# design 1

Design 1, cell density map:
8 x 11 tiles, from white (low) to dark blue (high), 0 to 100% covered.
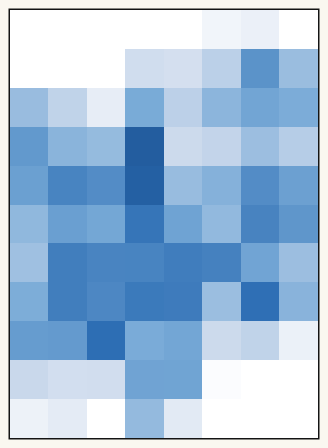

### config.mk
export PLATFORM = sky130hd
export DESIGN_NAME = image_bit_spitter
export DESIGN_NICKNAME = d
export VERILOG_FILES = /design/src/rtl/image_pkg.sv /design/src/rtl/piso_shifter.sv /design/src/rtl/image_bit_spitter.sv
export SDC_FILE = /design/constraint.sdc
export NUM_CORES = 1
export LEC_CHECK = 0
export ABC_AREA = 1
export CORE_ASPECT_RATIO = 1.4
export CORE_UTILIZATION = 30
export CTS_CLUSTER_DIAMETER = 60
export DETAILED_ROUTE_END_ITERATION = 10
export HOLD_SLACK_MARGIN = 0.12
export PLACE_DENSITY = 0.6
export SLEW_MARGIN = 10
export SYNTH_ARGS = -nofsm -noshare
export SYNTH_HDL_FRONTEND = slang
export SYNTH_HIERARCHICAL = 1
export SYNTH_SLANG_ARGS = --single-unit
### constraint.sdc
create_clock -name clock -period 1.85 [get_ports clock]
set_input_delay 0.4625 -clock clock [delete_from_list [all_inputs] [get_ports clock]]
set_output_delay 0.4625 -clock clock [all_outputs]
set_load 0.1 [all_outputs]
### src/rtl/image_pkg.sv
`default_nettype none
// +----------------------------------------------------------------------+
// | Module      : image_pkg                                              |
// | Description : Shared frame-geometry defaults and FSM state encoding  |
// |               for the image bit spitter.                             |
// | Revision    : 1.0 - initial release                                  |
// +----------------------------------------------------------------------+
package image_pkg;

    // 160x120 one-bit pixels packed sixteen to a ROM word
    localparam int DEFAULT_WORD_WIDTH = 16;
    localparam int DEFAULT_NUM_WORDS  = 1200;
    localparam int DEFAULT_ADDR_WIDTH = 11;

    // Sequencer states
    typedef enum logic [2:0] {
        IDLE  = 3'd0,
        FETCH = 3'd1,
        LOAD  = 3'd2,
        SHIFT = 3'd3,
        DONE  = 3'd4
    } spitterState_t;

endpackage : image_pkg
`default_nettype wire

### src/rtl/piso_shifter.sv
`default_nettype none
// +----------------------------------------------------------------------+
// | Module      : piso_shifter                                           |
// | Description : Parallel-load, shift-left register; the MSB is the     |
// |               serial output.                                         |
// | Revision    : 1.0 - initial release                                  |
// +----------------------------------------------------------------------+
module piso_shifter #(
    parameter int WIDTH = 16
) (
    input  logic             clock,
    input  logic             resetN,
    input  logic             load,
    input  logic             shift,
    input  logic [WIDTH-1:0] parallelIn,
    output logic             serialOut
);

    logic [WIDTH-1:0] r_shiftReg;

    // Load takes priority over shift; the vacated LSB fills with zero
    always_ff @(posedge clock) begin
        if (!resetN) begin
            r_shiftReg <= '0;
        end else if (load) begin
            r_shiftReg <= parallelIn;
        end else if (shift) begin
            r_shiftReg <= {r_shiftReg[WIDTH-2:0], 1'b0};
        end
    end

    assign serialOut = r_shiftReg[WIDTH-1];

endmodule : piso_shifter
`default_nettype wire

### src/rtl/image_bit_spitter.sv
`default_nettype none
// +----------------------------------------------------------------------+
// | Module      : image_bit_spitter                                      |
// | Description : Streams one frame from a synchronous image ROM as a    |
// |               serial bit stream with valid/ready handshake, word MSB |
// |               first.                                                 |
// | Revision    : 1.0 - initial release                                  |
// +----------------------------------------------------------------------+
module image_bit_spitter
    import image_pkg::*;
#(
    parameter int WORD_WIDTH = DEFAULT_WORD_WIDTH,
    parameter int NUM_WORDS  = DEFAULT_NUM_WORDS,
    parameter int ADDR_WIDTH = DEFAULT_ADDR_WIDTH
) (
    input  logic                  clock,
    input  logic                  resetN,
    input  logic                  start,
    output logic [ADDR_WIDTH-1:0] romAddress,
    input  logic [WORD_WIDTH-1:0] romData,
    output logic                  bitOut,
    output logic                  bitValid,
    input  logic                  bitReady,
    output logic                  busy,
    output logic                  done
);

    localparam int BIT_INDEX_WIDTH = $clog2(WORD_WIDTH);
    localparam logic [BIT_INDEX_WIDTH-1:0] C_LAST_BIT  = BIT_INDEX_WIDTH'(WORD_WIDTH - 1);
    localparam logic [ADDR_WIDTH-1:0]      C_LAST_WORD = ADDR_WIDTH'(NUM_WORDS - 1);

    spitterState_t              r_state;
    spitterState_t              w_nextState;
    logic [ADDR_WIDTH-1:0]      r_wordIndex;
    logic [ADDR_WIDTH-1:0]      w_wordIndexNext;
    logic [BIT_INDEX_WIDTH-1:0] r_bitIndex;
    logic [BIT_INDEX_WIDTH-1:0] w_bitIndexNext;
    logic [ADDR_WIDTH-1:0]      r_romAddress;
    logic                       w_load;
    logic                       w_shift;

    // State register
    always_ff @(posedge clock) begin
        if (!resetN) begin
            r_state <= IDLE;
        end else begin
            r_state <= w_nextState;
        end
    end

    // Next-state, counter-next and shifter control decode
    always_comb begin
        w_nextState     = r_state;
        w_wordIndexNext = r_wordIndex;
        w_bitIndexNext  = r_bitIndex;
        w_load          = 1'b0;
        w_shift         = 1'b0;
        case (r_state)
            IDLE: begin
                if (start) begin
                    w_nextState     = FETCH;
                    w_wordIndexNext = '0;
                end
            end
            FETCH: begin
                w_nextState = LOAD;
            end
            LOAD: begin
                w_load         = 1'b1;
                w_bitIndexNext = '0;
                w_nextState    = SHIFT;
            end
            SHIFT: begin
                // Nothing moves unless the downstream accepts the bit
                if (bitReady) begin
                    w_shift = 1'b1;
                    if (r_bitIndex == C_LAST_BIT) begin
                        // Counter parks on the last bit; LOAD clears it
                        if (r_wordIndex == C_LAST_WORD) begin
                            w_nextState = DONE;
                        end else begin
                            w_wordIndexNext = r_wordIndex + ADDR_WIDTH'(1);
                            w_nextState     = FETCH;
                        end
                    end else begin
                        w_bitIndexNext = r_bitIndex + BIT_INDEX_WIDTH'(1);
                    end
                end
            end
            DONE: begin
                w_nextState = IDLE;
            end
            default: begin
                w_nextState = IDLE;
            end
        endcase
    end

    // Counters and ROM address; the address is launched on entry to FETCH
    // so the synchronous ROM returns the word during LOAD
    always_ff @(posedge clock) begin
        if (!resetN) begin
            r_wordIndex  <= '0;
            r_bitIndex   <= '0;
            r_romAddress <= '0;
        end else begin
            r_wordIndex <= w_wordIndexNext;
            r_bitIndex  <= w_bitIndexNext;
            if (w_nextState == FETCH) begin
                r_romAddress <= w_wordIndexNext;
            end
        end
    end

    piso_shifter #(
        .WIDTH (WORD_WIDTH)
    ) u_shifter (
        .clock      (clock),
        .resetN     (resetN),
        .load       (w_load),
        .shift      (w_shift),
        .parallelIn (romData),
        .serialOut  (bitOut)
    );

    assign romAddress = r_romAddress;
    assign bitValid   = (r_state == SHIFT);
    assign busy       = (r_state != IDLE);
    assign done       = (r_state == DONE);

endmodule : image_bit_spitter
`default_nettype wire

# design 2

--- src/rtl/fetch_unit.sv ---
// Instruction-fetch front end: owns PC/IR/TR and runs a req/ack memory read with timeout.
// Fetch done two cycles after the command when ack is immediate; commands arriving while busy are dropped.
module fetch_unit #(
  parameter int                DATA_W   = 8,
  parameter int                ADDR_W   = 8,
  parameter logic [ADDR_W-1:0] RESET_PC = '0,
  parameter int                TIMEOUT  = 15
) (
  input  logic              clk,
  input  logic              rst,
  input  logic              fetch_ir,
  input  logic              fetch_tr,
  input  logic              jump_en,
  input  logic [ADDR_W-1:0] jump_addr,
  output logic              busy,
  output logic              done,
  output logic              fault,
  output logic [ADDR_W-1:0] pc,
  output logic [DATA_W-1:0] ir,
  output logic [DATA_W-1:0] tr,
  output logic [3:0]        opcode,
  output logic [ADDR_W-1:0] mem_addr,
  output logic              mem_req,
  input  logic              mem_ack,
  input  logic [DATA_W-1:0] mem_rdata
);

  localparam int CNT_W = (TIMEOUT < 2) ? 1 : $clog2(TIMEOUT);
  localparam logic [CNT_W-1:0] CNT_LAST = CNT_W'(TIMEOUT - 1);

  typedef enum logic {IDLE, REQ} state_t;

  state_t              state_q, state_d;
  logic [ADDR_W-1:0]   pc_q, pc_d;
  logic [DATA_W-1:0]   ir_q, ir_d;
  logic [DATA_W-1:0]   tr_q, tr_d;
  logic [ADDR_W-1:0]   mem_addr_q, mem_addr_d;
  logic                mem_req_q, mem_req_d;
  logic                busy_q, busy_d;
  logic                done_q, done_d;
  logic                fault_q, fault_d;
  logic                sel_tr_q, sel_tr_d;
  logic [CNT_W-1:0]    cnt_q, cnt_d;

  always_comb begin
    state_d    = state_q;
    pc_d       = pc_q;
    ir_d       = ir_q;
    tr_d       = tr_q;
    mem_addr_d = mem_addr_q;
    mem_req_d  = mem_req_q;
    busy_d     = busy_q;
    done_d     = 1'b0;
    fault_d    = fault_q;
    sel_tr_d   = sel_tr_q;
    cnt_d      = cnt_q;

    case (state_q)
      IDLE: begin
        if (jump_en) begin
          pc_d   = jump_addr;
          done_d = 1'b1;
        end else if (fetch_ir || fetch_tr) begin
          sel_tr_d   = !fetch_ir;
          mem_addr_d = pc_q;
          mem_req_d  = 1'b1;
          busy_d     = 1'b1;
          cnt_d      = '0;
          state_d    = REQ;
        end
      end
      default: begin
        // An ack in the final allowed cycle still wins over the timeout.
        if (mem_ack) begin
          if (sel_tr_q) tr_d = mem_rdata;
          else          ir_d = mem_rdata;
          pc_d      = pc_q + ADDR_W'(1);
          mem_req_d = 1'b0;
          busy_d    = 1'b0;
          done_d    = 1'b1;
          state_d   = IDLE;
        end else if (cnt_q == CNT_LAST) begin
          fault_d   = 1'b1;
          mem_req_d = 1'b0;
          busy_d    = 1'b0;
          done_d    = 1'b1;
          state_d   = IDLE;
        end else begin
          cnt_d = cnt_q + CNT_W'(1);
        end
      end
    endcase
  end

  always_ff @(posedge clk or posedge rst) begin
    if (rst) begin
      state_q    <= IDLE;
      pc_q       <= RESET_PC;
      ir_q       <= '0;
      tr_q       <= '0;
      mem_addr_q <= RESET_PC;
      mem_req_q  <= 1'b0;
      busy_q     <= 1'b0;
      done_q     <= 1'b0;
      fault_q    <= 1'b0;
      sel_tr_q   <= 1'b0;
      cnt_q      <= '0;
    end else begin
      state_q    <= state_d;
      pc_q       <= pc_d;
      ir_q       <= ir_d;
      tr_q       <= tr_d;
      mem_addr_q <= mem_addr_d;
      mem_req_q  <= mem_req_d;
      busy_q     <= busy_d;
      done_q     <= done_d;
      fault_q    <= fault_d;
      sel_tr_q   <= sel_tr_d;
      cnt_q      <= cnt_d;
    end
  end

  assign busy     = busy_q;
  assign done     = done_q;
  assign fault    = fault_q;
  assign pc       = pc_q;
  assign ir       = ir_q;
  assign tr       = tr_q;
  assign mem_addr = mem_addr_q;
  assign mem_req  = mem_req_q;
  assign opcode   = ir_q[DATA_W-1 -: 4];

endmodule

--- config.mk ---
export PLATFORM = sky130hd
export DESIGN_NAME = fetch_unit
export DESIGN_NICKNAME = d
export VERILOG_FILES = /design/src/rtl/fetch_unit.sv
export SDC_FILE = /design/constraint.sdc
export NUM_CORES = 1
export LEC_CHECK = 0
export CORE_MARGIN = 2
export CORE_UTILIZATION = 30
export CTS_CLUSTER_SIZE = 8
export DETAILED_ROUTE_END_ITERATION = 10
export GPL_TIMING_DRIVEN = 1
export PLACE_DENSITY = 0.6
export SKIP_CTS_REPAIR_TIMING = 1
export SLEW_MARGIN = 20
export SYNTH_ARGS = -nofsm -noshare
export SYNTH_HDL_FRONTEND = slang
export SYNTH_SLANG_ARGS = --single-unit
--- constraint.sdc ---
create_clock -name clk -period 2.8 [get_ports clk]
set_input_delay 0.42 -clock clk [delete_from_list [all_inputs] [get_ports clk]]
set_output_delay 0.42 -clock clk [all_outputs]
set_load 0.005 [all_outputs]
# design 3

--- src/rtl/aes_pkg.sv ---
`default_nettype none
// +------------------------------------------------------------------+
// | aes_pkg : shared constants and types for the AES-128 round ctrl  |
// | Rev 1.0                                                          |
// +------------------------------------------------------------------+
package aes_pkg;

   localparam int BUS_WIDTH  = 128;
   localparam int NUM_ROUNDS = 10;
   localparam int RND_IDX_W  = $clog2(NUM_ROUNDS + 1);

   typedef logic [RND_IDX_W-1:0] rnd_idx_t;

   typedef enum logic [1:0] {
      ST_IDLE  = 2'd0,
      ST_ISSUE = 2'd1,
      ST_WAIT  = 2'd2,
      ST_DONE  = 2'd3
   } ctrl_state_e;

endpackage
`default_nettype wire

--- src/rtl/aes_wait_timer.sv ---
`default_nettype none
// +------------------------------------------------------------------+
// | aes_wait_timer : loadable down-counter with zero flag            |
// | Rev 1.0                                                          |
// +------------------------------------------------------------------+
module aes_wait_timer #(
   parameter int RND_LAT = 3
) (
   input  logic Clk,
   input  logic Rst,
   input  logic Load,
   input  logic Dec,
   output logic Zero
);

   localparam int CNT_W = (RND_LAT > 1) ? $clog2(RND_LAT) : 1;
   localparam logic [CNT_W-1:0] LOAD_VAL = CNT_W'(RND_LAT - 1);

   logic [CNT_W-1:0] cnt_q, cnt_d;

   // Saturates at zero so a stale count can never wrap into a false capture.
   always_comb begin
      cnt_d = cnt_q;
      if (Load)
         cnt_d = LOAD_VAL;
      else if (Dec && (cnt_q != '0))
         cnt_d = cnt_q - CNT_W'(1);
   end

   always_ff @(posedge Clk or negedge Rst) begin
      if (!Rst)
         cnt_q <= '0;
      else
         cnt_q <= cnt_d;
   end

   assign Zero = (cnt_q == '0);

endmodule
`default_nettype wire

--- src/rtl/aes_round_ctrl.sv ---
`default_nettype none
// +------------------------------------------------------------------+
// | aes_round_ctrl : sequencer for the iterative AES-128 datapath.   |
// | Optional macro AES_RND_CTRL_ABORT_EN adds the Abort input.       |
// | Rev 1.0                                                          |
// +------------------------------------------------------------------+
module aes_round_ctrl
   import aes_pkg::ctrl_state_e, aes_pkg::ST_IDLE, aes_pkg::ST_ISSUE,
          aes_pkg::ST_WAIT, aes_pkg::ST_DONE;
#(
   parameter int BUS_WIDTH  = aes_pkg::BUS_WIDTH,
   parameter int NUM_ROUNDS = aes_pkg::NUM_ROUNDS,
   parameter int RND_LAT    = 3
) (
   input  logic                              Clk,
   input  logic                              Rst,
`ifdef AES_RND_CTRL_ABORT_EN
   input  logic                              Abort,
`endif
   input  logic                              In_Valid,
   output logic                              In_Ready,
   input  logic [BUS_WIDTH-1:0]              In_Data,
   output logic [$clog2(NUM_ROUNDS+1)-1:0]   Rk_Idx,
   input  logic [BUS_WIDTH-1:0]              Rk_Data,
   output logic                              Rnd_Start,
   output logic [BUS_WIDTH-1:0]              Rnd_Data,
   output logic                              Last_Round,
   input  logic [BUS_WIDTH-1:0]              Rnd_Result,
   output logic                              Out_Valid,
   input  logic                              Out_Ready,
   output logic [BUS_WIDTH-1:0]              Out_Data
);

   localparam int IDX_W = $clog2(NUM_ROUNDS + 1);
   localparam logic [IDX_W-1:0] LAST_IDX = IDX_W'(NUM_ROUNDS);

   ctrl_state_e            state_q, state_d;
   logic [IDX_W-1:0]       round_q, round_d;
   logic [BUS_WIDTH-1:0]   data_q, data_d;
   logic                   timer_load;
   logic                   timer_zero;
   logic                   abort;
   logic                   in_round;

`ifdef AES_RND_CTRL_ABORT_EN
   assign abort = Abort;
`else
   assign abort = 1'b0;
`endif

   aes_wait_timer #(
      .RND_LAT (RND_LAT)
   ) u_wait_timer (
      .Clk  (Clk),
      .Rst  (Rst),
      .Load (timer_load),
      .Dec  (state_q == ST_WAIT),
      .Zero (timer_zero)
   );

   always_comb begin
      state_d    = state_q;
      round_d    = round_q;
      data_d     = data_q;
      timer_load = 1'b0;
      if (abort) begin
         state_d = ST_IDLE;
         round_d = '0;
      end else begin
         case (state_q)
            ST_IDLE: begin
               // Initial AddRoundKey: Rk_Idx is 0 here, so Rk_Data is key 0.
               if (In_Valid) begin
                  data_d  = In_Data ^ Rk_Data;
                  round_d = IDX_W'(1);
                  state_d = ST_ISSUE;
               end
            end
            ST_ISSUE: begin
               timer_load = 1'b1;
               state_d    = ST_WAIT;
            end
            ST_WAIT: begin
               if (timer_zero) begin
                  data_d = Rnd_Result;
                  if (round_q == LAST_IDX) begin
                     state_d = ST_DONE;
                  end else begin
                     round_d = round_q + IDX_W'(1);
                     state_d = ST_ISSUE;
                  end
               end
            end
            ST_DONE: begin
               if (Out_Ready) begin
                  round_d = '0;
                  state_d = ST_IDLE;
               end
            end
            default: begin
               round_d = '0;
               state_d = ST_IDLE;
            end
         endcase
      end
   end

   always_ff @(posedge Clk or negedge Rst) begin
      if (!Rst) begin
         state_q <= ST_IDLE;
         round_q <= '0;
         data_q  <= '0;
      end else begin
         state_q <= state_d;
         round_q <= round_d;
         data_q  <= data_d;
      end
   end

   assign in_round   = (state_q == ST_ISSUE) || (state_q == ST_WAIT);
   assign In_Ready   = (state_q == ST_IDLE) && !abort;
   assign Rnd_Start  = (state_q == ST_ISSUE);
   assign Rk_Idx     = in_round ? round_q : '0;
   assign Last_Round = in_round && (round_q == LAST_IDX);
   assign Rnd_Data   = data_q;
   assign Out_Valid  = (state_q == ST_DONE);
   assign Out_Data   = data_q;

endmodule
`default_nettype wire

--- config.mk ---
export PLATFORM = sky130hd
export DESIGN_NAME = aes_round_ctrl
export DESIGN_NICKNAME = d
export VERILOG_FILES = /design/src/rtl/aes_pkg.sv /design/src/rtl/aes_wait_timer.sv /design/src/rtl/aes_round_ctrl.sv
export SDC_FILE = /design/constraint.sdc
export NUM_CORES = 1
export LEC_CHECK = 0
export CORE_AREA = 2 2 256 258
export DETAILED_ROUTE_END_ITERATION = 7
export DIE_AREA = 0 0 258 260
export PLACE_DENSITY_LB_ADDON = 0.25
export RECOVER_POWER = 50
export SLEW_MARGIN = 40
export SYNTH_ARGS = -nofsm -noshare
export SYNTH_HDL_FRONTEND = slang
export SYNTH_SLANG_ARGS = --single-unit
--- constraint.sdc ---
create_clock -name Clk -period 2.4 [get_ports Clk]
set_clock_uncertainty 0.2 [all_clocks]
set_input_delay 0.48 -clock Clk [delete_from_list [all_inputs] [get_ports Clk]]
set_output_delay 0.48 -clock Clk [all_outputs]
set_load 0.01 [all_outputs]
# design 4

`config.mk`:
```
export PLATFORM = sky130hd
export DESIGN_NAME = cpu_irq_ctrl
export DESIGN_NICKNAME = d
export VERILOG_FILES = /design/src/rtl/cpu_irq_pkg.sv /design/src/rtl/cpu_irq_sync.sv /design/src/rtl/cpu_irq_ctrl.sv
export SDC_FILE = /design/constraint.sdc
export NUM_CORES = 1
export LEC_CHECK = 0
export CORE_MARGIN = 2
export CORE_UTILIZATION = 33
export CTS_CLUSTER_DIAMETER = 30
export DETAILED_ROUTE_END_ITERATION = 6
export GPL_ROUTABILITY_DRIVEN = 0
export PLACE_DENSITY_LB_ADDON = 0.15
export SYNTH_ARGS = -nofsm -noshare
export SYNTH_HDL_FRONTEND = slang
export SYNTH_SLANG_ARGS = --single-unit
```
`constraint.sdc`:
```
create_clock -name clk -period 2.7 [get_ports clk]
set_clock_uncertainty 0.05 [all_clocks]
set_input_delay 0.81 -clock clk [delete_from_list [all_inputs] [get_ports clk]]
set_output_delay 0.81 -clock clk [all_outputs]
set_load 0.03 [all_outputs]
```
`src/rtl/cpu_irq_pkg.sv`:
```
// Shared types and helpers for the CP0 hardware interrupt sequencer.
package cpu_irq_pkg;

  localparam int unsigned N_IRQ_DEF = 8;
  localparam int unsigned VEC_W     = 3;

  typedef enum logic [0:0] {
    IRQ_IDLE = 1'b0,
    IRQ_REQ  = 1'b1
  } irq_state_t;

  typedef struct packed {
    logic             valid;
    logic [VEC_W-1:0] idx;
  } prio_t;

  // Lowest set index wins; index 0 is the highest priority line.
  function automatic prio_t prio_enc(input logic [7:0] v);
    prio_t r;
    r = '0;
    for (int i = 7; i >= 0; i--) begin
      if (v[i]) begin
        r.valid = 1'b1;
        r.idx   = VEC_W'(i);
      end
    end
    return r;
  endfunction

endpackage

```
`src/rtl/cpu_irq_sync.sv`:
```
// One interrupt line: metastability chain plus rising-edge detector.
module cpu_irq_sync
  import cpu_irq_pkg::*;
#(
  parameter int unsigned SYNC_STAGES = 2
) (
  input  logic clk,
  input  logic clr,
  input  logic d,
  output logic edge_c
);

  logic [SYNC_STAGES-1:0] sync_q;
  logic                   prev_q;

  always_ff @(posedge clk) begin
    if (clr) begin
      sync_q <= '0;
      prev_q <= 1'b0;
    end else begin
      sync_q[0] <= d;
      for (int i = 1; i < SYNC_STAGES; i++) begin
        sync_q[i] <= sync_q[i-1];
      end
      prev_q <= sync_q[SYNC_STAGES-1];
    end
  end

  assign edge_c = sync_q[SYNC_STAGES-1] & ~prev_q;

endmodule

```
`src/rtl/cpu_irq_ctrl.sv`:
```
// Hardware interrupt sequencer: edge capture, masking, fixed-priority pick,
// req/ack handshake to EX and an in-service stack retired by eret.
module cpu_irq_ctrl
  import cpu_irq_pkg::*;
#(
  parameter int unsigned N_IRQ       = N_IRQ_DEF,
  parameter int unsigned SYNC_STAGES = 2,
  parameter int unsigned CNT_W       = 32
) (
  input  logic             clk,
  input  logic             clr,
  input  logic [N_IRQ-1:0] hw_irq,
  input  logic [N_IRQ-1:0] int_mask,
  input  logic             int_global_en,
  input  logic             irq_ack,
  input  logic             eret,
  output logic             irq_req,
  output logic [VEC_W-1:0] irq_vector,
  output logic [N_IRQ-1:0] pending,
  output logic [N_IRQ-1:0] in_service,
  output logic [CNT_W-1:0] irq_count
);

  irq_state_t       state_q, state_d;
  logic             req_d;
  logic [VEC_W-1:0] vec_d;
  logic [N_IRQ-1:0] edge_c;
  logic [N_IRQ-1:0] elig_c;
  logic [N_IRQ-1:0] vec_onehot_c;
  logic [N_IRQ-1:0] pend_d;
  logic [N_IRQ-1:0] isv_d;
  prio_t            cand_c;
  prio_t            isv_top_c;
  logic             cand_ok_c;
  logic             vec_live_c;
  logic             take_c;

  for (genvar gi = 0; gi < N_IRQ; gi++) begin : g_sync
    cpu_irq_sync #(
      .SYNC_STAGES(SYNC_STAGES)
    ) u_sync (
      .clk    (clk),
      .clr    (clr),
      .d      (hw_irq[gi]),
      .edge_c (edge_c[gi])
    );
  end

  // Only a line strictly more urgent than the innermost active handler may nest.
  always_comb begin
    elig_c       = pending & int_mask & {N_IRQ{int_global_en}};
    cand_c       = prio_enc(8'(elig_c));
    isv_top_c    = prio_enc(8'(in_service));
    cand_ok_c    = cand_c.valid && (!isv_top_c.valid || (cand_c.idx < isv_top_c.idx));
    vec_live_c   = pending[irq_vector] & int_mask[irq_vector] & int_global_en;
    take_c       = (state_q == IRQ_REQ) && irq_ack;
    vec_onehot_c = N_IRQ'(1) << irq_vector;
  end

  // Handshake FSM; the vector is frozen for the whole request.
  always_comb begin
    state_d = state_q;
    req_d   = irq_req;
    vec_d   = irq_vector;
    case (state_q)
      IRQ_IDLE: begin
        if (cand_ok_c) begin
          state_d = IRQ_REQ;
          req_d   = 1'b1;
          vec_d   = cand_c.idx;
        end
      end
      IRQ_REQ: begin
        if (irq_ack || !vec_live_c) begin
          state_d = IRQ_IDLE;
          req_d   = 1'b0;
        end
      end
      default: begin
        state_d = IRQ_IDLE;
        req_d   = 1'b0;
      end
    endcase
  end

  // A fresh edge in the ack cycle survives the clear, so the second event is kept.
  always_comb begin
    pend_d = (pending & ~(take_c ? vec_onehot_c : '0)) | edge_c;
    isv_d  = in_service;
    if (eret && isv_top_c.valid) begin
      isv_d = isv_d & ~(N_IRQ'(1) << isv_top_c.idx);
    end
    if (take_c) begin
      isv_d = isv_d | vec_onehot_c;
    end
  end

  always_ff @(posedge clk) begin
    if (clr) begin
      state_q    <= IRQ_IDLE;
      irq_req    <= 1'b0;
      irq_vector <= '0;
      pending    <= '0;
      in_service <= '0;
      irq_count  <= '0;
    end else begin
      state_q    <= state_d;
      irq_req    <= req_d;
      irq_vector <= vec_d;
      pending    <= pend_d;
      in_service <= isv_d;
      if (take_c) begin
        irq_count <= irq_count + CNT_W'(1);
      end
    end
  end

endmodule
```
Design 3, sizing map:
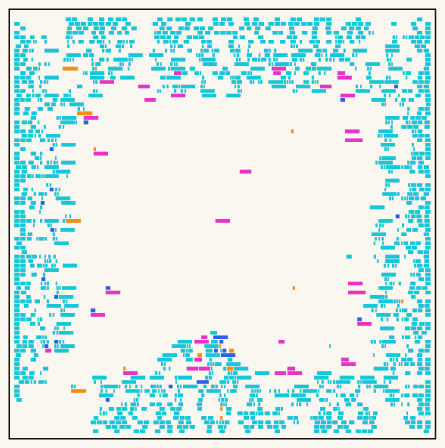
Cyan stands for drive 1 or less, cells 1485. Magenta stands for drive 6 and up, cells 35. Blue stands for drive 3 to 4, cells 23. Orange stands for drive 2, cells 15.
post-layout instance area: 15700 um2
non-clock buffer count in the final layout: 693

==> impl_metrics.toml, design 3 <==
# synthesis and place-and-route metrics
[timing]
timing.slew.headroom_pct = 41.0
fin_ws_ns = 0.0959
final.min_clock_period_ns = 2.30
setup_viol = 0
worst_slew_pin_slew_ns = 0.885
hold_viol = 0
fmaxAchievable_ghz = 0.434
grt_setup_unrepaired = "false"

[flow_run]
max_cap_violations = 0

[min_path]
min_delay_worst_endpoint = "u_wait_timer.cnt_q[1]$_DFFE_PN0P_"
holdCritPathClass = "register to register"

[route]
top_signal_layer_used = "met4"
detailroute.wirelength.met3_um = 2440
drc_errors = 0
avgViaCountPerCell = 3.50
met2WireLength_um = 18200

[synthesis]
yosys.cell_count.top_type = "sky130_fd_sc_hd__nor2_1"
synth.yosys.num_cells = 1019
xor_xnor_share_pct = 13.4
post_synth_inst_count = 1019

[critical_path]
critical-path-max-stage-delay_ns = 0.38
critical_path_peak_fanout = 6
crit_path_cell_trace = "inv_1 > ha_4 > and2_1 > dlygate4sd2_1"
crit-reg2reg-launch = "state_q[0]$_DFFE_PN0P_"
critical_path_cell_count = 4
setup.worst_path.end_class = "output pin"

[floorplanning]
die_h_um = 260
fp_util_pct = 13.1

[power]
pwr-share-clk_pct = 15.6
sw_frac_of_total_pct = 40.2
switchingPower_uw = 7130

[global_route]
antenna_found_initial = 3
global_route.usage.met2_pct = 18.4

[cells_and_area]
combAreaFraction_pct = 23.9
layout.area.comb_um2 = 3760
largest_register_ffs = 128
area_growth_pct = 87.2
seqAreaFraction_pct = 21.6

[clock_network]
cts_tree = "yes"
cts_num_sinks = 136
max_root_sink_buffers = 2
cts-htree-levels = 4
ctsResizeCount = 13
clock_latency_ns = 0.47

[outcome]
run_status = "finished, final reports clean"
[design 3: cell families (layout without fill, tap and decap cells)]
| family | after synthesis | in the layout |
|---|---|---|
| other | 0 | 2 |
| XOR/XNOR | 129 | 129 |
| adder cells (fa/ha/maj) | 9 | 9 |
| multiplexers | 1 | 1 |
| buffers and inverters | 193 | 732 |
| AND/OR/NAND/NOR | 284 | 284 |
| flip-flops | 136 | 136 |
| AND-OR/OR-AND | 267 | 267 |
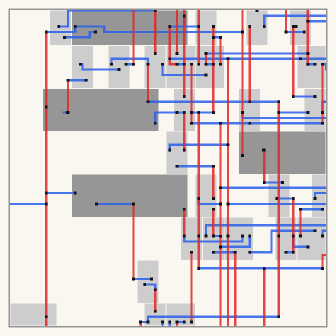
Design 1: layout detail
Region (49, 72) to (69, 92) um. Cells in grey, sequential cells in the stronger grey; small squares are vias.
Blue stands for met1. Red stands for met2.
Netlist names of flops here include `u_shifter/r_shiftReg` (4). Sequential cells in the window: 4. Most frequent: nand2_1 (13), nand3_1 (6), inv_1 (5). 30 logic cells have their middle in the window.

## Picture notes: 'cell density map' of design 1
The mean over all tiles is 37%. 18% of the tiles are nearly empty. The densest ninth of the die: centre.
floorplan-stage core utilization: 31.3%
final cell utilization of the core: 42.2%

==> impl_metrics.toml, design 1 <==
# synthesis and place-and-route metrics
[floorplanning]
core.rowCount = 38
top_level_ports = 35
n_tap_cell = 100

[global_route]
global_route.usage.met2_pct = 27.1
grt_util_all_layers_pct = 14.8
via_count_of_the_first_global_routing_pass = 2292
grt_first_pass_wirelength_um = 10100

[power]
pg_comb_uw = 897
switchingPower_uw = 963
overall_power_uw = 2870
max-vdd-ir-drop_v = 0.000407
pwr-share-clk_pct = 30.8
power.density_nw_per_um2 = 867

[cells_and_area]
layout.cells.largest_class = "multi-input combinational cells"
area_growth_pct = 34.8
layout.comb_gates.multi_input = 260
seqAreaFraction_pct = 27.2
num-clock-buffers = 5
layout.buffer.nonclock.area_share_pct = 20.5
final_layout_top_logic_cells = "114 x sky130_fd_sc_hd__nand2_1, 47 x sky130_fd_sc_hd__nand3_1, 44 x sky130_fd_sc_hd__dfxtp_1, 43 x sky130_fd_sc_hd__inv_1, 34 x sky130_fd_sc_hd__nor2_1"

[clock_network]
cts_num_sinks = 45
cts-htree-levels = 2
ctsResizeCount = 1
clk_pin_slew_worst_paths_ns = 0.09
max_root_sink_buffers = 2

[timing]
setup_viol = 0
final_min_period_over_clock_period_pct = 92.6
drv_slew = 0
grt_setup_unrepaired = "false"

[critical_path]
ff2ff_path_depth = 10
crit_path_cell_trace = "inv_2 > nor2_4 > nand2_2 > clkinv_4 > buf_12"
critical_path_cell_count = 5
worst_setup_path_startpoint = "r_state[1]$_SDFF_PN0_"
crit-reg2reg-launch = "r_wordIndex[1]$_SDFF_PN0_"
timing.critical_path.max_delay_family = "flip-flops"

[synthesis]
ys_seq_share_pct = 36.6
ys_area_um2 = 2460
simple_gate_share_pct = 40.7
xor_xnor_share_pct = 1.78

[route]
detailroute.wirelength.met3_um = 158

[min_path]
holdCritPathClass = "register to register"

[placement]
preCtsSetupSlack_ns = -0.114
gpl.final_weighted_congestion = 0.830

[outcome]
run_status = "finished, final reports clean"
[design 1: state kept, by name, indices dropped and copies added, names as in the netlist]
| signal | count |
|---|---|
| r_state | 3 |
| romAddress | 11 |
| r_wordIndex | 11 |
| r_bitIndex | 4 |
| u_shifter/r_shiftReg | 16 |
[design 1: logic make-up (layout without fill, tap and decap cells)]
family,count (synthesis),count (layout)
AND-OR/OR-AND,33,33
XOR/XNOR,5,5
adder cells (fa/ha/maj),2,2
buffers and inverters,63,112
flip-flops,45,45
AND/OR/NAND/NOR,220,220
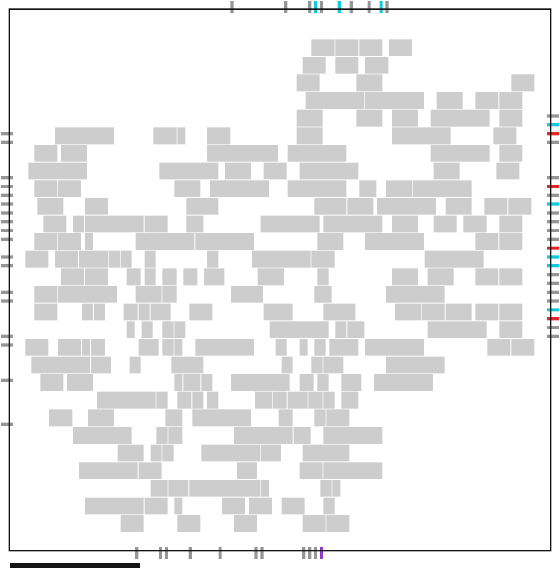
Design 2: ports around the boundary
The bar under the picture is 20 um long. Pins as bars across the die edge, other pins in grey.
Cyan stands for `tr`, pins 8, direction output, edge 5 east, 3 north. Red stands for `opcode`, pins 4, direction output, edge east. Purple stands for `fetch_tr`, pins 1, direction input, edge south.

==> impl_metrics.toml, design 2 <==
# synthesis and place-and-route metrics
[cells_and_area]
diodes = 0
lay_top_count = "sky130_fd_sc_hd__clkdlybuf4s50_1"
drive_gt1_share_pct = 17.1
layout.area.comb_um2 = 779
stdcell_area_um2 = 2670
n_fill_cell = 567

[timing]
worst_slew_pin_slew_ns = 0.873
fmaxAchievable_ghz = 0.509
timing.slew.headroom_pct = 41.8
timing.clock.skew_ns = 0.00385
hold_viol = 0
grt_setup_unrepaired = "false"
drv_slew = 0

[clock_network]
clk_pin_slew_worst_paths_ns = 0.08
cts-buffers-inserted = 5
cts_tree = "yes"
cts.root.buffer_cell = "sky130_fd_sc_hd__clkbuf_8"
clock_latency_ns = 0.29
cts-htree-levels = 2

[synthesis]
compound_area_share_pct = 9.87
synth.distinct_cells = 38
post_synth_design_cell_area_um2 = 1890
synth.mux.area_fraction_pct = 17.0
ys_top_cells_by_area = "sky130_fd_sc_hd__dfrtp_1 54%, sky130_fd_sc_hd__mux2_2 15%, sky130_fd_sc_hd__nand3_1 2.9%"
postSynth.asyncResetShare_pct = 100
yosys.cell_count.top_type = "sky130_fd_sc_hd__dfrtp_1"
synth.largest_area_cell = "sky130_fd_sc_hd__dfrtp_1"
ys_area_um2 = 1890
ffs_latches_synth = 41
avgSynthCellArea_um2 = 12.2
yosys_warnings = 0

[outcome]
run_status = "finished, final reports clean"

[route]
avgViaCountPerCell = 5.00
first_pass_iters = 5
ant_nets = 0
totalWireLength_um = 4240
top_signal_layer_used = "met4"

[power]
p_leak_uw = 0.00110
seq_cell_power_uw = 1010
power_top_consumer = "registers"
pg_comb_uw = 898
comb_power_share_pct = 36.2
overall_power_uw = 2480

[critical_path]
setup.worst_path.end_class = "register"
cp.required_ns = 2.98
r2r_end = "tr[6]$_DFFE_PP0P_"
startpoint_type_of_the_worst_setup_path = "register"
worstPathArrival_ns = 2.14
critical_path_peak_fanout = 28
crit-reg2reg-launch = "state_q$_DFF_PP0_"

[floorplanning]
core_area_um2 = 5990
top_level_ports = 62
die_size_um2 = 6940

[placement]
preCtsSetupSlack_ns = 0.680
postPlaceCellArea_um2 = 2540
placed_cells = 283
place.port_buffers = 61

[flow_run]
openroad.warnings = 27
max_cap_violations = 0

[min_path]
holdCritPathClass = "primary input to asynchronous set/reset pin"

[global_route]
grt.busiest_layer = "met2"
-- design 2: area by class of cell --
cell class	instances	area share, %
sequential	41	38.4
inverter	5	0.702
multi-input combinational	100	29.2
tap	75	3.51
clock inverter	3	2.57
clock buffer	5	2.57
timing repair buffer	62	23.1
-- design 2: sequential cells by signal (all words and copies together), names as in the netlist --
signal and cells:
done 1, ir 8, state_q 1, busy 1, fault 1, sel_tr_q 1
tr 8, mem_addr 8, cnt_q 4, pc 8
-- design 2: critical path: cells and delay by family (launching register included) --
kind | cells | cell delay (ns)
flops | 1 | 0.92
simple gates | 1 | 0.52
mux | 1 | 0.41
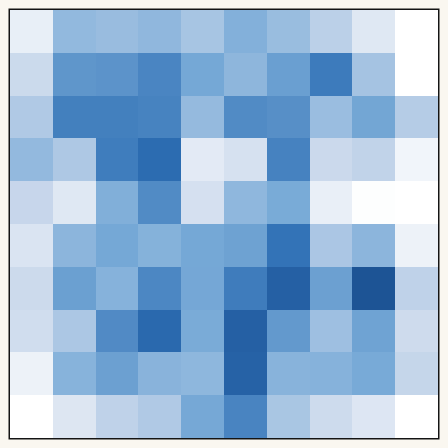
Design 4: cell density map
10 x 10 tiles, from white (low) to dark blue (high), 0 to 100% covered.
The densest ninth of the die: south. 6.0% of the tiles are nearly empty. The mean over all tiles is 41%. The fullest tile reaches 86%.

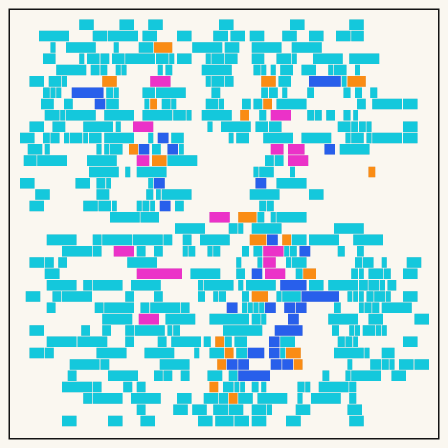
Design 4: sizing map
Orange stands for drive 2, cells 22. Blue stands for drive 3 to 4, cells 29. Cyan stands for drive 1 or less, cells 395. Magenta stands for drive 6 and up, cells 14.

==> impl_metrics.toml, design 4 <==
# synthesis and place-and-route metrics
[critical_path]
r2r_end = "irq_vector[0]$_SDFFE_PP0P_"
worstPathArrival_ns = 2.88
critical-path-max-stage-delay_ns = 0.43
reg2reg_slack_ns = 0.31
startpoint_type_of_the_worst_setup_path = "primary input"
critical_path_peak_fanout = 4
critical_path_cell_count = 10
buffer_and_inverter_count_on_the_worst_path = 1

[power]
overall_power_uw = 2260
power_top_consumer = "registers"
cell_internal_pwr_uw = 1690
power.density_nw_per_um2 = 502
comb_power_share_pct = 8.1
pwr-share-clk_pct = 40.0
pg_comb_uw = 183
switchingPower_uw = 570

[cells_and_area]
n_fill_cell = 953
register_bank_with_the_most_flops = "irq_count"
stdcell_area_um2 = 4510
layout.buffer.nonclock.area_share_pct = 19.4
nonClockInverterCount = 9
seqAreaFraction_pct = 34.2
diodes = 0

[floorplanning]
die_size_um2 = 10600
fp_util_pct = 33.4

[synthesis]
ffs_latches_synth = 77
post_synth_most_frequent_cells = "77 x sky130_fd_sc_hd__dfxtp_1, 49 x sky130_fd_sc_hd__nor2_1, 41 x sky130_fd_sc_hd__nand2_1, 35 x sky130_fd_sc_hd__nor2b_1, 26 x sky130_fd_sc_hd__a21oi_1"
top_cell_area_share_pct = 47.8
ys_seq_share_pct = 47.8
post_synth_edffs = 0
synth.yosys.num_cells = 360
ys_area_um2 = 3220
ys_top_cells_by_area = "sky130_fd_sc_hd__dfxtp_1 48%, sky130_fd_sc_hd__nor2b_1 6.8%, sky130_fd_sc_hd__nor2_1 5.7%"
largest_family_of_logic_cells_by_area = "simple AND/OR/NAND/NOR gates"
synth.mux.area_fraction_pct = 2.33

[clock_network]
cts-buffers-inserted = 9
cts_hold_buffers = 0
clock_latency_ns = 0.35

[global_route]
grt.overflow.total = 0
grt_util_all_layers_pct = 14.6

[placement]
postPlaceCellArea_um2 = 4210
place.port_buffers = 72

[min_path]
hold_depth = 1

[timing]
final.hold.worst_slack_ns = 0.390
worst_slew_pin_slew_ns = 0.752
fmaxAchievable_ghz = 0.372

[outcome]
run_status = "finished, final reports clean"
## design 4: what timing repair did
| item | in CTS | in global routing |
|---|---|---|
| buffers inserted | 0 | 2 |
| pin swaps | 0 | 8 |
| endpoints found under the setup margin | 3 | 5 |
| resized | 2 | 16 |
## design 4: per-layer routing
layer / GRT usage, % / up-vias / routed length (um) / part of all wire, %
met5: 0 / - / 0 / 0
met2: 22.8 / 52 / 3300 / 44
met3: 3.05 / 9 / 277 / 3.7
li1: - / 1414 / - / -
met1: 19.8 / 1289 / 3760 / 50
met4: 6.28 / 0 / 112 / 1.5

==> gallery <==
Cell outlines without signal wires.
panel A
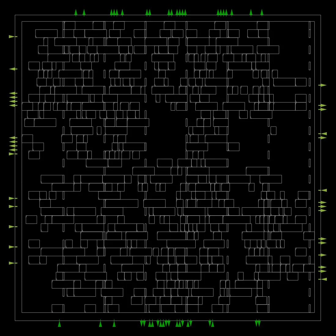
panel B
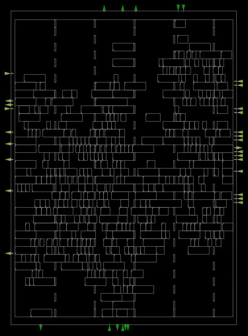
panel C
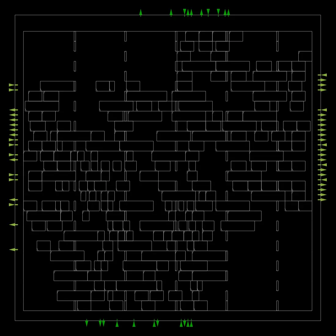
panel D
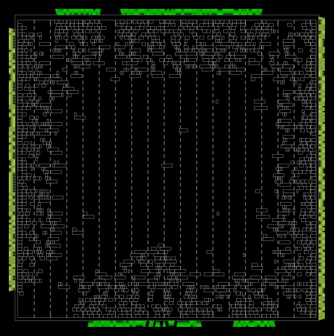
For design 3, see panel D.
For design 1, see panel B.
For design 4, see panel A.
For design 2, see panel C.
Of these, lowest utilization: panel D
Of these, most cells: panel D


# design 5

Design 5, ports around the boundary:
The bar under the picture is 20 um long. Pins as bars across the die edge, other pins in grey.
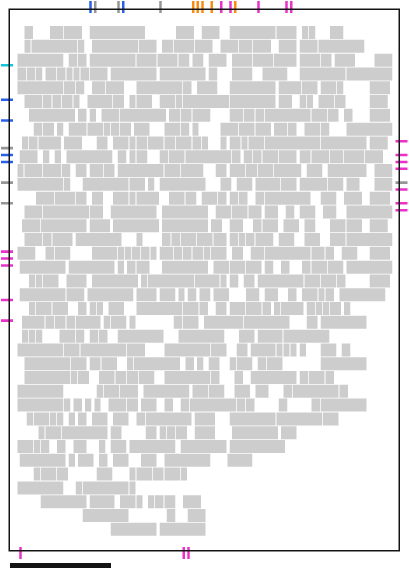

**config.mk**
```make
export PLATFORM = sky130hd
export DESIGN_NAME = tone_sequencer
export DESIGN_NICKNAME = d
export VERILOG_FILES = /design/src/rtl/tone_sequencer.sv
export SDC_FILE = /design/constraint.sdc
export NUM_CORES = 1
export LEC_CHECK = 0
export ABC_CLOCK_PERIOD_IN_PS = 4500
export CAP_MARGIN = 20
export CORE_ASPECT_RATIO = 1.4
export CORE_UTILIZATION = 60
export CTS_CLUSTER_SIZE = 28
export DETAILED_ROUTE_END_ITERATION = 8
export PLACE_DENSITY = 0.88
export SLEW_MARGIN = 20
export SYNTH_ARGS = -nofsm -noshare
export SYNTH_HDL_FRONTEND = slang
export SYNTH_SLANG_ARGS = --single-unit
```
**constraint.sdc**
```tcl
create_clock -name clk -period 4.5 [get_ports clk]
set_input_delay 0.675 -clock clk [delete_from_list [all_inputs] [get_ports clk]]
set_output_delay 0.675 -clock clk [all_outputs]
set_load 0.01 [all_outputs]
```
**src/rtl/tone_sequencer.sv**
```systemverilog
// Song player: walks the note ROM by index, makes a square wave from each note
// period and holds each note for duration x TICK_CYCLES clock cycles.
module tone_sequencer #(
   parameter int TICK_CYCLES = 12_500_000,
   parameter int LAST_INDEX  = 19,
   parameter int SILENCE_MAX = 1
) (
   input  logic        clk,
   input  logic        reset,
   input  logic        start,
   input  logic        stop,
   input  logic        loop,
   input  logic [19:0] note,
   input  logic [4:0]  duration,
   output logic [5:0]  number,
   output logic        speaker,
   output logic        busy,
   output logic        done
);

   localparam int TW = (TICK_CYCLES > 1) ? $clog2(TICK_CYCLES) : 1;
   localparam logic [TW-1:0] TICK_LAST = TW'(TICK_CYCLES - 1);
   localparam logic [5:0]    LAST      = 6'(LAST_INDEX);
   localparam logic [19:0]   SIL       = 20'(SILENCE_MAX);

   typedef enum logic [1:0] {IDLE, LOAD, PLAY} state_t;

   state_t        state_reg, state_next;
   logic [5:0]    number_reg, number_next;
   logic          speaker_reg, speaker_next;
   logic          done_reg, done_next;
   logic [19:0]   note_reg;
   logic [4:0]    dur_reg;
   logic [TW-1:0] tick_cnt_reg;
   logic [4:0]    dur_cnt_reg;
   logic [19:0]   tone_cnt_reg;

   logic [19:0] half;
   logic        silent, tone_hit, tick_wrap, note_end, last;

   assign half      = note_reg >> 1;
   assign silent    = (note_reg <= SIL) || (half == 20'd0);
   assign tone_hit  = (tone_cnt_reg == half - 20'd1);
   assign tick_wrap = (tick_cnt_reg == TICK_LAST);
   assign note_end  = tick_wrap && (dur_cnt_reg == dur_reg - 5'd1);
   assign last      = (number_reg == LAST);

   always_ff @(posedge clk or posedge reset) begin
      if (reset) state_reg <= IDLE;
      else       state_reg <= state_next;
   end

   always_comb begin
      state_next = state_reg;
      case (state_reg)
         IDLE:    if (start && !stop) state_next = LOAD;
         LOAD:    state_next = stop ? IDLE : PLAY;
         PLAY: begin
            if (stop)          state_next = IDLE;
            else if (note_end) state_next = (last && !loop) ? IDLE : LOAD;
         end
         default: state_next = IDLE;
      endcase
   end

   always_comb begin
      busy         = (state_reg != IDLE);
      done_next    = (state_reg == PLAY) && !stop && note_end && last && !loop;
      number_next  = number_reg;
      speaker_next = 1'b0;
      if (state_next == IDLE)
         number_next = 6'd0;
      else if (state_reg == PLAY && state_next == LOAD)
         number_next = last ? 6'd0 : number_reg + 6'd1;
      // Speaker only runs while staying in PLAY; entering LOAD or IDLE forces it low.
      if (state_reg == PLAY && state_next == PLAY && !silent)
         speaker_next = tone_hit ? ~speaker_reg : speaker_reg;
   end

   always_ff @(posedge clk or posedge reset) begin
      if (reset) begin
         number_reg   <= 6'd0;
         speaker_reg  <= 1'b0;
         done_reg     <= 1'b0;
         note_reg     <= 20'd0;
         dur_reg      <= 5'd0;
         tick_cnt_reg <= '0;
         dur_cnt_reg  <= 5'd0;
         tone_cnt_reg <= 20'd0;
      end else begin
         number_reg  <= number_next;
         speaker_reg <= speaker_next;
         done_reg    <= done_next;
         case (state_reg)
            LOAD: begin
               note_reg     <= note;
               dur_reg      <= (duration == 5'd0) ? 5'd1 : duration;
               tick_cnt_reg <= '0;
               dur_cnt_reg  <= 5'd0;
               tone_cnt_reg <= 20'd0;
            end
            PLAY: begin
               tick_cnt_reg <= tick_wrap ? '0 : tick_cnt_reg + 1'b1;
               if (tick_wrap) dur_cnt_reg <= dur_cnt_reg + 5'd1;
               if (silent || tone_hit) tone_cnt_reg <= 20'd0;
               else                    tone_cnt_reg <= tone_cnt_reg + 20'd1;
            end
            default: begin
               tick_cnt_reg <= '0;
               dur_cnt_reg  <= 5'd0;
               tone_cnt_reg <= 20'd0;
            end
         endcase
      end
   end

   assign number  = number_reg;
   assign speaker = speaker_reg;
   assign done    = done_reg;

endmodule

```
# design 6

`src/rtl/calc_pkg.sv`:
```
// calc_pkg: shared state encoding, operand width and default timing for
// the calc_sequencer block and its interface.
package calc_pkg;

    localparam int OP_W            = 4;
    localparam int DEF_SPACING     = 4;
    localparam int DEF_HOLD_CYCLES = 1000;
    localparam int DEF_CNT_W       = 16;

    typedef enum logic [2:0] {
        ST_IDLE = 3'd0,
        ST_RUN  = 3'd1,
        ST_GAP  = 3'd2,
        ST_HOLD = 3'd3,
        ST_ERR  = 3'd4
    } state_e;

    // A command is in flight while the sequencer is in RUN or GAP.
    function automatic logic is_busy_state(input state_e st);
        return (st == ST_RUN) || (st == ST_GAP);
    endfunction

endpackage

```
`src/rtl/calc_sequencer_if.sv`:
```
// calc_sequencer_if: command/status bundle between the button logic, the
// sequencer and the accumulator datapath. The sequencer uses the slave view.
interface calc_sequencer_if;
    import calc_pkg::*;

    logic            go;
    logic            clr;
    logic [OP_W-1:0] addend;
    logic [OP_W-1:0] rep;
    logic            overflow;
    logic [OP_W-1:0] op_addend;
    logic            op_enb;
    logic            calc_clr;
    logic            disp_sum;
    logic            err_led;
    logic            busy;
    logic            done;

    modport master (
        output go, clr, addend, rep, overflow,
        input  op_addend, op_enb, calc_clr, disp_sum, err_led, busy, done
    );

    modport slave (
        input  go, clr, addend, rep, overflow,
        output op_addend, op_enb, calc_clr, disp_sum, err_led, busy, done
    );

endinterface

```
`src/rtl/seq_timer.sv`:
```
// seq_timer: loadable down-counter. Loading N-1 makes expired_o rise in the
// N-th cycle after the load, so one counter serves both GAP and HOLD.
module seq_timer #(
    parameter int CNT_W = 16
) (
    input  logic             clk_i,
    input  logic             rst_ni,
    input  logic             load_i,
    input  logic [CNT_W-1:0] load_val_i,
    output logic             expired_o
);

    logic [CNT_W-1:0] cnt_q;
    logic [CNT_W-1:0] cnt_d;

    // Next count: load wins, otherwise count down and park at zero.
    always_comb begin
        cnt_d = cnt_q;
        if (load_i) begin
            cnt_d = load_val_i;
        end else if (cnt_q != '0) begin
            cnt_d = cnt_q - CNT_W'(1);
        end else begin
            cnt_d = cnt_q;
        end
    end

    // Count register with synchronous active-low reset.
    always_ff @(posedge clk_i) begin
        if (!rst_ni) begin
            cnt_q <= '0;
        end else begin
            cnt_q <= cnt_d;
        end
    end

    assign expired_o = (cnt_q == '0);

endmodule

```
`src/rtl/calc_sequencer.sv`:
```
// calc_sequencer: sequences repeat-add commands onto the accumulator,
// spacing op_enb pulses and watching the overflow flag.
// Optional build macro CALC_SEQ_QUEUE_EN adds a one-deep pending-command
// buffer for go strobes that arrive while a command is running.
module calc_sequencer
    import calc_pkg::*;
#(
    parameter int SPACING     = DEF_SPACING,
    parameter int HOLD_CYCLES = DEF_HOLD_CYCLES,
    parameter int CNT_W       = DEF_CNT_W
) (
    input  logic            clk_i,
    input  logic            rst_ni,
    calc_sequencer_if.slave bus
);

    localparam logic [CNT_W-1:0] GAP_LD  = CNT_W'(SPACING - 1);
    localparam logic [CNT_W-1:0] HOLD_LD = CNT_W'(HOLD_CYCLES - 1);

    state_e          state_q, state_d;
    logic [OP_W-1:0] rem_q, rem_d;
    logic [OP_W-1:0] op_addend_q, op_addend_d;
    logic            op_enb_q, op_enb_d;
    logic            calc_clr_q, calc_clr_d;
    logic            disp_sum_q, disp_sum_d;
    logic            err_led_q, err_led_d;
    logic            busy_q, busy_d;
    logic            done_q, done_d;

    logic            tmr_load_s;
    logic [CNT_W-1:0] tmr_val_s;
    logic            tmr_expired_s;

    logic            start_valid_s;
    logic [OP_W-1:0] start_addend_s;
    logic [OP_W-1:0] start_rep_s;

    seq_timer #(.CNT_W(CNT_W)) u_timer (
        .clk_i      (clk_i),
        .rst_ni     (rst_ni),
        .load_i     (tmr_load_s),
        .load_val_i (tmr_val_s),
        .expired_o  (tmr_expired_s)
    );

`ifdef CALC_SEQ_QUEUE_EN
    logic            pend_valid_q, pend_valid_d;
    logic [OP_W-1:0] pend_addend_q, pend_addend_d;
    logic [OP_W-1:0] pend_rep_q, pend_rep_d;

    // Command source when idle: a buffered command takes precedence over go.
    always_comb begin
        if (pend_valid_q) begin
            start_valid_s  = 1'b1;
            start_addend_s = pend_addend_q;
            start_rep_s    = pend_rep_q;
        end else begin
            start_valid_s  = bus.go;
            start_addend_s = bus.addend;
            start_rep_s    = bus.rep;
        end
    end

    // Pending buffer: capture a go while busy, release on launch, flush on clr/ERR.
    always_comb begin
        pend_valid_d  = pend_valid_q;
        pend_addend_d = pend_addend_q;
        pend_rep_d    = pend_rep_q;
        if (is_busy_state(state_q) && bus.go && !pend_valid_q) begin
            pend_valid_d  = 1'b1;
            pend_addend_d = bus.addend;
            pend_rep_d    = bus.rep;
        end else if (!is_busy_state(state_q) && pend_valid_q) begin
            pend_valid_d = 1'b0;
        end else begin
            pend_valid_d = pend_valid_q;
        end
        if (bus.clr || (state_d == ST_ERR)) begin
            pend_valid_d = 1'b0;
        end else begin
            pend_valid_d = pend_valid_d;
        end
    end

    // Pending buffer registers.
    always_ff @(posedge clk_i) begin
        if (!rst_ni) begin
            pend_valid_q  <= 1'b0;
            pend_addend_q <= '0;
            pend_rep_q    <= '0;
        end else begin
            pend_valid_q  <= pend_valid_d;
            pend_addend_q <= pend_addend_d;
            pend_rep_q    <= pend_rep_d;
        end
    end
`else
    // Command source when idle: only a fresh go strobe.
    always_comb begin
        start_valid_s  = bus.go;
        start_addend_s = bus.addend;
        start_rep_s    = bus.rep;
    end
`endif

    // Next state, timer control and next values of all registered outputs.
    always_comb begin
        state_d     = state_q;
        rem_d       = rem_q;
        op_addend_d = op_addend_q;
        done_d      = 1'b0;
        calc_clr_d  = 1'b0;
        tmr_load_s  = 1'b0;
        tmr_val_s   = '0;

        case (state_q)
            ST_IDLE, ST_HOLD: begin
                if (start_valid_s && (start_rep_s != '0)) begin
                    op_addend_d = start_addend_s;
                    rem_d       = start_rep_s;
                    state_d     = ST_RUN;
                end else begin
                    // A zero-repeat command completes at once without enb.
                    done_d = start_valid_s;
                    if ((state_q == ST_HOLD) && tmr_expired_s) begin
                        state_d = ST_IDLE;
                    end else begin
                        state_d = state_q;
                    end
                end
            end
            ST_RUN: begin
                rem_d      = rem_q - OP_W'(1);
                state_d    = ST_GAP;
                tmr_load_s = 1'b1;
                tmr_val_s  = GAP_LD;
            end
            ST_GAP: begin
                if (bus.overflow) begin
                    rem_d   = '0;
                    state_d = ST_ERR;
                end else if (tmr_expired_s) begin
                    if (rem_q != '0) begin
                        state_d = ST_RUN;
                    end else begin
                        done_d     = 1'b1;
                        state_d    = ST_HOLD;
                        tmr_load_s = 1'b1;
                        tmr_val_s  = HOLD_LD;
                    end
                end else begin
                    state_d = ST_GAP;
                end
            end
            ST_ERR: begin
                state_d = ST_ERR;
            end
            default: begin
                state_d = ST_IDLE;
            end
        endcase

        // clr overrides everything, including a coincident go.
        if (bus.clr) begin
            state_d     = ST_IDLE;
            rem_d       = '0;
            op_addend_d = op_addend_q;
            done_d      = 1'b0;
            calc_clr_d  = 1'b1;
        end else begin
            calc_clr_d  = 1'b0;
        end

        // Outputs follow the state being entered so they register alongside it.
        op_enb_d  = (state_d == ST_RUN);
        busy_d    = is_busy_state(state_d);
        err_led_d = (state_d == ST_ERR);
        case (state_d)
            ST_HOLD, ST_ERR: disp_sum_d = 1'b1;
            ST_RUN, ST_GAP:  disp_sum_d = disp_sum_q;
            default:         disp_sum_d = 1'b0;
        endcase
    end

    // State and output registers with synchronous active-low reset.
    always_ff @(posedge clk_i) begin
        if (!rst_ni) begin
            state_q     <= ST_IDLE;
            rem_q       <= '0;
            op_addend_q <= '0;
            op_enb_q    <= 1'b0;
            calc_clr_q  <= 1'b0;
            disp_sum_q  <= 1'b0;
            err_led_q   <= 1'b0;
            busy_q      <= 1'b0;
            done_q      <= 1'b0;
        end else begin
            state_q     <= state_d;
            rem_q       <= rem_d;
            op_addend_q <= op_addend_d;
            op_enb_q    <= op_enb_d;
            calc_clr_q  <= calc_clr_d;
            disp_sum_q  <= disp_sum_d;
            err_led_q   <= err_led_d;
            busy_q      <= busy_d;
            done_q      <= done_d;
        end
    end

    assign bus.op_addend = op_addend_q;
    assign bus.op_enb    = op_enb_q;
    assign bus.calc_clr  = calc_clr_q;
    assign bus.disp_sum  = disp_sum_q;
    assign bus.err_led   = err_led_q;
    assign bus.busy      = busy_q;
    assign bus.done      = done_q;

endmodule

```
`src/flat_wrapper.sv`:
```
// flat-port wrapper written by rule: the top's interface ports become plain ports
module calc_sequencer_flat import calc_pkg::*;
#(
    parameter int SPACING     = DEF_SPACING,
    parameter int HOLD_CYCLES = DEF_HOLD_CYCLES,
    parameter int CNT_W       = DEF_CNT_W
)
  (clk_i, rst_ni, bus_go, bus_clr, bus_addend, bus_rep, bus_overflow, bus_op_addend, bus_op_enb, bus_calc_clr, bus_disp_sum, bus_err_led, bus_busy, bus_done);
  calc_sequencer_if bus_i ();
  input  logic clk_i;
  input  logic rst_ni;
  input wire logic [$bits(bus_i.go)-1:0] bus_go;
  input wire logic [$bits(bus_i.clr)-1:0] bus_clr;
  input wire logic [$bits(bus_i.addend)-1:0] bus_addend;
  input wire logic [$bits(bus_i.rep)-1:0] bus_rep;
  input wire logic [$bits(bus_i.overflow)-1:0] bus_overflow;
  output wire logic [$bits(bus_i.op_addend)-1:0] bus_op_addend;
  output wire logic [$bits(bus_i.op_enb)-1:0] bus_op_enb;
  output wire logic [$bits(bus_i.calc_clr)-1:0] bus_calc_clr;
  output wire logic [$bits(bus_i.disp_sum)-1:0] bus_disp_sum;
  output wire logic [$bits(bus_i.err_led)-1:0] bus_err_led;
  output wire logic [$bits(bus_i.busy)-1:0] bus_busy;
  output wire logic [$bits(bus_i.done)-1:0] bus_done;
  assign bus_i.go = bus_go;
  assign bus_i.clr = bus_clr;
  assign bus_i.addend = bus_addend;
  assign bus_i.rep = bus_rep;
  assign bus_i.overflow = bus_overflow;
  assign bus_op_addend = bus_i.op_addend;
  assign bus_op_enb = bus_i.op_enb;
  assign bus_calc_clr = bus_i.calc_clr;
  assign bus_disp_sum = bus_i.disp_sum;
  assign bus_err_led = bus_i.err_led;
  assign bus_busy = bus_i.busy;
  assign bus_done = bus_i.done;
  calc_sequencer #(.SPACING(SPACING), .HOLD_CYCLES(HOLD_CYCLES), .CNT_W(CNT_W)) u_core (.clk_i(clk_i), .rst_ni(rst_ni), .bus(bus_i));
endmodule
```
`config.mk`:
```
export PLATFORM = sky130hd
export DESIGN_NAME = calc_sequencer_flat
export DESIGN_NICKNAME = d
export VERILOG_FILES = /design/src/rtl/calc_pkg.sv /design/src/rtl/calc_sequencer_if.sv /design/src/rtl/seq_timer.sv /design/src/rtl/calc_sequencer.sv /design/src/flat_wrapper.sv
export SDC_FILE = /design/constraint.sdc
export NUM_CORES = 1
export LEC_CHECK = 0
export ABC_CLOCK_PERIOD_IN_PS = 2350
export CORE_MARGIN = 10
export CORE_UTILIZATION = 40
export CTS_BUF_LIST = sky130_fd_sc_hd__clkbuf_4
export DETAILED_ROUTE_END_ITERATION = 10
export SETUP_SLACK_MARGIN = 0.15
export SLEW_MARGIN = 5
export SYNTH_ARGS = -nofsm -noshare
export SYNTH_HDL_FRONTEND = slang
export SYNTH_SLANG_ARGS = --single-unit
```
`constraint.sdc`:
```
create_clock -name clk_i -period 2.35 [get_ports clk_i]
set_input_delay 0.47 -clock clk_i [delete_from_list [all_inputs] [get_ports clk_i]]
set_output_delay 0.47 -clock clk_i [all_outputs]
set_load 0.02 [all_outputs]
```
# design 7

`config.mk`:
```
export PLATFORM = sky130hd
export DESIGN_NAME = irq_claim_ctrl_flat
export DESIGN_NICKNAME = d
export VERILOG_FILES = /design/src/rtl/irq_claim_ctrl_if.sv /design/src/rtl/irq_claim_ctrl.sv /design/src/flat_wrapper.sv
export SDC_FILE = /design/constraint.sdc
export NUM_CORES = 1
export LEC_CHECK = 0
export ABC_AREA = 1
export CAP_MARGIN = 20
export CORE_UTILIZATION = 61
export CTS_BUF_LIST = sky130_fd_sc_hd__clkbuf_2 sky130_fd_sc_hd__clkbuf_4 sky130_fd_sc_hd__clkbuf_8
export DETAILED_ROUTE_END_ITERATION = 12
export PLACE_DENSITY = 0.88
export SLEW_MARGIN = 20
export SYNTH_ARGS = -nofsm -noshare
export SYNTH_HDL_FRONTEND = slang
export SYNTH_SLANG_ARGS = --single-unit
```
`constraint.sdc`:
```
create_clock -name clk_i -period 6.96 [get_ports clk_i]
set_input_delay 1.044 -clock clk_i [delete_from_list [all_inputs] [get_ports clk_i]]
set_output_delay 1.044 -clock clk_i [all_outputs]
set_load 0.01 [all_outputs]
```
`src/rtl/irq_claim_ctrl_if.sv`:
```
`default_nettype none
// ============================================================================
//  Module   : irq_claim_ctrl_if
//  Purpose  : Bundles the arbiter-winner inputs, the hart request/claim/
//             complete handshake and the status outputs of irq_claim_ctrl.
//  Ports    : arb_valid_i/arb_prio_i/arb_idx_i   - arbiter winner
//             ip_clr_o                           - pending-bit clear pulse
//             irq_valid_o/irq_id_o/irq_prio_o    - request offered to hart
//             irq_ack_i                          - hart claims the offer
//             irq_cmpl_i/irq_cmpl_id_i           - hart completes an ID
//             depth_o/cur_prio_o/err_o           - nesting status, error
//  Modports : master = controller side, slave = arbiter/hart side.
//  Revision : 1.0 - initial release
// ============================================================================
interface irq_claim_ctrl_if #(
  parameter int NrInputs  = 32,
  parameter int PrioWidth = 8,
  parameter int NestDepth = 4
);
  localparam int IdxWidth   = $clog2(NrInputs);
  localparam int DepthWidth = $clog2(NestDepth + 1);

  logic                  arb_valid_i;
  logic [PrioWidth-1:0]  arb_prio_i;
  logic [IdxWidth-1:0]   arb_idx_i;
  logic [NrInputs-1:0]   ip_clr_o;
  logic                  irq_valid_o;
  logic [IdxWidth-1:0]   irq_id_o;
  logic [PrioWidth-1:0]  irq_prio_o;
  logic                  irq_ack_i;
  logic                  irq_cmpl_i;
  logic [IdxWidth-1:0]   irq_cmpl_id_i;
  logic [DepthWidth-1:0] depth_o;
  logic [PrioWidth-1:0]  cur_prio_o;
  logic                  err_o;

  modport master (
    input  arb_valid_i, arb_prio_i, arb_idx_i,
    input  irq_ack_i, irq_cmpl_i, irq_cmpl_id_i,
    output ip_clr_o, irq_valid_o, irq_id_o, irq_prio_o,
    output depth_o, cur_prio_o, err_o
  );

  modport slave (
    output arb_valid_i, arb_prio_i, arb_idx_i,
    output irq_ack_i, irq_cmpl_i, irq_cmpl_id_i,
    input  ip_clr_o, irq_valid_o, irq_id_o, irq_prio_o,
    input  depth_o, cur_prio_o, err_o
  );
endinterface
`default_nettype wire

```
`src/rtl/irq_claim_ctrl.sv`:
```
`default_nettype none
// ============================================================================
//  Module   : irq_claim_ctrl
//  Purpose  : Claim/complete controller for the EDF interrupt controller.
//             Latches the arbiter winner into a stable request for the hart,
//             clears the claimed source's pending bit, and tracks nested
//             in-service interrupts on a stack whose top sets the preemption
//             threshold for later offers.
//  Ports    : clk_i  - clock
//             rst_i  - asynchronous, active-high reset
//             bus    - irq_claim_ctrl_if.master (arbiter, hart, status)
//  Revision : 1.0 - initial release
// ============================================================================
module irq_claim_ctrl #(
  parameter int NrInputs  = 32,
  parameter int PrioWidth = 8,
  parameter int NestDepth = 4
) (
  input  logic                clk_i,
  input  logic                rst_i,
  irq_claim_ctrl_if.master    bus
);
  localparam int IdxWidth   = $clog2(NrInputs);
  localparam int DepthWidth = $clog2(NestDepth + 1);

  localparam logic [DepthWidth-1:0] c_nest_depth = DepthWidth'(NestDepth);
  localparam logic [DepthWidth-1:0] c_depth_one  = DepthWidth'(1);
  localparam logic [NrInputs-1:0]   c_clr_one    = NrInputs'(1);

  typedef enum logic [1:0] {
    ST_IDLE  = 2'd0,
    ST_OFFER = 2'd1,
    ST_CLEAR = 2'd2
  } state_t;

  state_t r_state;
  state_t w_state_nxt;

  // Nesting stack; entry 0 is the bottom, entry r_depth-1 is the top.
  logic [PrioWidth-1:0]  r_stk_prio [NestDepth];
  logic [IdxWidth-1:0]   r_stk_idx  [NestDepth];
  logic [DepthWidth-1:0] r_depth;

  logic                  r_irq_valid;
  logic [IdxWidth-1:0]   r_irq_id;
  logic [PrioWidth-1:0]  r_irq_prio;
  logic [NrInputs-1:0]   r_ip_clr;
  logic [PrioWidth-1:0]  r_cur_prio;
  logic                  r_err;

  logic [PrioWidth-1:0]  w_top_prio;
  logic [IdxWidth-1:0]   w_top_idx;
  logic [PrioWidth-1:0]  w_below_prio;
  logic                  w_nonempty;
  logic                  w_eligible;
  logic                  w_push;
  logic                  w_pop;
  logic                  w_cmpl_bad;
  logic [DepthWidth-1:0] w_wr_ptr;
  logic [DepthWidth-1:0] w_depth_nxt;

  // Top-of-stack and the entry beneath it, read through a compare mux so the
  // depth counter (one bit wider than the entry index) never indexes directly.
  always_comb begin
    w_top_prio   = '0;
    w_top_idx    = '0;
    w_below_prio = '0;
    for (int i = 0; i < NestDepth; i++) begin
      if (r_depth == DepthWidth'(i + 1)) begin
        w_top_prio = r_stk_prio[i];
        w_top_idx  = r_stk_idx[i];
      end
    end
    for (int i = 0; i < NestDepth - 1; i++) begin
      if (r_depth == DepthWidth'(i + 2)) begin
        w_below_prio = r_stk_prio[i];
      end
    end
  end

  assign w_nonempty = (r_depth != '0);

  // Equal priority never preempts: strictly smaller (signed) value required.
  assign w_eligible = bus.arb_valid_i && (r_depth < c_nest_depth) &&
                      (!w_nonempty ||
                       ($signed(bus.arb_prio_i) < $signed(w_top_prio)));

  assign w_pop      = bus.irq_cmpl_i && w_nonempty &&
                      (bus.irq_cmpl_id_i == w_top_idx);
  assign w_cmpl_bad = bus.irq_cmpl_i && !w_pop;
  assign w_push     = (r_state == ST_OFFER) && bus.irq_ack_i;

  // Pop is applied before push: a simultaneous pop/push overwrites the top.
  assign w_wr_ptr = w_pop ? (r_depth - c_depth_one) : r_depth;

  always_comb begin
    w_depth_nxt = r_depth;
    if (w_push && !w_pop) begin
      w_depth_nxt = r_depth + c_depth_one;
    end else if (w_pop && !w_push) begin
      w_depth_nxt = r_depth - c_depth_one;
    end
  end

  always_ff @(posedge clk_i or posedge rst_i) begin
    if (rst_i) begin
      r_state <= ST_IDLE;
    end else begin
      r_state <= w_state_nxt;
    end
  end

  always_comb begin
    w_state_nxt = r_state;
    case (r_state)
      ST_IDLE:  if (w_eligible)    w_state_nxt = ST_OFFER;
      ST_OFFER: if (bus.irq_ack_i) w_state_nxt = ST_CLEAR;
      ST_CLEAR: w_state_nxt = ST_IDLE;
      default:  w_state_nxt = ST_IDLE;
    endcase
  end

  always_ff @(posedge clk_i or posedge rst_i) begin
    if (rst_i) begin
      r_irq_valid <= 1'b0;
      r_irq_id    <= '0;
      r_irq_prio  <= '0;
      r_ip_clr    <= '0;
      r_cur_prio  <= '0;
      r_err       <= 1'b0;
      r_depth     <= '0;
    end else begin
      r_err    <= w_cmpl_bad;
      r_ip_clr <= w_push ? (c_clr_one << r_irq_id) : '0;
      r_depth  <= w_depth_nxt;

      if ((r_state == ST_IDLE) && w_eligible) begin
        r_irq_valid <= 1'b1;
        r_irq_id    <= bus.arb_idx_i;
        r_irq_prio  <= bus.arb_prio_i;
      end else if (w_push) begin
        r_irq_valid <= 1'b0;
      end

      // w_below_prio reads 0 at depth 1, so popping the last entry yields 0.
      if (w_push) begin
        r_cur_prio <= r_irq_prio;
      end else if (w_pop) begin
        r_cur_prio <= w_below_prio;
      end
    end
  end

  always_ff @(posedge clk_i or posedge rst_i) begin
    if (rst_i) begin
      for (int i = 0; i < NestDepth; i++) begin
        r_stk_prio[i] <= '0;
        r_stk_idx[i]  <= '0;
      end
    end else begin
      for (int i = 0; i < NestDepth; i++) begin
        if (w_push && (w_wr_ptr == DepthWidth'(i))) begin
          r_stk_prio[i] <= r_irq_prio;
          r_stk_idx[i]  <= r_irq_id;
        end
      end
    end
  end

  assign bus.ip_clr_o    = r_ip_clr;
  assign bus.irq_valid_o = r_irq_valid;
  assign bus.irq_id_o    = r_irq_id;
  assign bus.irq_prio_o  = r_irq_prio;
  assign bus.depth_o     = r_depth;
  assign bus.cur_prio_o  = r_cur_prio;
  assign bus.err_o       = r_err;

`ifndef SYNTHESIS
  // Eligibility excludes offers while full, so a net push can never overflow.
  a_no_push_when_full: assert property (@(posedge clk_i) disable iff (rst_i)
    !(w_push && !w_pop && (r_depth == c_nest_depth)));
`endif

endmodule
`default_nettype wire
```
`src/flat_wrapper.sv`:
```
// flat-port wrapper written by rule: the top's interface ports become plain ports
module irq_claim_ctrl_flat 
#(
  parameter int NrInputs  = 32,
  parameter int PrioWidth = 8,
  parameter int NestDepth = 4
)
  (clk_i, rst_i, bus_arb_valid_i, bus_arb_prio_i, bus_arb_idx_i, bus_irq_ack_i, bus_irq_cmpl_i, bus_irq_cmpl_id_i, bus_ip_clr_o, bus_irq_valid_o, bus_irq_id_o, bus_irq_prio_o, bus_depth_o, bus_cur_prio_o, bus_err_o);
  irq_claim_ctrl_if #(.NrInputs(NrInputs), .PrioWidth(PrioWidth), .NestDepth(NestDepth)) bus_i ();
  input  logic clk_i;
  input  logic rst_i;
  input wire logic [$bits(bus_i.arb_valid_i)-1:0] bus_arb_valid_i;
  input wire logic [$bits(bus_i.arb_prio_i)-1:0] bus_arb_prio_i;
  input wire logic [$bits(bus_i.arb_idx_i)-1:0] bus_arb_idx_i;
  input wire logic [$bits(bus_i.irq_ack_i)-1:0] bus_irq_ack_i;
  input wire logic [$bits(bus_i.irq_cmpl_i)-1:0] bus_irq_cmpl_i;
  input wire logic [$bits(bus_i.irq_cmpl_id_i)-1:0] bus_irq_cmpl_id_i;
  output wire logic [$bits(bus_i.ip_clr_o)-1:0] bus_ip_clr_o;
  output wire logic [$bits(bus_i.irq_valid_o)-1:0] bus_irq_valid_o;
  output wire logic [$bits(bus_i.irq_id_o)-1:0] bus_irq_id_o;
  output wire logic [$bits(bus_i.irq_prio_o)-1:0] bus_irq_prio_o;
  output wire logic [$bits(bus_i.depth_o)-1:0] bus_depth_o;
  output wire logic [$bits(bus_i.cur_prio_o)-1:0] bus_cur_prio_o;
  output wire logic [$bits(bus_i.err_o)-1:0] bus_err_o;
  assign bus_i.arb_valid_i = bus_arb_valid_i;
  assign bus_i.arb_prio_i = bus_arb_prio_i;
  assign bus_i.arb_idx_i = bus_arb_idx_i;
  assign bus_i.irq_ack_i = bus_irq_ack_i;
  assign bus_i.irq_cmpl_i = bus_irq_cmpl_i;
  assign bus_i.irq_cmpl_id_i = bus_irq_cmpl_id_i;
  assign bus_ip_clr_o = bus_i.ip_clr_o;
  assign bus_irq_valid_o = bus_i.irq_valid_o;
  assign bus_irq_id_o = bus_i.irq_id_o;
  assign bus_irq_prio_o = bus_i.irq_prio_o;
  assign bus_depth_o = bus_i.depth_o;
  assign bus_cur_prio_o = bus_i.cur_prio_o;
  assign bus_err_o = bus_i.err_o;
  irq_claim_ctrl #(.NrInputs(NrInputs), .PrioWidth(PrioWidth), .NestDepth(NestDepth)) u_core (.clk_i(clk_i), .rst_i(rst_i), .bus(bus_i));
endmodule
```
Design 7, sizing map:
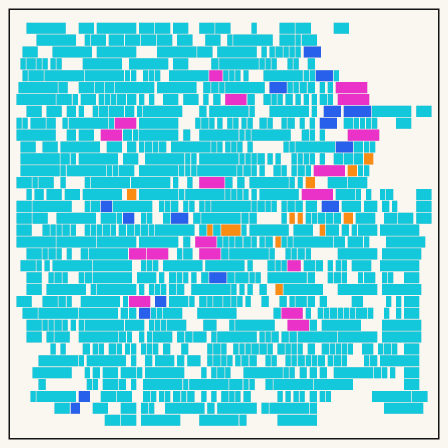
Magenta stands for drive 6 and up, cells 18. Cyan stands for drive 1 or less, cells 694. Orange stands for drive 2, cells 12. Blue stands for drive 3 to 4, cells 16.
layout overhead on the synthesized area: 16.3%
post-layout instance area: 6540 um2
non-clock buffer count in the final layout: 83

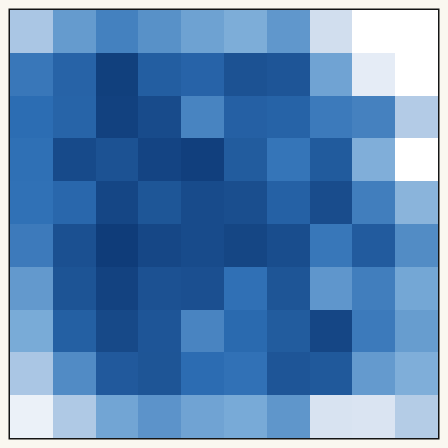
Design 7: cell density map
10 x 10 tiles, from white (low) to dark blue (high), 0 to 100% covered.
4.0% of the tiles are nearly empty. The fullest tile reaches 95%. The emptiest ninth of the die: north-east. The mean over all tiles is 67%. 48% of the tiles are over 75% full.
floorplan-stage core utilization: 63.9%
final cell utilization of the core: 74.3%
core outline area: 8810 um2

==> impl_metrics.toml, design 7 <==
# synthesis and place-and-route metrics
[clock_network]
cts_hold_buffers = 0

[cells_and_area]
layout.area.seq_um2 = 2800
seqAreaFraction_pct = 42.8
layout.comb_gates.multi_input = 494

[outcome]
run_status = "complete, but fails checks"
violations = "DRC"

[critical_path]
critical-path-max-stage-delay_ns = 0.70
cpMaxStageDelayCell = "sky130_fd_sc_hd__dfrtp_1"
buffer_and_inverter_count_on_the_worst_path = 2
worst_setup_path_startpoint = "u_core.bus.depth_o[2]$_DFFE_PP0P_"
critical_path_cell_count = 16
setup.worst_path.end_class = "register"
crit_path_cell_trace = "inv_2 > ha_1 > inv_2 > nor2_1 > a311oi_1 > a21oi_1 > ha_1 > a21oi_1 > nor2_1 > nor2_1 > nand2_1 > nand2_1 > nand3_1 > nand2_1 > nand2_1 > nand2_1"
crit-reg2reg-launch = "u_core.bus.depth_o[2]$_DFFE_PP0P_"

[route]
routed-via-count = 5034
drc_errors = 3
drt-wirelength-per-cell_um = 17.2
top_signal_layer_used = "met4"
wirelength_met1_um = 5800

[min_path]
min_delay_worst_endpoint = "u_core.r_stk_idx[4]$_DFFE_PP0P_"

[global_route]
gr-usage-met3_pct = 7.73
global_route.usage.met2_pct = 51.6
met1_usage_pct = 43.0

[power]
overall_power_uw = 2640

[synthesis]
avgSynthCellArea_um2 = 8.31
ffs_latches_synth = 112
ys_seq_share_pct = 49.8
yosys.cell_count.top_type = "sky130_fd_sc_hd__nand2_1"
postSynth.asyncResetShare_pct = 100

[timing]
tns_ns = 0
final.hold.worst_slack_ns = 0.484
design 7: flip-flops by register name, indices dropped and copies added (netlist names), 2 cells and up:
register               cells
u_core.bus.ip_clr_o       32
u_core.r_stk_prio         32
u_core.r_stk_idx          20
u_core.bus.cur_prio_o      8
u_core.bus.irq_prio_o      8
u_core.bus.irq_id_o        5
u_core.bus.depth_o         3
u_core.r_state             2
design 7: power breakdown:
group | switching, uW | internal (uW)
sequential | 246 | 837
clock | 241 | 138
combinational | 758 | 420
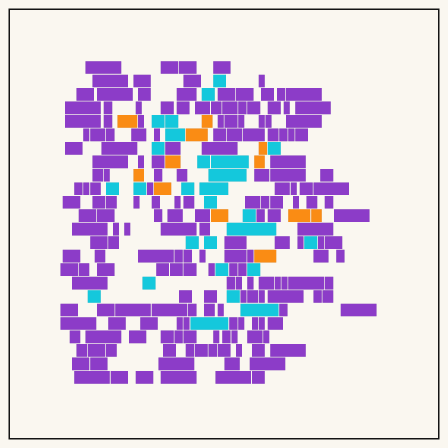
Design 6: sizing map
Orange stands for drive 2, cells 12. Purple stands for drive 1 or less, cells 196. Cyan stands for drive 3 to 4, cells 27.

==> impl_metrics.toml, design 6 <==
# synthesis and place-and-route metrics
[power]
switchingPower_uw = 999
power.density_nw_per_um2 = 1100
sw_frac_of_total_pct = 41.2
overall_power_uw = 2430
seq_cell_power_uw = 871
comb_power_share_pct = 51.6
pg_comb_uw = 1250

[route]
wirelength_met1_um = 1930
first_pass_iters = 4
avgViaCountPerCell = 5.40
top_signal_layer_used = "met4"
totalWireLength_um = 4130
drt-wirelength-per-cell_um = 14.4

[critical_path]
worst_setup_path_startpoint = "bus_overflow"
crit-reg2reg-launch = "u_core.u_timer.cnt_q[0]$_SDFFE_PN0P_"
critical_path_cell_count = 6
timing_worst_setup_path_type = "primary input to register"
startpoint_type_of_the_worst_setup_path = "primary input"
cpMaxStageDelayCell = "sky130_fd_sc_hd__o41a_4"

[global_route]
grt.busiest_layer = "met2"

[timing]
final.hold.worst_slack_ns = 0.522
final.min_clock_period_ns = 2.13
hold_viol = 0
setup_viol = 0

[placement]
dp.final_hpwl_um = 3220
gpl.final_weighted_congestion = 0.871

[flow_run]
max_cap_violations = 0

[outcome]
run_status = "finished, final reports clean"

[cells_and_area]
post-route-util_pct = 51.0
seqAreaFraction_pct = 30.0
n_fill_cell = 425
final_cells = 287
num-nonclk-buffers = 37
nonClockInverterCount = 7

[clock_network]
cts_hold_buffers = 0

[synthesis]
yosys_warnings = 0
ys_top_cells_by_area = "sky130_fd_sc_hd__dfxtp_1 37%, sky130_fd_sc_hd__nor2_1 4.0%, sky130_fd_sc_hd__xnor2_1 4.0%"
postSynthNetCount = 214
synth.largest_area_cell = "sky130_fd_sc_hd__dfxtp_1"
post_synth_most_frequent_cells = "33 x sky130_fd_sc_hd__dfxtp_1, 19 x sky130_fd_sc_hd__nor2_1, 14 x sky130_fd_sc_hd__nand2_1, 9 x sky130_fd_sc_hd__a21oi_1"

[floorplanning]
core_area_um2 = 4320
core.rowCount = 24
fp_util_pct = 40.8
## design 6: stage by stage
stage,TNS [ns],cell area (um2)
after floorplan,0,1760
after global placement,-0.377,2120
after detailed placement,-0.652,2120
after CTS,0,2170
after global routing,0,2200
final,0,2200
## design 6: registers in the layout (all words and copies together) (netlist names)
register and flops:
u_core.state_q 3, u_core.bus.done 1, u_core.bus.disp_sum 1, u_core.bus.busy 1, u_core.bus.op_enb 1, u_core.bus.op_addend 4
u_core.bus.err_led 1, u_core.bus.calc_clr 1, u_core.rem_q 4, u_core.u_timer.cnt_q 16
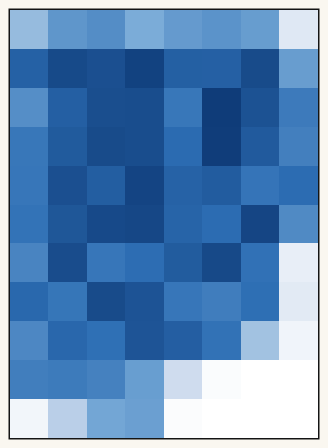
Design 5: cell density map
8 x 11 tiles, from white (low) to dark blue (high), 0 to 100% covered.
The fullest tile reaches 95%. 6.8% of the tiles are nearly empty. 46% of the tiles are over 75% full.

About 'ports around the boundary' of design 5:
Cyan stands for `clk`, pins 1, direction input, edge west. Magenta stands for `note`, pins 20, direction input, edge 7 east, 5 north, 5 west, 3 south. Orange stands for `duration`, pins 5, direction input, edge north. Blue stands for `number`, pins 6, direction output, edge 4 west, 2 north.
All pins by edge: 15 north, 13 west, 8 east, 3 south.

==> impl_metrics.toml, design 5 <==
# synthesis and place-and-route metrics
[cells_and_area]
drive_gt1_share_pct = 10.9
stdcell_area_um2 = 5380
area_growth_pct = 15.0
num-nonclk-buffers = 41

[min_path]
min_delay_worst_endpoint = "tick_cnt_reg[0]$_DFF_PP0_"
hold_depth = 1

[synthesis]
post_synth_inst_count = 477
compound_area_share_pct = 7.17
ffs_latches_synth = 83
synth.distinct_cells = 53
simple_gate_share_pct = 24.5

[timing]
final.min_clock_period_ns = 3.19
grt_setup_unrepaired = "false"
tns_ns = 0
fin_ws_ns = 1.31

[critical_path]
cpMaxStageDelayCell = "sky130_fd_sc_hd__nor4_4"
buffer_and_inverter_count_on_the_worst_path = 0
worstPathArrival_ns = 3.49
cp.required_ns = 4.80
timing.critical_path.max_delay_family = "simple AND/OR/NAND/NOR gates"
r2r_end = "speaker$_DFFE_PP0P_"

[placement]
preCtsSetupSlack_ns = 1.39
dp.final_hpwl_um = 7200
placed_cells = 597

[power]
pwr-share-clk_pct = 34.7
switchingPower_uw = 548
power.sequential.fraction_pct = 47.0
overall_power_uw = 1920

[outcome]
run_status = "finished, final reports clean"

[route]
drc_errors = 0
totalWireLength_um = 10200

[clock_network]
clk_pin_slew_worst_paths_ns = 0.08
cts_num_sinks = 83

[global_route]
grt.overflow.total = 0

[floorplanning]
n_tap_cell = 97
top_level_ports = 39
-- design 5: metal layers --
metal	wire length (um)	share of wire (%)	up-vias	GRT usage (%)
li1	-	-	1761	-
met1	4030	40	1810	30.6
met2	5420	53	106	50.3
met3	393	3.9	36	5.84
met4	333	3.3	0	13.2
met5	0	0	-	0
-- design 5: kinds of logic after synthesis --
kind of cell	after synthesis
AOI/OAI and AO/OA	50
xor gates and xnor gates	74
adders and majority gates	7
DFF	83
and+or+nand+nor	208
muxes	23
buffers and inverters	32

==> screenshots <==
Layout detail.
picture 1
Region (47, 70) to (67, 90) um. Cells in grey, sequential cells in the stronger grey; small squares are vias.
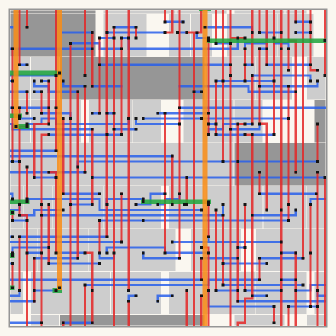
picture 2
Region (55, 55) to (75, 75) um. Cells in grey, sequential cells in the stronger grey; small squares are vias.
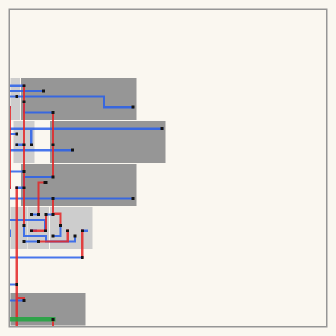
picture 3
Region (64, 64) to (84, 84) um. Cells in grey, sequential cells in the stronger grey; small squares are vias.
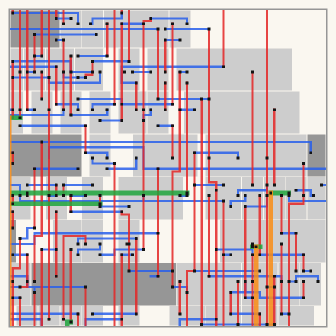
| picture | from |
|---|---|
| picture 3 | design 7 |
| picture 2 | design 6 |
| picture 1 | design 5 |

Key to picture 3:
Green stands for met3. Blue stands for met1. Red stands for met2. Orange stands for met4.
Most frequent: nand2_1 (18), inv_1 (4), nand3_1 (4). Netlist names of flops here include `u_core.r_stk_idx` (1). 39 logic cells have their middle in the window. Sequential cells in the window: 1.


# design 8

<file path="src/rtl/fcs_strip.sv">
// fcs_strip: removes the trailing 4-byte FCS from the Sof/Eof/Mod word stream.
// When the FCS spills into the last word, that word is dropped and the previous
// word is re-marked as the last word. Length and error flags are reported on the Eof word.
module fcs_strip #(
  parameter int MIN_LEN = 60,
  parameter int MAX_LEN = 1514
) (
  input  logic        Clk,
  input  logic        Reset,
  input  logic        PreRxdv,
  input  logic [63:0] PreRxd,
  input  logic        PreRxSof,
  input  logic        PreRxEof,
  input  logic [2:0]  PreRxMod,
  input  logic        PreErr,
  output logic        FcsRxdv,
  output logic [63:0] FcsRxd,
  output logic        FcsRxSof,
  output logic        FcsRxEof,
  output logic [2:0]  FcsRxMod,
  output logic [15:0] FcsLen,
  output logic [3:0]  FcsErrVec
);

  // Valid-byte count of a word: a Mod value of 0 means all 8 bytes are valid.
  function automatic logic [3:0] nbytes(input logic [2:0] m);
    return (m == 3'd0) ? 4'd8 : {1'b0, m};
  endfunction

  // S1: registered input word
  logic        s1_vld_q, s1_vld_d;
  logic [63:0] s1_data_q, s1_data_d;
  logic        s1_sof_q, s1_sof_d;
  logic        s1_eof_q, s1_eof_d;
  logic [2:0]  s1_mod_q, s1_mod_d;
  logic        s1_err_q, s1_err_d;

  // S2: output register
  logic        s2_vld_q, s2_vld_d;
  logic [63:0] s2_data_q, s2_data_d;
  logic        s2_sof_q, s2_sof_d;
  logic        s2_eof_q, s2_eof_d;
  logic [2:0]  s2_mod_q, s2_mod_d;
  logic [15:0] s2_len_q, s2_len_d;
  logic [3:0]  s2_err_q, s2_err_d;

  // Frame tracking for the word moving from S1 into S2
  logic        in_frame_q, in_frame_d;
  logic [15:0] cnt_q, cnt_d;
  logic        pre_err_q, pre_err_d;

  logic        accept, single, open_after, abort, fold, is_eof, perr;
  logic [3:0]  w_v, n_v, fold_v, strip_v, out_bytes;
  logic [2:0]  eof_mod;
  logic [16:0] sum;
  logic [15:0] len;

  // Next-state: the word leaving S1 is classified using a look-ahead at the
  // input word that is about to enter S1 (abort on Sof/gap, fold on a short Eof).
  always_comb begin
    s1_vld_d  = PreRxdv;
    s1_data_d = PreRxd;
    s1_sof_d  = PreRxSof;
    s1_eof_d  = PreRxEof;
    s1_mod_d  = PreRxMod;
    s1_err_d  = PreErr;

    s2_vld_d  = 1'b0;
    s2_data_d = 64'd0;
    s2_sof_d  = 1'b0;
    s2_eof_d  = 1'b0;
    s2_mod_d  = 3'd0;
    s2_len_d  = 16'd0;
    s2_err_d  = 4'd0;

    in_frame_d = 1'b0;
    cnt_d      = cnt_q;
    pre_err_d  = pre_err_q;

    w_v        = nbytes(s1_mod_q);
    n_v        = nbytes(PreRxMod);
    accept     = s1_vld_q && (s1_sof_q || in_frame_q);
    single     = s1_sof_q && s1_eof_q;
    open_after = accept && !s1_eof_q;
    abort      = open_after && (!PreRxdv || PreRxSof);
    fold       = open_after && PreRxdv && !PreRxSof && PreRxEof && (n_v <= 4'd4);
    is_eof     = s1_eof_q || abort || fold;
    fold_v     = n_v + 4'd4;
    strip_v    = w_v - 4'd4;

    eof_mod = 3'd0;
    if (abort)         eof_mod = 3'd0;
    else if (fold)     eof_mod = fold_v[2:0];
    else if (single)   eof_mod = s1_mod_q;
    else if (s1_eof_q) eof_mod = strip_v[2:0];

    out_bytes = is_eof ? nbytes(eof_mod) : 4'd8;
    sum       = {1'b0, (s1_sof_q ? 16'd0 : cnt_q)} + {13'd0, out_bytes};
    len       = sum[16] ? 16'hFFFF : sum[15:0];
    perr      = s1_sof_q ? s1_err_q : pre_err_q;

    if (accept) begin
      s2_vld_d   = 1'b1;
      s2_data_d  = s1_data_q;
      s2_sof_d   = s1_sof_q;
      s2_eof_d   = is_eof;
      cnt_d      = len;
      pre_err_d  = perr;
      in_frame_d = !is_eof;
      if (is_eof) begin
        s2_mod_d = eof_mod;
        s2_len_d = len;
        s2_err_d = {abort, (len > 16'(MAX_LEN)), (single || (len < 16'(MIN_LEN))), perr};
      end
    end
  end

  // Pipeline and frame-state registers with synchronous reset
  always_ff @(posedge Clk) begin
    if (Reset) begin
      s1_vld_q   <= 1'b0;
      s1_data_q  <= 64'd0;
      s1_sof_q   <= 1'b0;
      s1_eof_q   <= 1'b0;
      s1_mod_q   <= 3'd0;
      s1_err_q   <= 1'b0;
      s2_vld_q   <= 1'b0;
      s2_data_q  <= 64'd0;
      s2_sof_q   <= 1'b0;
      s2_eof_q   <= 1'b0;
      s2_mod_q   <= 3'd0;
      s2_len_q   <= 16'd0;
      s2_err_q   <= 4'd0;
      in_frame_q <= 1'b0;
      cnt_q      <= 16'd0;
      pre_err_q  <= 1'b0;
    end else begin
      s1_vld_q   <= s1_vld_d;
      s1_data_q  <= s1_data_d;
      s1_sof_q   <= s1_sof_d;
      s1_eof_q   <= s1_eof_d;
      s1_mod_q   <= s1_mod_d;
      s1_err_q   <= s1_err_d;
      s2_vld_q   <= s2_vld_d;
      s2_data_q  <= s2_data_d;
      s2_sof_q   <= s2_sof_d;
      s2_eof_q   <= s2_eof_d;
      s2_mod_q   <= s2_mod_d;
      s2_len_q   <= s2_len_d;
      s2_err_q   <= s2_err_d;
      in_frame_q <= in_frame_d;
      cnt_q      <= cnt_d;
      pre_err_q  <= pre_err_d;
    end
  end

  assign FcsRxdv   = s2_vld_q;
  assign FcsRxd    = s2_data_q;
  assign FcsRxSof  = s2_sof_q;
  assign FcsRxEof  = s2_eof_q;
  assign FcsRxMod  = s2_mod_q;
  assign FcsLen    = s2_len_q;
  assign FcsErrVec = s2_err_q;

endmodule

</file>
<file path="config.mk">
export PLATFORM = sky130hd
export DESIGN_NAME = fcs_strip
export DESIGN_NICKNAME = d
export VERILOG_FILES = /design/src/rtl/fcs_strip.sv
export SDC_FILE = /design/constraint.sdc
export NUM_CORES = 1
export LEC_CHECK = 0
export ABC_AREA = 1
export CORE_UTILIZATION = 45
export CTS_BUF_LIST = sky130_fd_sc_hd__clkbuf_8
export CTS_CLUSTER_SIZE = 28
export DETAILED_ROUTE_END_ITERATION = 10
export HOLD_SLACK_MARGIN = 0.08
export PLACE_DENSITY = 0.73
export SYNTH_ARGS = -nofsm -noshare
export SYNTH_HDL_FRONTEND = slang
export SYNTH_SLANG_ARGS = --single-unit
</file>
<file path="constraint.sdc">
create_clock -name Clk -period 3.8 [get_ports Clk]
set_clock_uncertainty 0.15 [all_clocks]
set_input_delay 0.57 -clock Clk [delete_from_list [all_inputs] [get_ports Clk]]
set_output_delay 0.57 -clock Clk [all_outputs]
set_load 0.02 [all_outputs]
</file>
# design 9

## src/rtl/simple_processor_pkg.sv

```systemverilog
// -----------------------------------------------------------------------------
// simple_processor_pkg
// Shared types for the simple processor datapath.
//   DATA_WIDTH        : datapath width
//   func_t            : ALU operation encoding (ADD / ADDI / SUB)
//   ALU_ARB_MAX_REQ   : largest requester count alu_math_arbiter supports
//   alu_arb_state_t   : response-register state of alu_math_arbiter
// -----------------------------------------------------------------------------
package simple_processor_pkg;

    localparam int DATA_WIDTH = 32;
    localparam int FUNC_W     = 2;
    localparam int IMM_W      = 6;

    typedef enum logic [FUNC_W-1:0] {
        ADD  = 2'b00,
        ADDI = 2'b01,
        SUB  = 2'b10
    } func_t;

    localparam int ALU_ARB_MAX_REQ = 8;

    typedef enum logic {
        ARB_EMPTY,
        ARB_FULL
    } alu_arb_state_t;

endpackage

```

## src/rtl/alu_rr_pick.sv

```systemverilog
// -----------------------------------------------------------------------------
// alu_rr_pick
// Combinational round-robin picker. The search starts one past the last
// granted index and wraps modulo NUM_REQ; the first valid index wins.
//   i_valid      : per-requester valid vector
//   i_last_grant : index granted most recently
//   o_gnt_vld    : some requester is valid
//   o_gnt_idx    : chosen requester index (0 when o_gnt_vld is low)
// -----------------------------------------------------------------------------
module alu_rr_pick #(
    parameter int NUM_REQ = 2,
    parameter int ID_W    = $clog2(NUM_REQ)
) (
    input  logic [NUM_REQ-1:0] i_valid,
    input  logic [ID_W-1:0]    i_last_grant,
    output logic               o_gnt_vld,
    output logic [ID_W-1:0]    o_gnt_idx
);

    // Walk the search order backwards so the last hit written is the
    // first index in round-robin order.
    always_comb begin
        int          w_pos;
        logic [ID_W-1:0] w_idx;
        w_pos     = 0;
        w_idx     = '0;
        o_gnt_vld = 1'b0;
        o_gnt_idx = '0;
        for (int i = NUM_REQ; i >= 1; i--) begin
            w_pos = (int'(i_last_grant) + i) % NUM_REQ;
            w_idx = w_pos[ID_W-1:0];
            if (i_valid[w_idx]) begin
                o_gnt_vld = 1'b1;
                o_gnt_idx = w_idx;
            end
        end
    end

endmodule

```

## src/rtl/alu_math_arbiter.sv

```systemverilog
// -----------------------------------------------------------------------------
// alu_math_arbiter
// Shares one combinational alu_math between NUM_REQ requesters. The granted
// requester's operands are muxed onto alu_*_o, the ALU result is captured in a
// one-entry response register and returned with requester id and tag.
//
// Ports:
//   clk_i, arst_i            : clock, asynchronous active-high reset
//   req_valid_i/req_ready_o  : per-requester request handshake
//   req_func/rs1/rs2/imm/tag : per-requester payload
//   alu_func/rs1/rs2/imm_o   : operands to alu_math
//   alu_result_i             : result from alu_math
//   rsp_valid_o/rsp_ready_i  : response handshake
//   rsp_data/id/tag_o        : registered response
//   rsp_ovf_o                : signed overflow of the served op
//                              (only when ALU_ARB_OVF_EN is defined)
//
// State | meaning
// ------+---------------------------------
// EMPTY | response register free
// FULL  | response held, rsp_valid_o = 1
// -----------------------------------------------------------------------------
module alu_math_arbiter
    import simple_processor_pkg::*;
#(
    parameter int NUM_REQ = 2,
    parameter int TAG_W   = 4,
    parameter int ID_W    = $clog2(NUM_REQ)
) (
    input  logic                                 clk_i,
    input  logic                                 arst_i,
    input  logic [NUM_REQ-1:0]                   req_valid_i,
    output logic [NUM_REQ-1:0]                   req_ready_o,
    input  logic [NUM_REQ-1:0][FUNC_W-1:0]       req_func_i,
    input  logic [NUM_REQ-1:0][DATA_WIDTH-1:0]   req_rs1_i,
    input  logic [NUM_REQ-1:0][DATA_WIDTH-1:0]   req_rs2_i,
    input  logic [NUM_REQ-1:0][IMM_W-1:0]        req_imm_i,
    input  logic [NUM_REQ-1:0][TAG_W-1:0]        req_tag_i,
    output func_t                                alu_func_o,
    output logic [DATA_WIDTH-1:0]                alu_rs1_o,
    output logic [DATA_WIDTH-1:0]                alu_rs2_o,
    output logic [IMM_W-1:0]                     alu_imm_o,
    input  logic [DATA_WIDTH-1:0]                alu_result_i,
    output logic                                 rsp_valid_o,
    input  logic                                 rsp_ready_i,
    output logic [DATA_WIDTH-1:0]                rsp_data_o,
    output logic [ID_W-1:0]                      rsp_id_o,
    output logic [TAG_W-1:0]                     rsp_tag_o
`ifdef ALU_ARB_OVF_EN
    ,
    output logic                                 rsp_ovf_o
`endif
);

    alu_arb_state_t          r_state, w_state_nxt;
    logic [ID_W-1:0]         r_last_grant;
    logic [ID_W-1:0]         w_gnt_idx;
    logic                    w_pick_vld;
    logic                    w_can_accept;
    logic                    w_grant;
    logic [DATA_WIDTH-1:0]   r_data;
    logic [ID_W-1:0]         r_id;
    logic [TAG_W-1:0]        r_tag;

    alu_rr_pick #(
        .NUM_REQ (NUM_REQ),
        .ID_W    (ID_W)
    ) u_pick (
        .i_valid      (req_valid_i),
        .i_last_grant (r_last_grant),
        .o_gnt_vld    (w_pick_vld),
        .o_gnt_idx    (w_gnt_idx)
    );

    assign w_can_accept = (r_state == ARB_EMPTY) || rsp_ready_i;
    // Holding off while reset is asserted keeps ready low during reset.
    assign w_grant      = w_pick_vld && w_can_accept && !arst_i;

    always_comb begin
        req_ready_o = '0;
        if (w_grant) begin
            req_ready_o[w_gnt_idx] = 1'b1;
        end
    end

    // Operands idle at zero / ADD when nothing is granted.
    always_comb begin
        alu_func_o = ADD;
        alu_rs1_o  = '0;
        alu_rs2_o  = '0;
        alu_imm_o  = '0;
        if (w_grant) begin
            alu_func_o = func_t'(req_func_i[w_gnt_idx]);
            alu_rs1_o  = req_rs1_i[w_gnt_idx];
            alu_rs2_o  = req_rs2_i[w_gnt_idx];
            alu_imm_o  = req_imm_i[w_gnt_idx];
        end
    end

    always_ff @(posedge clk_i or posedge arst_i) begin
        if (arst_i) begin
            r_state <= ARB_EMPTY;
        end else begin
            r_state <= w_state_nxt;
        end
    end

    always_comb begin
        w_state_nxt = r_state;
        case (r_state)
            ARB_EMPTY: if (w_grant) w_state_nxt = ARB_FULL;
            ARB_FULL: begin
                if (w_grant)          w_state_nxt = ARB_FULL;
                else if (rsp_ready_i) w_state_nxt = ARB_EMPTY;
            end
            default: w_state_nxt = ARB_EMPTY;
        endcase
    end

    always_ff @(posedge clk_i or posedge arst_i) begin
        if (arst_i) begin
            r_data       <= '0;
            r_id         <= '0;
            r_tag        <= '0;
            r_last_grant <= ID_W'(NUM_REQ - 1);
        end else if (w_grant) begin
            r_data       <= alu_result_i;
            r_id         <= w_gnt_idx;
            r_tag        <= req_tag_i[w_gnt_idx];
            r_last_grant <= w_gnt_idx;
        end
    end

    assign rsp_valid_o = (r_state == ARB_FULL);
    assign rsp_data_o  = r_data;
    assign rsp_id_o    = r_id;
    assign rsp_tag_o   = r_tag;

`ifdef ALU_ARB_OVF_EN
    logic w_ovf;
    logic r_ovf;
    logic w_s1, w_s2, w_si, w_sr;

    assign w_s1 = alu_rs1_o[DATA_WIDTH-1];
    assign w_s2 = alu_rs2_o[DATA_WIDTH-1];
    assign w_si = alu_imm_o[IMM_W-1];
    assign w_sr = alu_result_i[DATA_WIDTH-1];

    always_comb begin
        w_ovf = 1'b0;
        case (alu_func_o)
            ADD:     w_ovf = (w_s1 == w_s2) && (w_sr != w_s1);
            ADDI:    w_ovf = (w_s1 == w_si) && (w_sr != w_s1);
            SUB:     w_ovf = (w_s1 != w_s2) && (w_sr != w_s1);
            default: w_ovf = 1'b0;
        endcase
    end

    always_ff @(posedge clk_i or posedge arst_i) begin
        if (arst_i) begin
            r_ovf <= 1'b0;
        end else if (w_grant) begin
            r_ovf <= w_ovf;
        end
    end

    assign rsp_ovf_o = r_ovf;
`endif

endmodule

```

## config.mk

```make
export PLATFORM = sky130hd
export DESIGN_NAME = alu_math_arbiter
export DESIGN_NICKNAME = d
export VERILOG_FILES = /design/src/rtl/simple_processor_pkg.sv /design/src/rtl/alu_rr_pick.sv /design/src/rtl/alu_math_arbiter.sv
export SDC_FILE = /design/constraint.sdc
export NUM_CORES = 1
export LEC_CHECK = 0
export CORE_AREA = 8 8 110 112
export CTS_CLUSTER_SIZE = 24
export DETAILED_ROUTE_END_ITERATION = 8
export DIE_AREA = 0 0 118 120
export DONT_BUFFER_PORTS = 1
export SLEW_MARGIN = 0
export SYNTH_ARGS = -nofsm -noshare
export SYNTH_HDL_FRONTEND = slang
export SYNTH_HIERARCHICAL = 1
export SYNTH_SLANG_ARGS = --single-unit
```

## constraint.sdc

```tcl
create_clock -name clk_i -period 3.4 [get_ports clk_i]
set_clock_uncertainty 0.2 [all_clocks]
set_input_delay 0.85 -clock clk_i [delete_from_list [all_inputs] [get_ports clk_i]]
set_output_delay 0.85 -clock clk_i [all_outputs]
set_load 0.02 [all_outputs]
```

# design 10

<file path="config.mk">
export PLATFORM = sky130hd
export DESIGN_NAME = load_store_unit
export DESIGN_NICKNAME = d
export VERILOG_FILES = /design/src/rtl/load_store_unit.sv
export SDC_FILE = /design/constraint.sdc
export NUM_CORES = 1
export LEC_CHECK = 0
export CORE_UTILIZATION = 27
export DETAILED_ROUTE_END_ITERATION = 12
export PLACE_DENSITY = 0.84
export SLEW_MARGIN = 0
export SYNTH_ARGS = -nofsm -noshare
export SYNTH_HDL_FRONTEND = slang
export SYNTH_SLANG_ARGS = --single-unit
export TNS_END_PERCENT = 30
</file>
<file path="constraint.sdc">
create_clock -name clk_i -period 1.8 [get_ports clk_i]
set_clock_uncertainty 0.05 [all_clocks]
set_input_delay 0.36 -clock clk_i [delete_from_list [all_inputs] [get_ports clk_i]]
set_output_delay 0.36 -clock clk_i [all_outputs]
set_load 0.005 [all_outputs]
</file>
<file path="src/rtl/load_store_unit.sv">
// load_store_unit: bridges core byte/half/word accesses to a word-aligned memory request/ready port
module load_store_unit (
    input  logic        clk_i,
    input  logic        rst_i,
    input  logic        core_req_i,
    input  logic        core_we_i,
    input  logic [2:0]  core_size_i,
    input  logic [31:0] core_addr_i,
    input  logic [31:0] core_wd_i,
    output logic [31:0] core_rd_o,
    output logic        core_stall_o,
    output logic        mem_req_o,
    output logic        mem_we_o,
    output logic [3:0]  mem_be_o,
    output logic [31:0] mem_addr_o,
    output logic [31:0] mem_wd_o,
    input  logic [31:0] mem_rd_i,
    input  logic        mem_ready_i
);
    typedef enum logic {IDLE, WAIT} state_t;
    state_t      state_q, state_d;
    logic        in_wait, done, is_b, is_h, sext;
    logic [7:0]  rd_b;
    logic [15:0] rd_h;
    logic [3:0]  be;
    always_comb begin
        in_wait      = state_q == WAIT;
        done         = in_wait & mem_ready_i;
        state_d      = in_wait ? (mem_ready_i ? IDLE : WAIT) : (core_req_i ? WAIT : IDLE);
        is_b         = core_size_i inside {3'd0, 3'd4};
        is_h         = core_size_i inside {3'd1, 3'd5};
        sext         = ~core_size_i[2];
        be           = is_b ? 4'b0001 << core_addr_i[1:0] : is_h ? (core_addr_i[1] ? 4'b1100 : 4'b0011) : 4'b1111;
        rd_b         = 8'(mem_rd_i >> {core_addr_i[1:0], 3'b000});
        rd_h         = core_addr_i[1] ? mem_rd_i[31:16] : mem_rd_i[15:0];
        core_rd_o    = !done ? '0 :
                       is_b  ? {{24{rd_b[7] & sext}}, rd_b} :
                       is_h  ? {{16{rd_h[15] & sext}}, rd_h} : mem_rd_i;
        core_stall_o = core_req_i & ~done;
        mem_req_o    = core_req_i | in_wait;
        mem_we_o     = core_req_i & core_we_i;
        mem_be_o     = mem_we_o ? be : '0;
        mem_addr_o   = core_addr_i;
        mem_wd_o     = is_b ? {4{core_wd_i[7:0]}} : is_h ? {2{core_wd_i[15:0]}} : core_wd_i;
    end
    always_ff @(posedge clk_i) begin
        if (rst_i) state_q <= IDLE;
        else       state_q <= state_d;
    end
endmodule

</file>
# design 11

### config.mk
export PLATFORM = sky130hd
export DESIGN_NAME = load_store_unit
export DESIGN_NICKNAME = d
export VERILOG_FILES = /design/src/rtl/load_store_unit.sv
export SDC_FILE = /design/constraint.sdc
export NUM_CORES = 1
export LEC_CHECK = 0
export ABC_AREA = 1
export CAP_MARGIN = 20
export CORE_MARGIN = 3
export CORE_UTILIZATION = 40
export CTS_BUF_LIST = sky130_fd_sc_hd__clkbuf_4
export CTS_CLUSTER_DIAMETER = 120
export DETAILED_ROUTE_END_ITERATION = 10
export PLACE_DENSITY = 0.74
export SYNTH_ARGS = -nofsm -noshare
export SYNTH_HDL_FRONTEND = slang
export SYNTH_SLANG_ARGS = --single-unit
### constraint.sdc
create_clock -name CLK -period 2.25 [get_ports CLK]
set_input_delay 0.45 -clock CLK [delete_from_list [all_inputs] [get_ports CLK]]
set_output_delay 0.45 -clock CLK [all_outputs]
set_load 0.05 [all_outputs]
### src/rtl/load_store_unit.sv
// RV32I byte/half/word load-store unit: single-port word memory, read-modify-write for SB/SH.
// Define LSU_MISALIGN_CHECK_EN to fault misaligned H/HU/W accesses instead of ignoring low address bits.
module load_store_unit #(
    parameter int ADDR_WIDTH = 32,
    parameter int DATA_WIDTH = 32
) (
    input  logic                  CLK,
    input  logic                  RST,
    input  logic                  req,
    input  logic                  store,
    input  logic [2:0]            funct3,
    input  logic [ADDR_WIDTH-1:0] addr,
    input  logic [DATA_WIDTH-1:0] wdata,
    output logic                  busy,
    output logic                  done,
    output logic                  err,
    output logic [DATA_WIDTH-1:0] rdata,
    output logic [ADDR_WIDTH-1:0] mem_A,
    output logic [DATA_WIDTH-1:0] mem_WD,
    output logic                  mem_WE,
    input  logic [DATA_WIDTH-1:0] mem_RD
);

    typedef enum logic [1:0] {IDLE, READ, WRITE, DONE} state_e;

    state_e                  state_q, state_d;
    logic                    store_q;
    logic [2:0]              f3_q;
    logic [ADDR_WIDTH-1:0]   addr_q;
    logic [DATA_WIDTH-1:0]   wdata_q;
    logic [DATA_WIDTH-1:0]   word_q;
    logic [DATA_WIDTH-1:0]   rdata_q, rdata_d;
    logic                    err_q;
    logic                    fault;
    logic                    illegal;
    logic                    misalign;
    logic [7:0]              ld_byte;
    logic [15:0]             ld_half;
    logic [DATA_WIDTH-1:0]   wd_merge;

    assign illegal = (funct3 == 3'b011) || (funct3[2:1] == 2'b11) || (store && funct3[2]);
`ifdef LSU_MISALIGN_CHECK_EN
    assign misalign = ((funct3[1:0] == 2'b01) && addr[0]) ||
                      ((funct3 == 3'b010) && (addr[1:0] != 2'b00));
`else
    assign misalign = 1'b0;
`endif
    assign fault = illegal || misalign;

    always_comb begin
        state_d = state_q;
        case (state_q)
            IDLE: begin
                if (req) begin
                    if (fault)                  state_d = DONE;
                    else if (!store)            state_d = READ;
                    else if (funct3 == 3'b010)  state_d = WRITE;
                    else                        state_d = READ;
                end
            end
            READ:    state_d = store_q ? WRITE : DONE;
            WRITE:   state_d = DONE;
            DONE:    state_d = IDLE;
            default: state_d = IDLE;
        endcase
    end

    // Lane selection for loads works straight off mem_RD so rdata is ready at the DONE cycle
    assign ld_byte = mem_RD[{addr_q[1:0], 3'b000} +: 8];
    assign ld_half = mem_RD[{addr_q[1], 4'b0000} +: 16];

    always_comb begin
        rdata_d = mem_RD;
        case (f3_q)
            3'b000:  rdata_d = {{(DATA_WIDTH-8){ld_byte[7]}}, ld_byte};
            3'b001:  rdata_d = {{(DATA_WIDTH-16){ld_half[15]}}, ld_half};
            3'b100:  rdata_d = {{(DATA_WIDTH-8){1'b0}}, ld_byte};
            3'b101:  rdata_d = {{(DATA_WIDTH-16){1'b0}}, ld_half};
            default: rdata_d = mem_RD;
        endcase
    end

    always_comb begin
        wd_merge = word_q;
        case (f3_q)
            3'b000:  wd_merge[{addr_q[1:0], 3'b000} +: 8]  = wdata_q[7:0];
            3'b001:  wd_merge[{addr_q[1], 4'b0000} +: 16]  = wdata_q[15:0];
            default: wd_merge = wdata_q;
        endcase
    end

    always_ff @(posedge CLK) begin
        if (RST) begin
            state_q <= IDLE;
            store_q <= 1'b0;
            f3_q    <= 3'b000;
            addr_q  <= '0;
            wdata_q <= '0;
            word_q  <= '0;
            rdata_q <= '0;
            err_q   <= 1'b0;
        end else begin
            state_q <= state_d;
            if (state_q == IDLE && req) begin
                store_q <= store;
                f3_q    <= funct3;
                addr_q  <= addr;
                wdata_q <= wdata;
                err_q   <= fault;
            end
            if (state_q == READ) begin
                word_q <= mem_RD;
                if (!store_q) rdata_q <= rdata_d;
            end
        end
    end

    assign busy   = (state_q != IDLE);
    assign done   = (state_q == DONE);
    assign err    = (state_q == DONE) && err_q;
    assign mem_WE = (state_q == WRITE);
    assign mem_A  = {addr_q[ADDR_WIDTH-1:2], 2'b00};
    assign mem_WD = wd_merge;
    assign rdata  = rdata_q;

endmodule
Design 11, layout detail:
Region (93, 93) to (113, 113) um. Cells in grey, sequential cells in the stronger grey; small squares are vias.
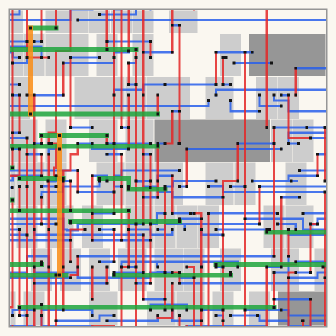
Red stands for met2. Green stands for met3. Orange stands for met4. Blue stands for met1.
Netlist names of flops here include `rdata` (2). Most frequent: nand2_1 (19), o21ai_0 (14), inv_1 (8). Sequential cells in the window: 2. 58 logic cells have their middle in the window.

==> impl_metrics.toml, design 11 <==
# synthesis and place-and-route metrics
[clock_network]
ctsResizeCount = 51
cts_hold_buffers = 0
cts-buffers-inserted = 17
cts.root.buffer_cell = "sky130_fd_sc_hd__clkbuf_4"
clk_pin_slew_worst_paths_ns = 0.13

[critical_path]
critical_path_peak_fanout = 6
crit_path_cell_trace = "inv_4 > ha_4 > inv_6 > buf_4 > o21ai_2 > nand3_2 > o221ai_4 > buf_12"
cpMaxStageDelayCell = "sky130_fd_sc_hd__dfxtp_4"
cp.required_ns = 1.80
startpoint_type_of_the_worst_setup_path = "register"

[power]
overall_power_uw = 16400
pwr-share-clk_pct = 11.1
power.density_nw_per_um2 = 1600
p_leak_uw = 0.00446
power_top_consumer = "combinational cells"

[global_route]
via_count_of_the_first_global_routing_pass = 7088
global_route.usage.met2_pct = 40.4
grt_util_all_layers_pct = 24.2
grt.overflow.total = 0
antenna_found_initial = 1
pin_count_of_the_biggest_net_entering_global_routing = 119
grt_first_pass_wirelength_um = 35800
met1_usage_pct = 29.6

[synthesis]
post_synth_design_cell_area_um2 = 6960
post_synth_most_frequent_cells = "198 x sky130_fd_sc_hd__o21ai_0, 139 x sky130_fd_sc_hd__nor2_1, 135 x sky130_fd_sc_hd__dfxtp_1, 122 x sky130_fd_sc_hd__nand2_1, 91 x sky130_fd_sc_hd__inv_1"
avgSynthCellArea_um2 = 6.86
postSynth.asyncResetShare_pct = 0
synth_top_flop_cell = "sky130_fd_sc_hd__dfxtp_1"
post_synth_edffs = 0
synth.distinct_cells = 29

[floorplanning]
die_w_um = 138
core_area_um2 = 16800
top_level_ports = 203

[timing]
drv_slew = 0
timing.slew.headroom_pct = 62.1
fin_ws_ns = -0.341
setup_viol = 32
final.hold.worst_slack_ns = 0.476

[outcome]
violations = "setup timing"
run_status = "complete, but fails checks"

[route]
avgViaCountPerCell = 5.35
totalWireLength_um = 23800
wirelength_met1_um = 9490

[cells_and_area]
num-clock-buffers = 17
final_cells = 1410
layout.area.seq_um2 = 2720
combAreaFraction_pct = 36.9
layout.comb_gates.multi_input = 681

[placement]
postPlaceCellArea_um2 = 9550
dp.final_hpwl_um = 17200
[design 11: path summary, 6_finish.rpt]
path	to	depth (start not counted)	start	slack, ns
worst min-delay path	word_q[0]$_SDFFE_PP0N_	3	mem_RD[0]	0.48
worst max register to register	rdata[11]$_SDFFE_PP0P_	7	state_q[1]$_SDFFE_PP0P_	0.39
worst max-delay path	mem_WD[14]	8	addr_q[0]$_SDFFE_PP0P_	-0.34
worst min register to register	addr_q[31]$_SDFFE_PP0P_	2	addr_q[31]$_SDFFE_PP0P_	0.49
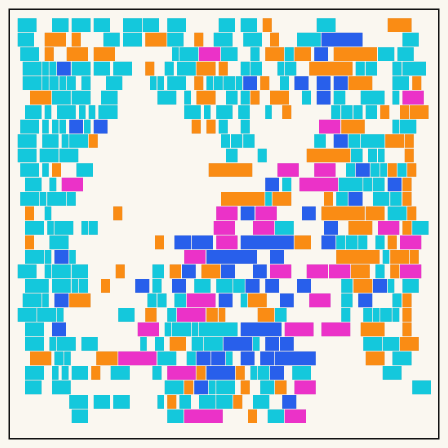
Design 10: sizing map
Cyan stands for drive 1 or less, cells 236. Magenta stands for drive 6 and up, cells 30. Orange stands for drive 2, cells 91. Blue stands for drive 3 to 4, cells 52.

==> impl_metrics.toml, design 10 <==
# synthesis and place-and-route metrics
[synthesis]
postSynth.asyncResetShare_pct = 0
xor_xnor_share_pct = 0
synth_top_flop_cell = "sky130_fd_sc_hd__dfxtp_1"
postSynthNetCount = 359

[timing]
final.hold.worst_slack_ns = 0.629
setup_viol = 29
tns_ns = -4.09
fin_ws_ns = -0.239
fmaxAchievable_ghz = 0.490
final_min_period_over_clock_period_pct = 113
final.min_clock_period_ns = 2.04

[global_route]
grt_util_all_layers_pct = 23.7
grt_first_pass_wirelength_um = 12200
via_count_of_the_first_global_routing_pass = 2567

[cells_and_area]
diodes = 0
final_layout_top_logic_cells = "43 x sky130_fd_sc_hd__buf_4, 40 x sky130_fd_sc_hd__dlygate4sd2_1, 37 x sky130_fd_sc_hd__clkdlybuf4s50_1, 34 x sky130_fd_sc_hd__nand2_1, 31 x sky130_fd_sc_hd__buf_2"
stdcell_area_um2 = 3390
post-route-util_pct = 57.3
finish.net_count = 515
drive_gt1_share_pct = 42.3
lay_top_count = "sky130_fd_sc_hd__buf_4"
final_cells = 484

[critical_path]
timing.critical_path.max_delay_family = "buffers and inverters"
cpMaxStageDelayCell = "sky130_fd_sc_hd__a221oi_4"
path_common_cell = "sky130_fd_sc_hd__buf_6"
crit_path_capture = "core_rd_o[18]"
cp.required_ns = 1.39

[route]
first_iter_violations = 89
totalWireLength_um = 7870
avgViaCountPerCell = 5.18

[placement]
placed_cells = 469

[power]
sw_frac_of_total_pct = 41.6
seq_cell_power_uw = 26.2
max-vdd-ir-drop_v = 0.000110
pwr-share-clk_pct = 0

[outcome]
violations = "setup timing"
run_status = "complete, but fails checks"

[floorplanning]
core_area_um2 = 5920
die_size_um2 = 6460
top_level_ports = 207
[design 10: metal layers]
| metal | track usage, % | up-vias |
|---|---|---|
| li1 | - | 1176 |
| met4 | 9.82 | 0 |
| met3 | 3.41 | 31 |
| met5 | 0 | - |
| met2 | 46.9 | 138 |
| met1 | 24.2 | 1161 |
[design 10: timing repair]
action / 4_1_cts / 5_1_grt
endpoints found under the setup margin: 73 / 48
pin swaps: 22 / 9
buffers inserted: 14 / 3
gates resized: 283 / 57
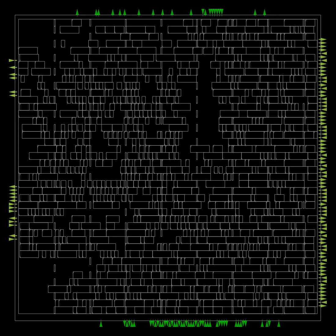
Design 8: cell outlines without signal wires
layout filler cell count: 1161
well tap count: 176
core outline area: 13200 um2
number of standard-cell rows in the floorplan: 42
fraction of standard cell area that is sequential: 42.7%

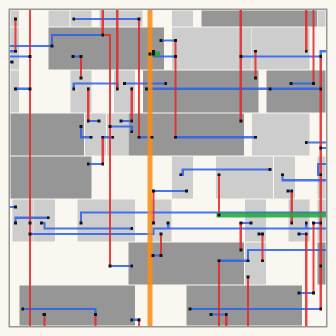
Design 8: layout detail
Region (79, 79) to (99, 99) um. Cells in grey, sequential cells in the stronger grey; small squares are vias.
Green stands for met3. Blue stands for met1. Orange stands for met4. Red stands for met2.
Sequential cells in the window: 9. Netlist names of flops here include `s1_data_q` (6), `FcsRxd` (3). Most frequent: dfxtp_1 (9), inv_1 (6), nor2_1 (6). 26 logic cells have their middle in the window.

==> impl_metrics.toml, design 8 <==
# synthesis and place-and-route metrics
[min_path]
holdCritPathClass = "register to register"

[floorplanning]
die_w_um = 119
die_size_um2 = 14100
fp_util_pct = 46.2
top_level_ports = 163

[flow_run]
max_cap_violations = 0

[timing]
tns_ns = 0
final.min_clock_period_ns = 3.43
final.hold.worst_slack_ns = 0.248
hold_viol = 0

[critical_path]
critical_path_peak_fanout = 4
startpoint_type_of_the_worst_setup_path = "primary input"
worst_setup_path_startpoint = "PreRxdv"

[synthesis]
compound_area_share_pct = 3.87
ys_seq_share_pct = 58.6
ys_area_um2 = 6120
largest_family_of_logic_cells_by_area = "simple AND/OR/NAND/NOR gates"
simple_gate_share_pct = 22.3
top_cell_area_share_pct = 58.6
yosys.cell_count.top_type = "sky130_fd_sc_hd__nor2_1"

[route]
first_pass_iters = 4
routed-via-count = 4901

[global_route]
via_count_of_the_first_global_routing_pass = 4583
grt_first_pass_wirelength_um = 22200

[clock_network]
cts-htree-levels = 4
cts.root.buffer_cell = "sky130_fd_sc_hd__clkbuf_8"

[placement]
preCtsSetupSlack_ns = -0.117
postPlaceCellArea_um2 = 8010

[cells_and_area]
layout.area.comb_um2 = 1710

[outcome]
run_status = "finished, final reports clean"
==> design 8: routing by layer <==
layer	routed length [um]	GRT usage [%]	share of wire (%)
met1	6140	25.3	45
met2	6310	33.1	46
met3	952	5.07	7.0
met4	250	8.07	1.8
met5	0	0	0
==> design 8: final cells by class <==
type | instances | area share [%]
clock buffer | 18 | 2.95
clock inverter | 13 | 1.52
inverter | 194 | 8.67
multi-input combinational | 371 | 20.4
sequential | 179 | 42.7
tap | 176 | 2.62
timing repair buffer | 183 | 21.1
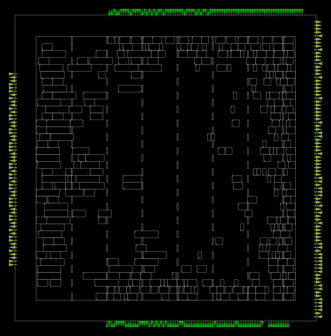
Design 9: cell outlines without signal wires
layout filler cell count: 1106
well tap count: 140
Flop Count: 39
final cell utilization of the core: 32.8%
core outline area: 10500 um2

==> impl_metrics.toml, design 9 <==
# synthesis and place-and-route metrics
[placement]
postPlaceCellArea_um2 = 3340
place.port_buffers = 0
dp.final_hpwl_um = 9120

[critical_path]
cpMaxStageDelayCell = "sky130_fd_sc_hd__mux2i_1"
crit_path_cell_trace = "a21boi_4 > buf_12 > mux2i_1 > nor2_1 > buf_4"
critical_path_peak_fanout = 43
cp.required_ns = 2.35
timing_worst_setup_path_type = "primary input to output pin"
ff2ff_path_depth = 5
setup.worst_path.end_class = "output pin"

[route]
first_iter_violations = 55
top_signal_layer_used = "met4"
detailroute.wirelength.met3_um = 1280

[synthesis]
xor_xnor_share_pct = 0
synth.yosys.num_cells = 256
simple_gate_share_pct = 11.2
synth.largest_area_cell = "sky130_fd_sc_hd__dfrtp_1"
post_synth_design_cell_area_um2 = 2670
avgSynthCellArea_um2 = 10.4
post_synth_inst_count = 256
top_cell_area_share_pct = 35.6
synth.distinct_cells = 14
ys_top_cells_by_area = "sky130_fd_sc_hd__dfrtp_1 36%, sky130_fd_sc_hd__mux2i_1 27%, sky130_fd_sc_hd__mux2_2 18%"

[flow_run]
openroad.warnings = 26

[clock_network]
postCtsSetupRepairBufs = 0
cts_num_sinks = 39
clock_latency_ns = 0.28

[power]
power_top_consumer = "registers"
seq_cell_power_uw = 718
p_clk_uw = 341
switchingPower_uw = 578

[cells_and_area]
layout.buffer.nonclock.area_share_pct = 18.9
nonClockInverterCount = 3
layout.area.comb_um2 = 1530
lay_top_count = "sky130_fd_sc_hd__buf_4"
drive_gt1_share_pct = 41.5
diodes = 0
combAreaFraction_pct = 44.2
num-clock-buffers = 7

[global_route]
via_count_of_the_first_global_routing_pass = 2401
global_route.usage.met2_pct = 25.1
grt.overflow.total = 0
pin_count_of_the_biggest_net_entering_global_routing = 57

[outcome]
run_status = "finished, final reports clean"

[timing]
timing.slew.headroom_pct = 69.4
tns_ns = 0
final_min_period_over_clock_period_pct = 88.4
fin_ws_ns = 0.395

[floorplanning]
die_size_um2 = 14200
core.rowCount = 38
==> design 9: cells in the mapped netlist, drive strengths merged <==
cell type  number
or2             1
mux2           42
inv             3
nand3           1
a21boi          1
buf            21
mux2i          72
dfrtp          38
nand2b          1
nor2           74
dfstp           1
o21ai           1
==> design 9: worst max-delay path: cells and delay by family <==
kind                   cells  cell delay, ns
buffers and inverters      2            0.47
AND-OR/OR-AND              1            0.23
AND/OR/NAND/NOR            1            0.06
multiplexers               1            0.31


==> screenshots <==
Cell density map.
shot_01.png
14 x 14 tiles, from white (low) to dark blue (high), 0 to 100% covered.
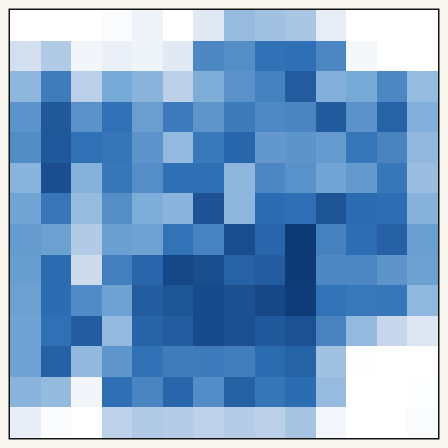
shot_02.png
8 x 8 tiles, from white (low) to dark blue (high), 0 to 100% covered.
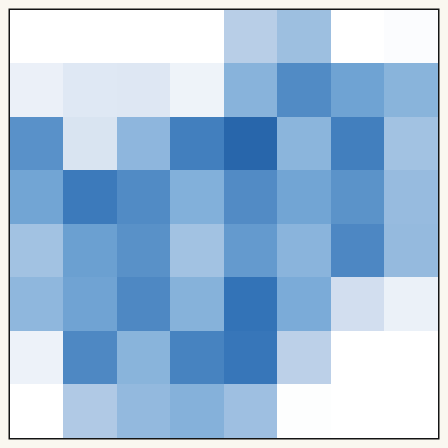
shot_03.png
26 x 26 tiles, from white (low) to dark blue (high), 0 to 100% covered.
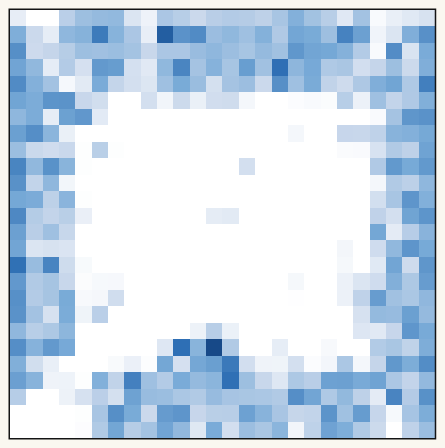
shot_04.png
9 x 9 tiles, from white (low) to dark blue (high), 0 to 100% covered.
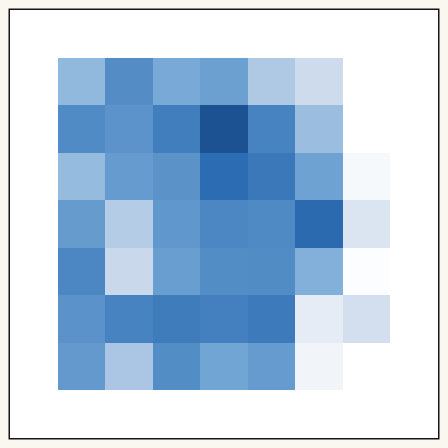
shot_05.png
12 x 12 tiles, from white (low) to dark blue (high), 0 to 100% covered.
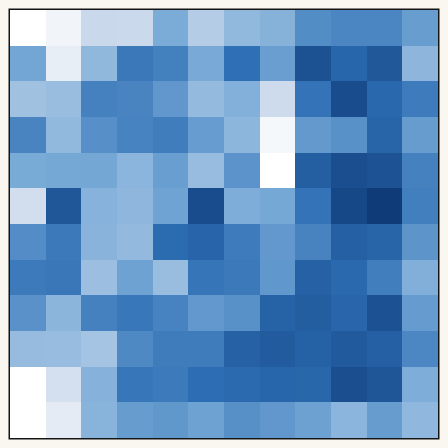
shot_06.png
12 x 12 tiles, from white (low) to dark blue (high), 0 to 100% covered.
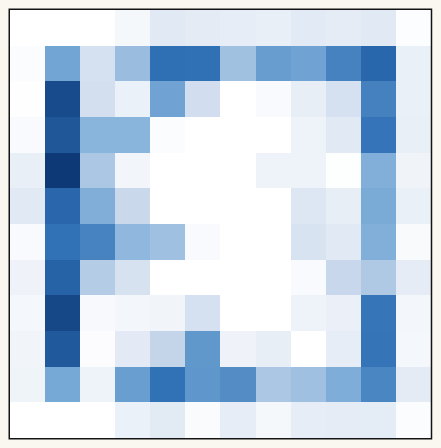
- shot_01.png = design 11
- shot_04.png = design 6
- shot_02.png = design 2
- shot_05.png = design 8
- shot_03.png = design 3
- shot_06.png = design 9
- lowest utilization: shot_03.png


==> screenshots <==
Cell outlines without signal wires.
image #1
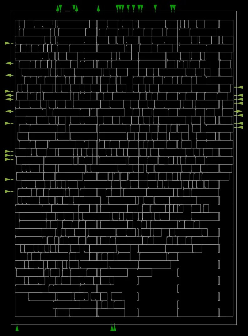
image #2
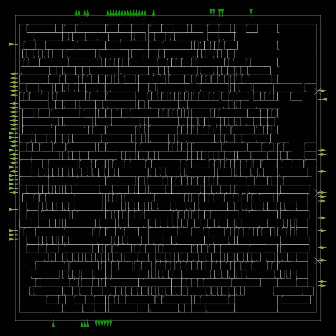
image #3
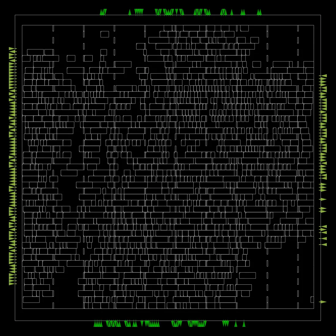
image #4
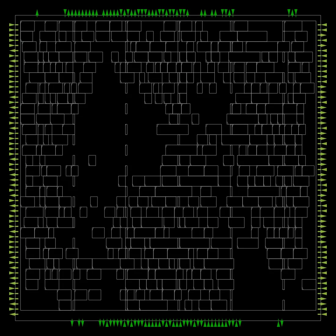
For design 5, see image #1.
For design 7, see image #2.
For design 10, see image #4.
For design 11, see image #3.
The one with the most sequential cells is image #3.
The one with the fewest sequential cells is image #4.

Power and IR drop assume default switching activity.
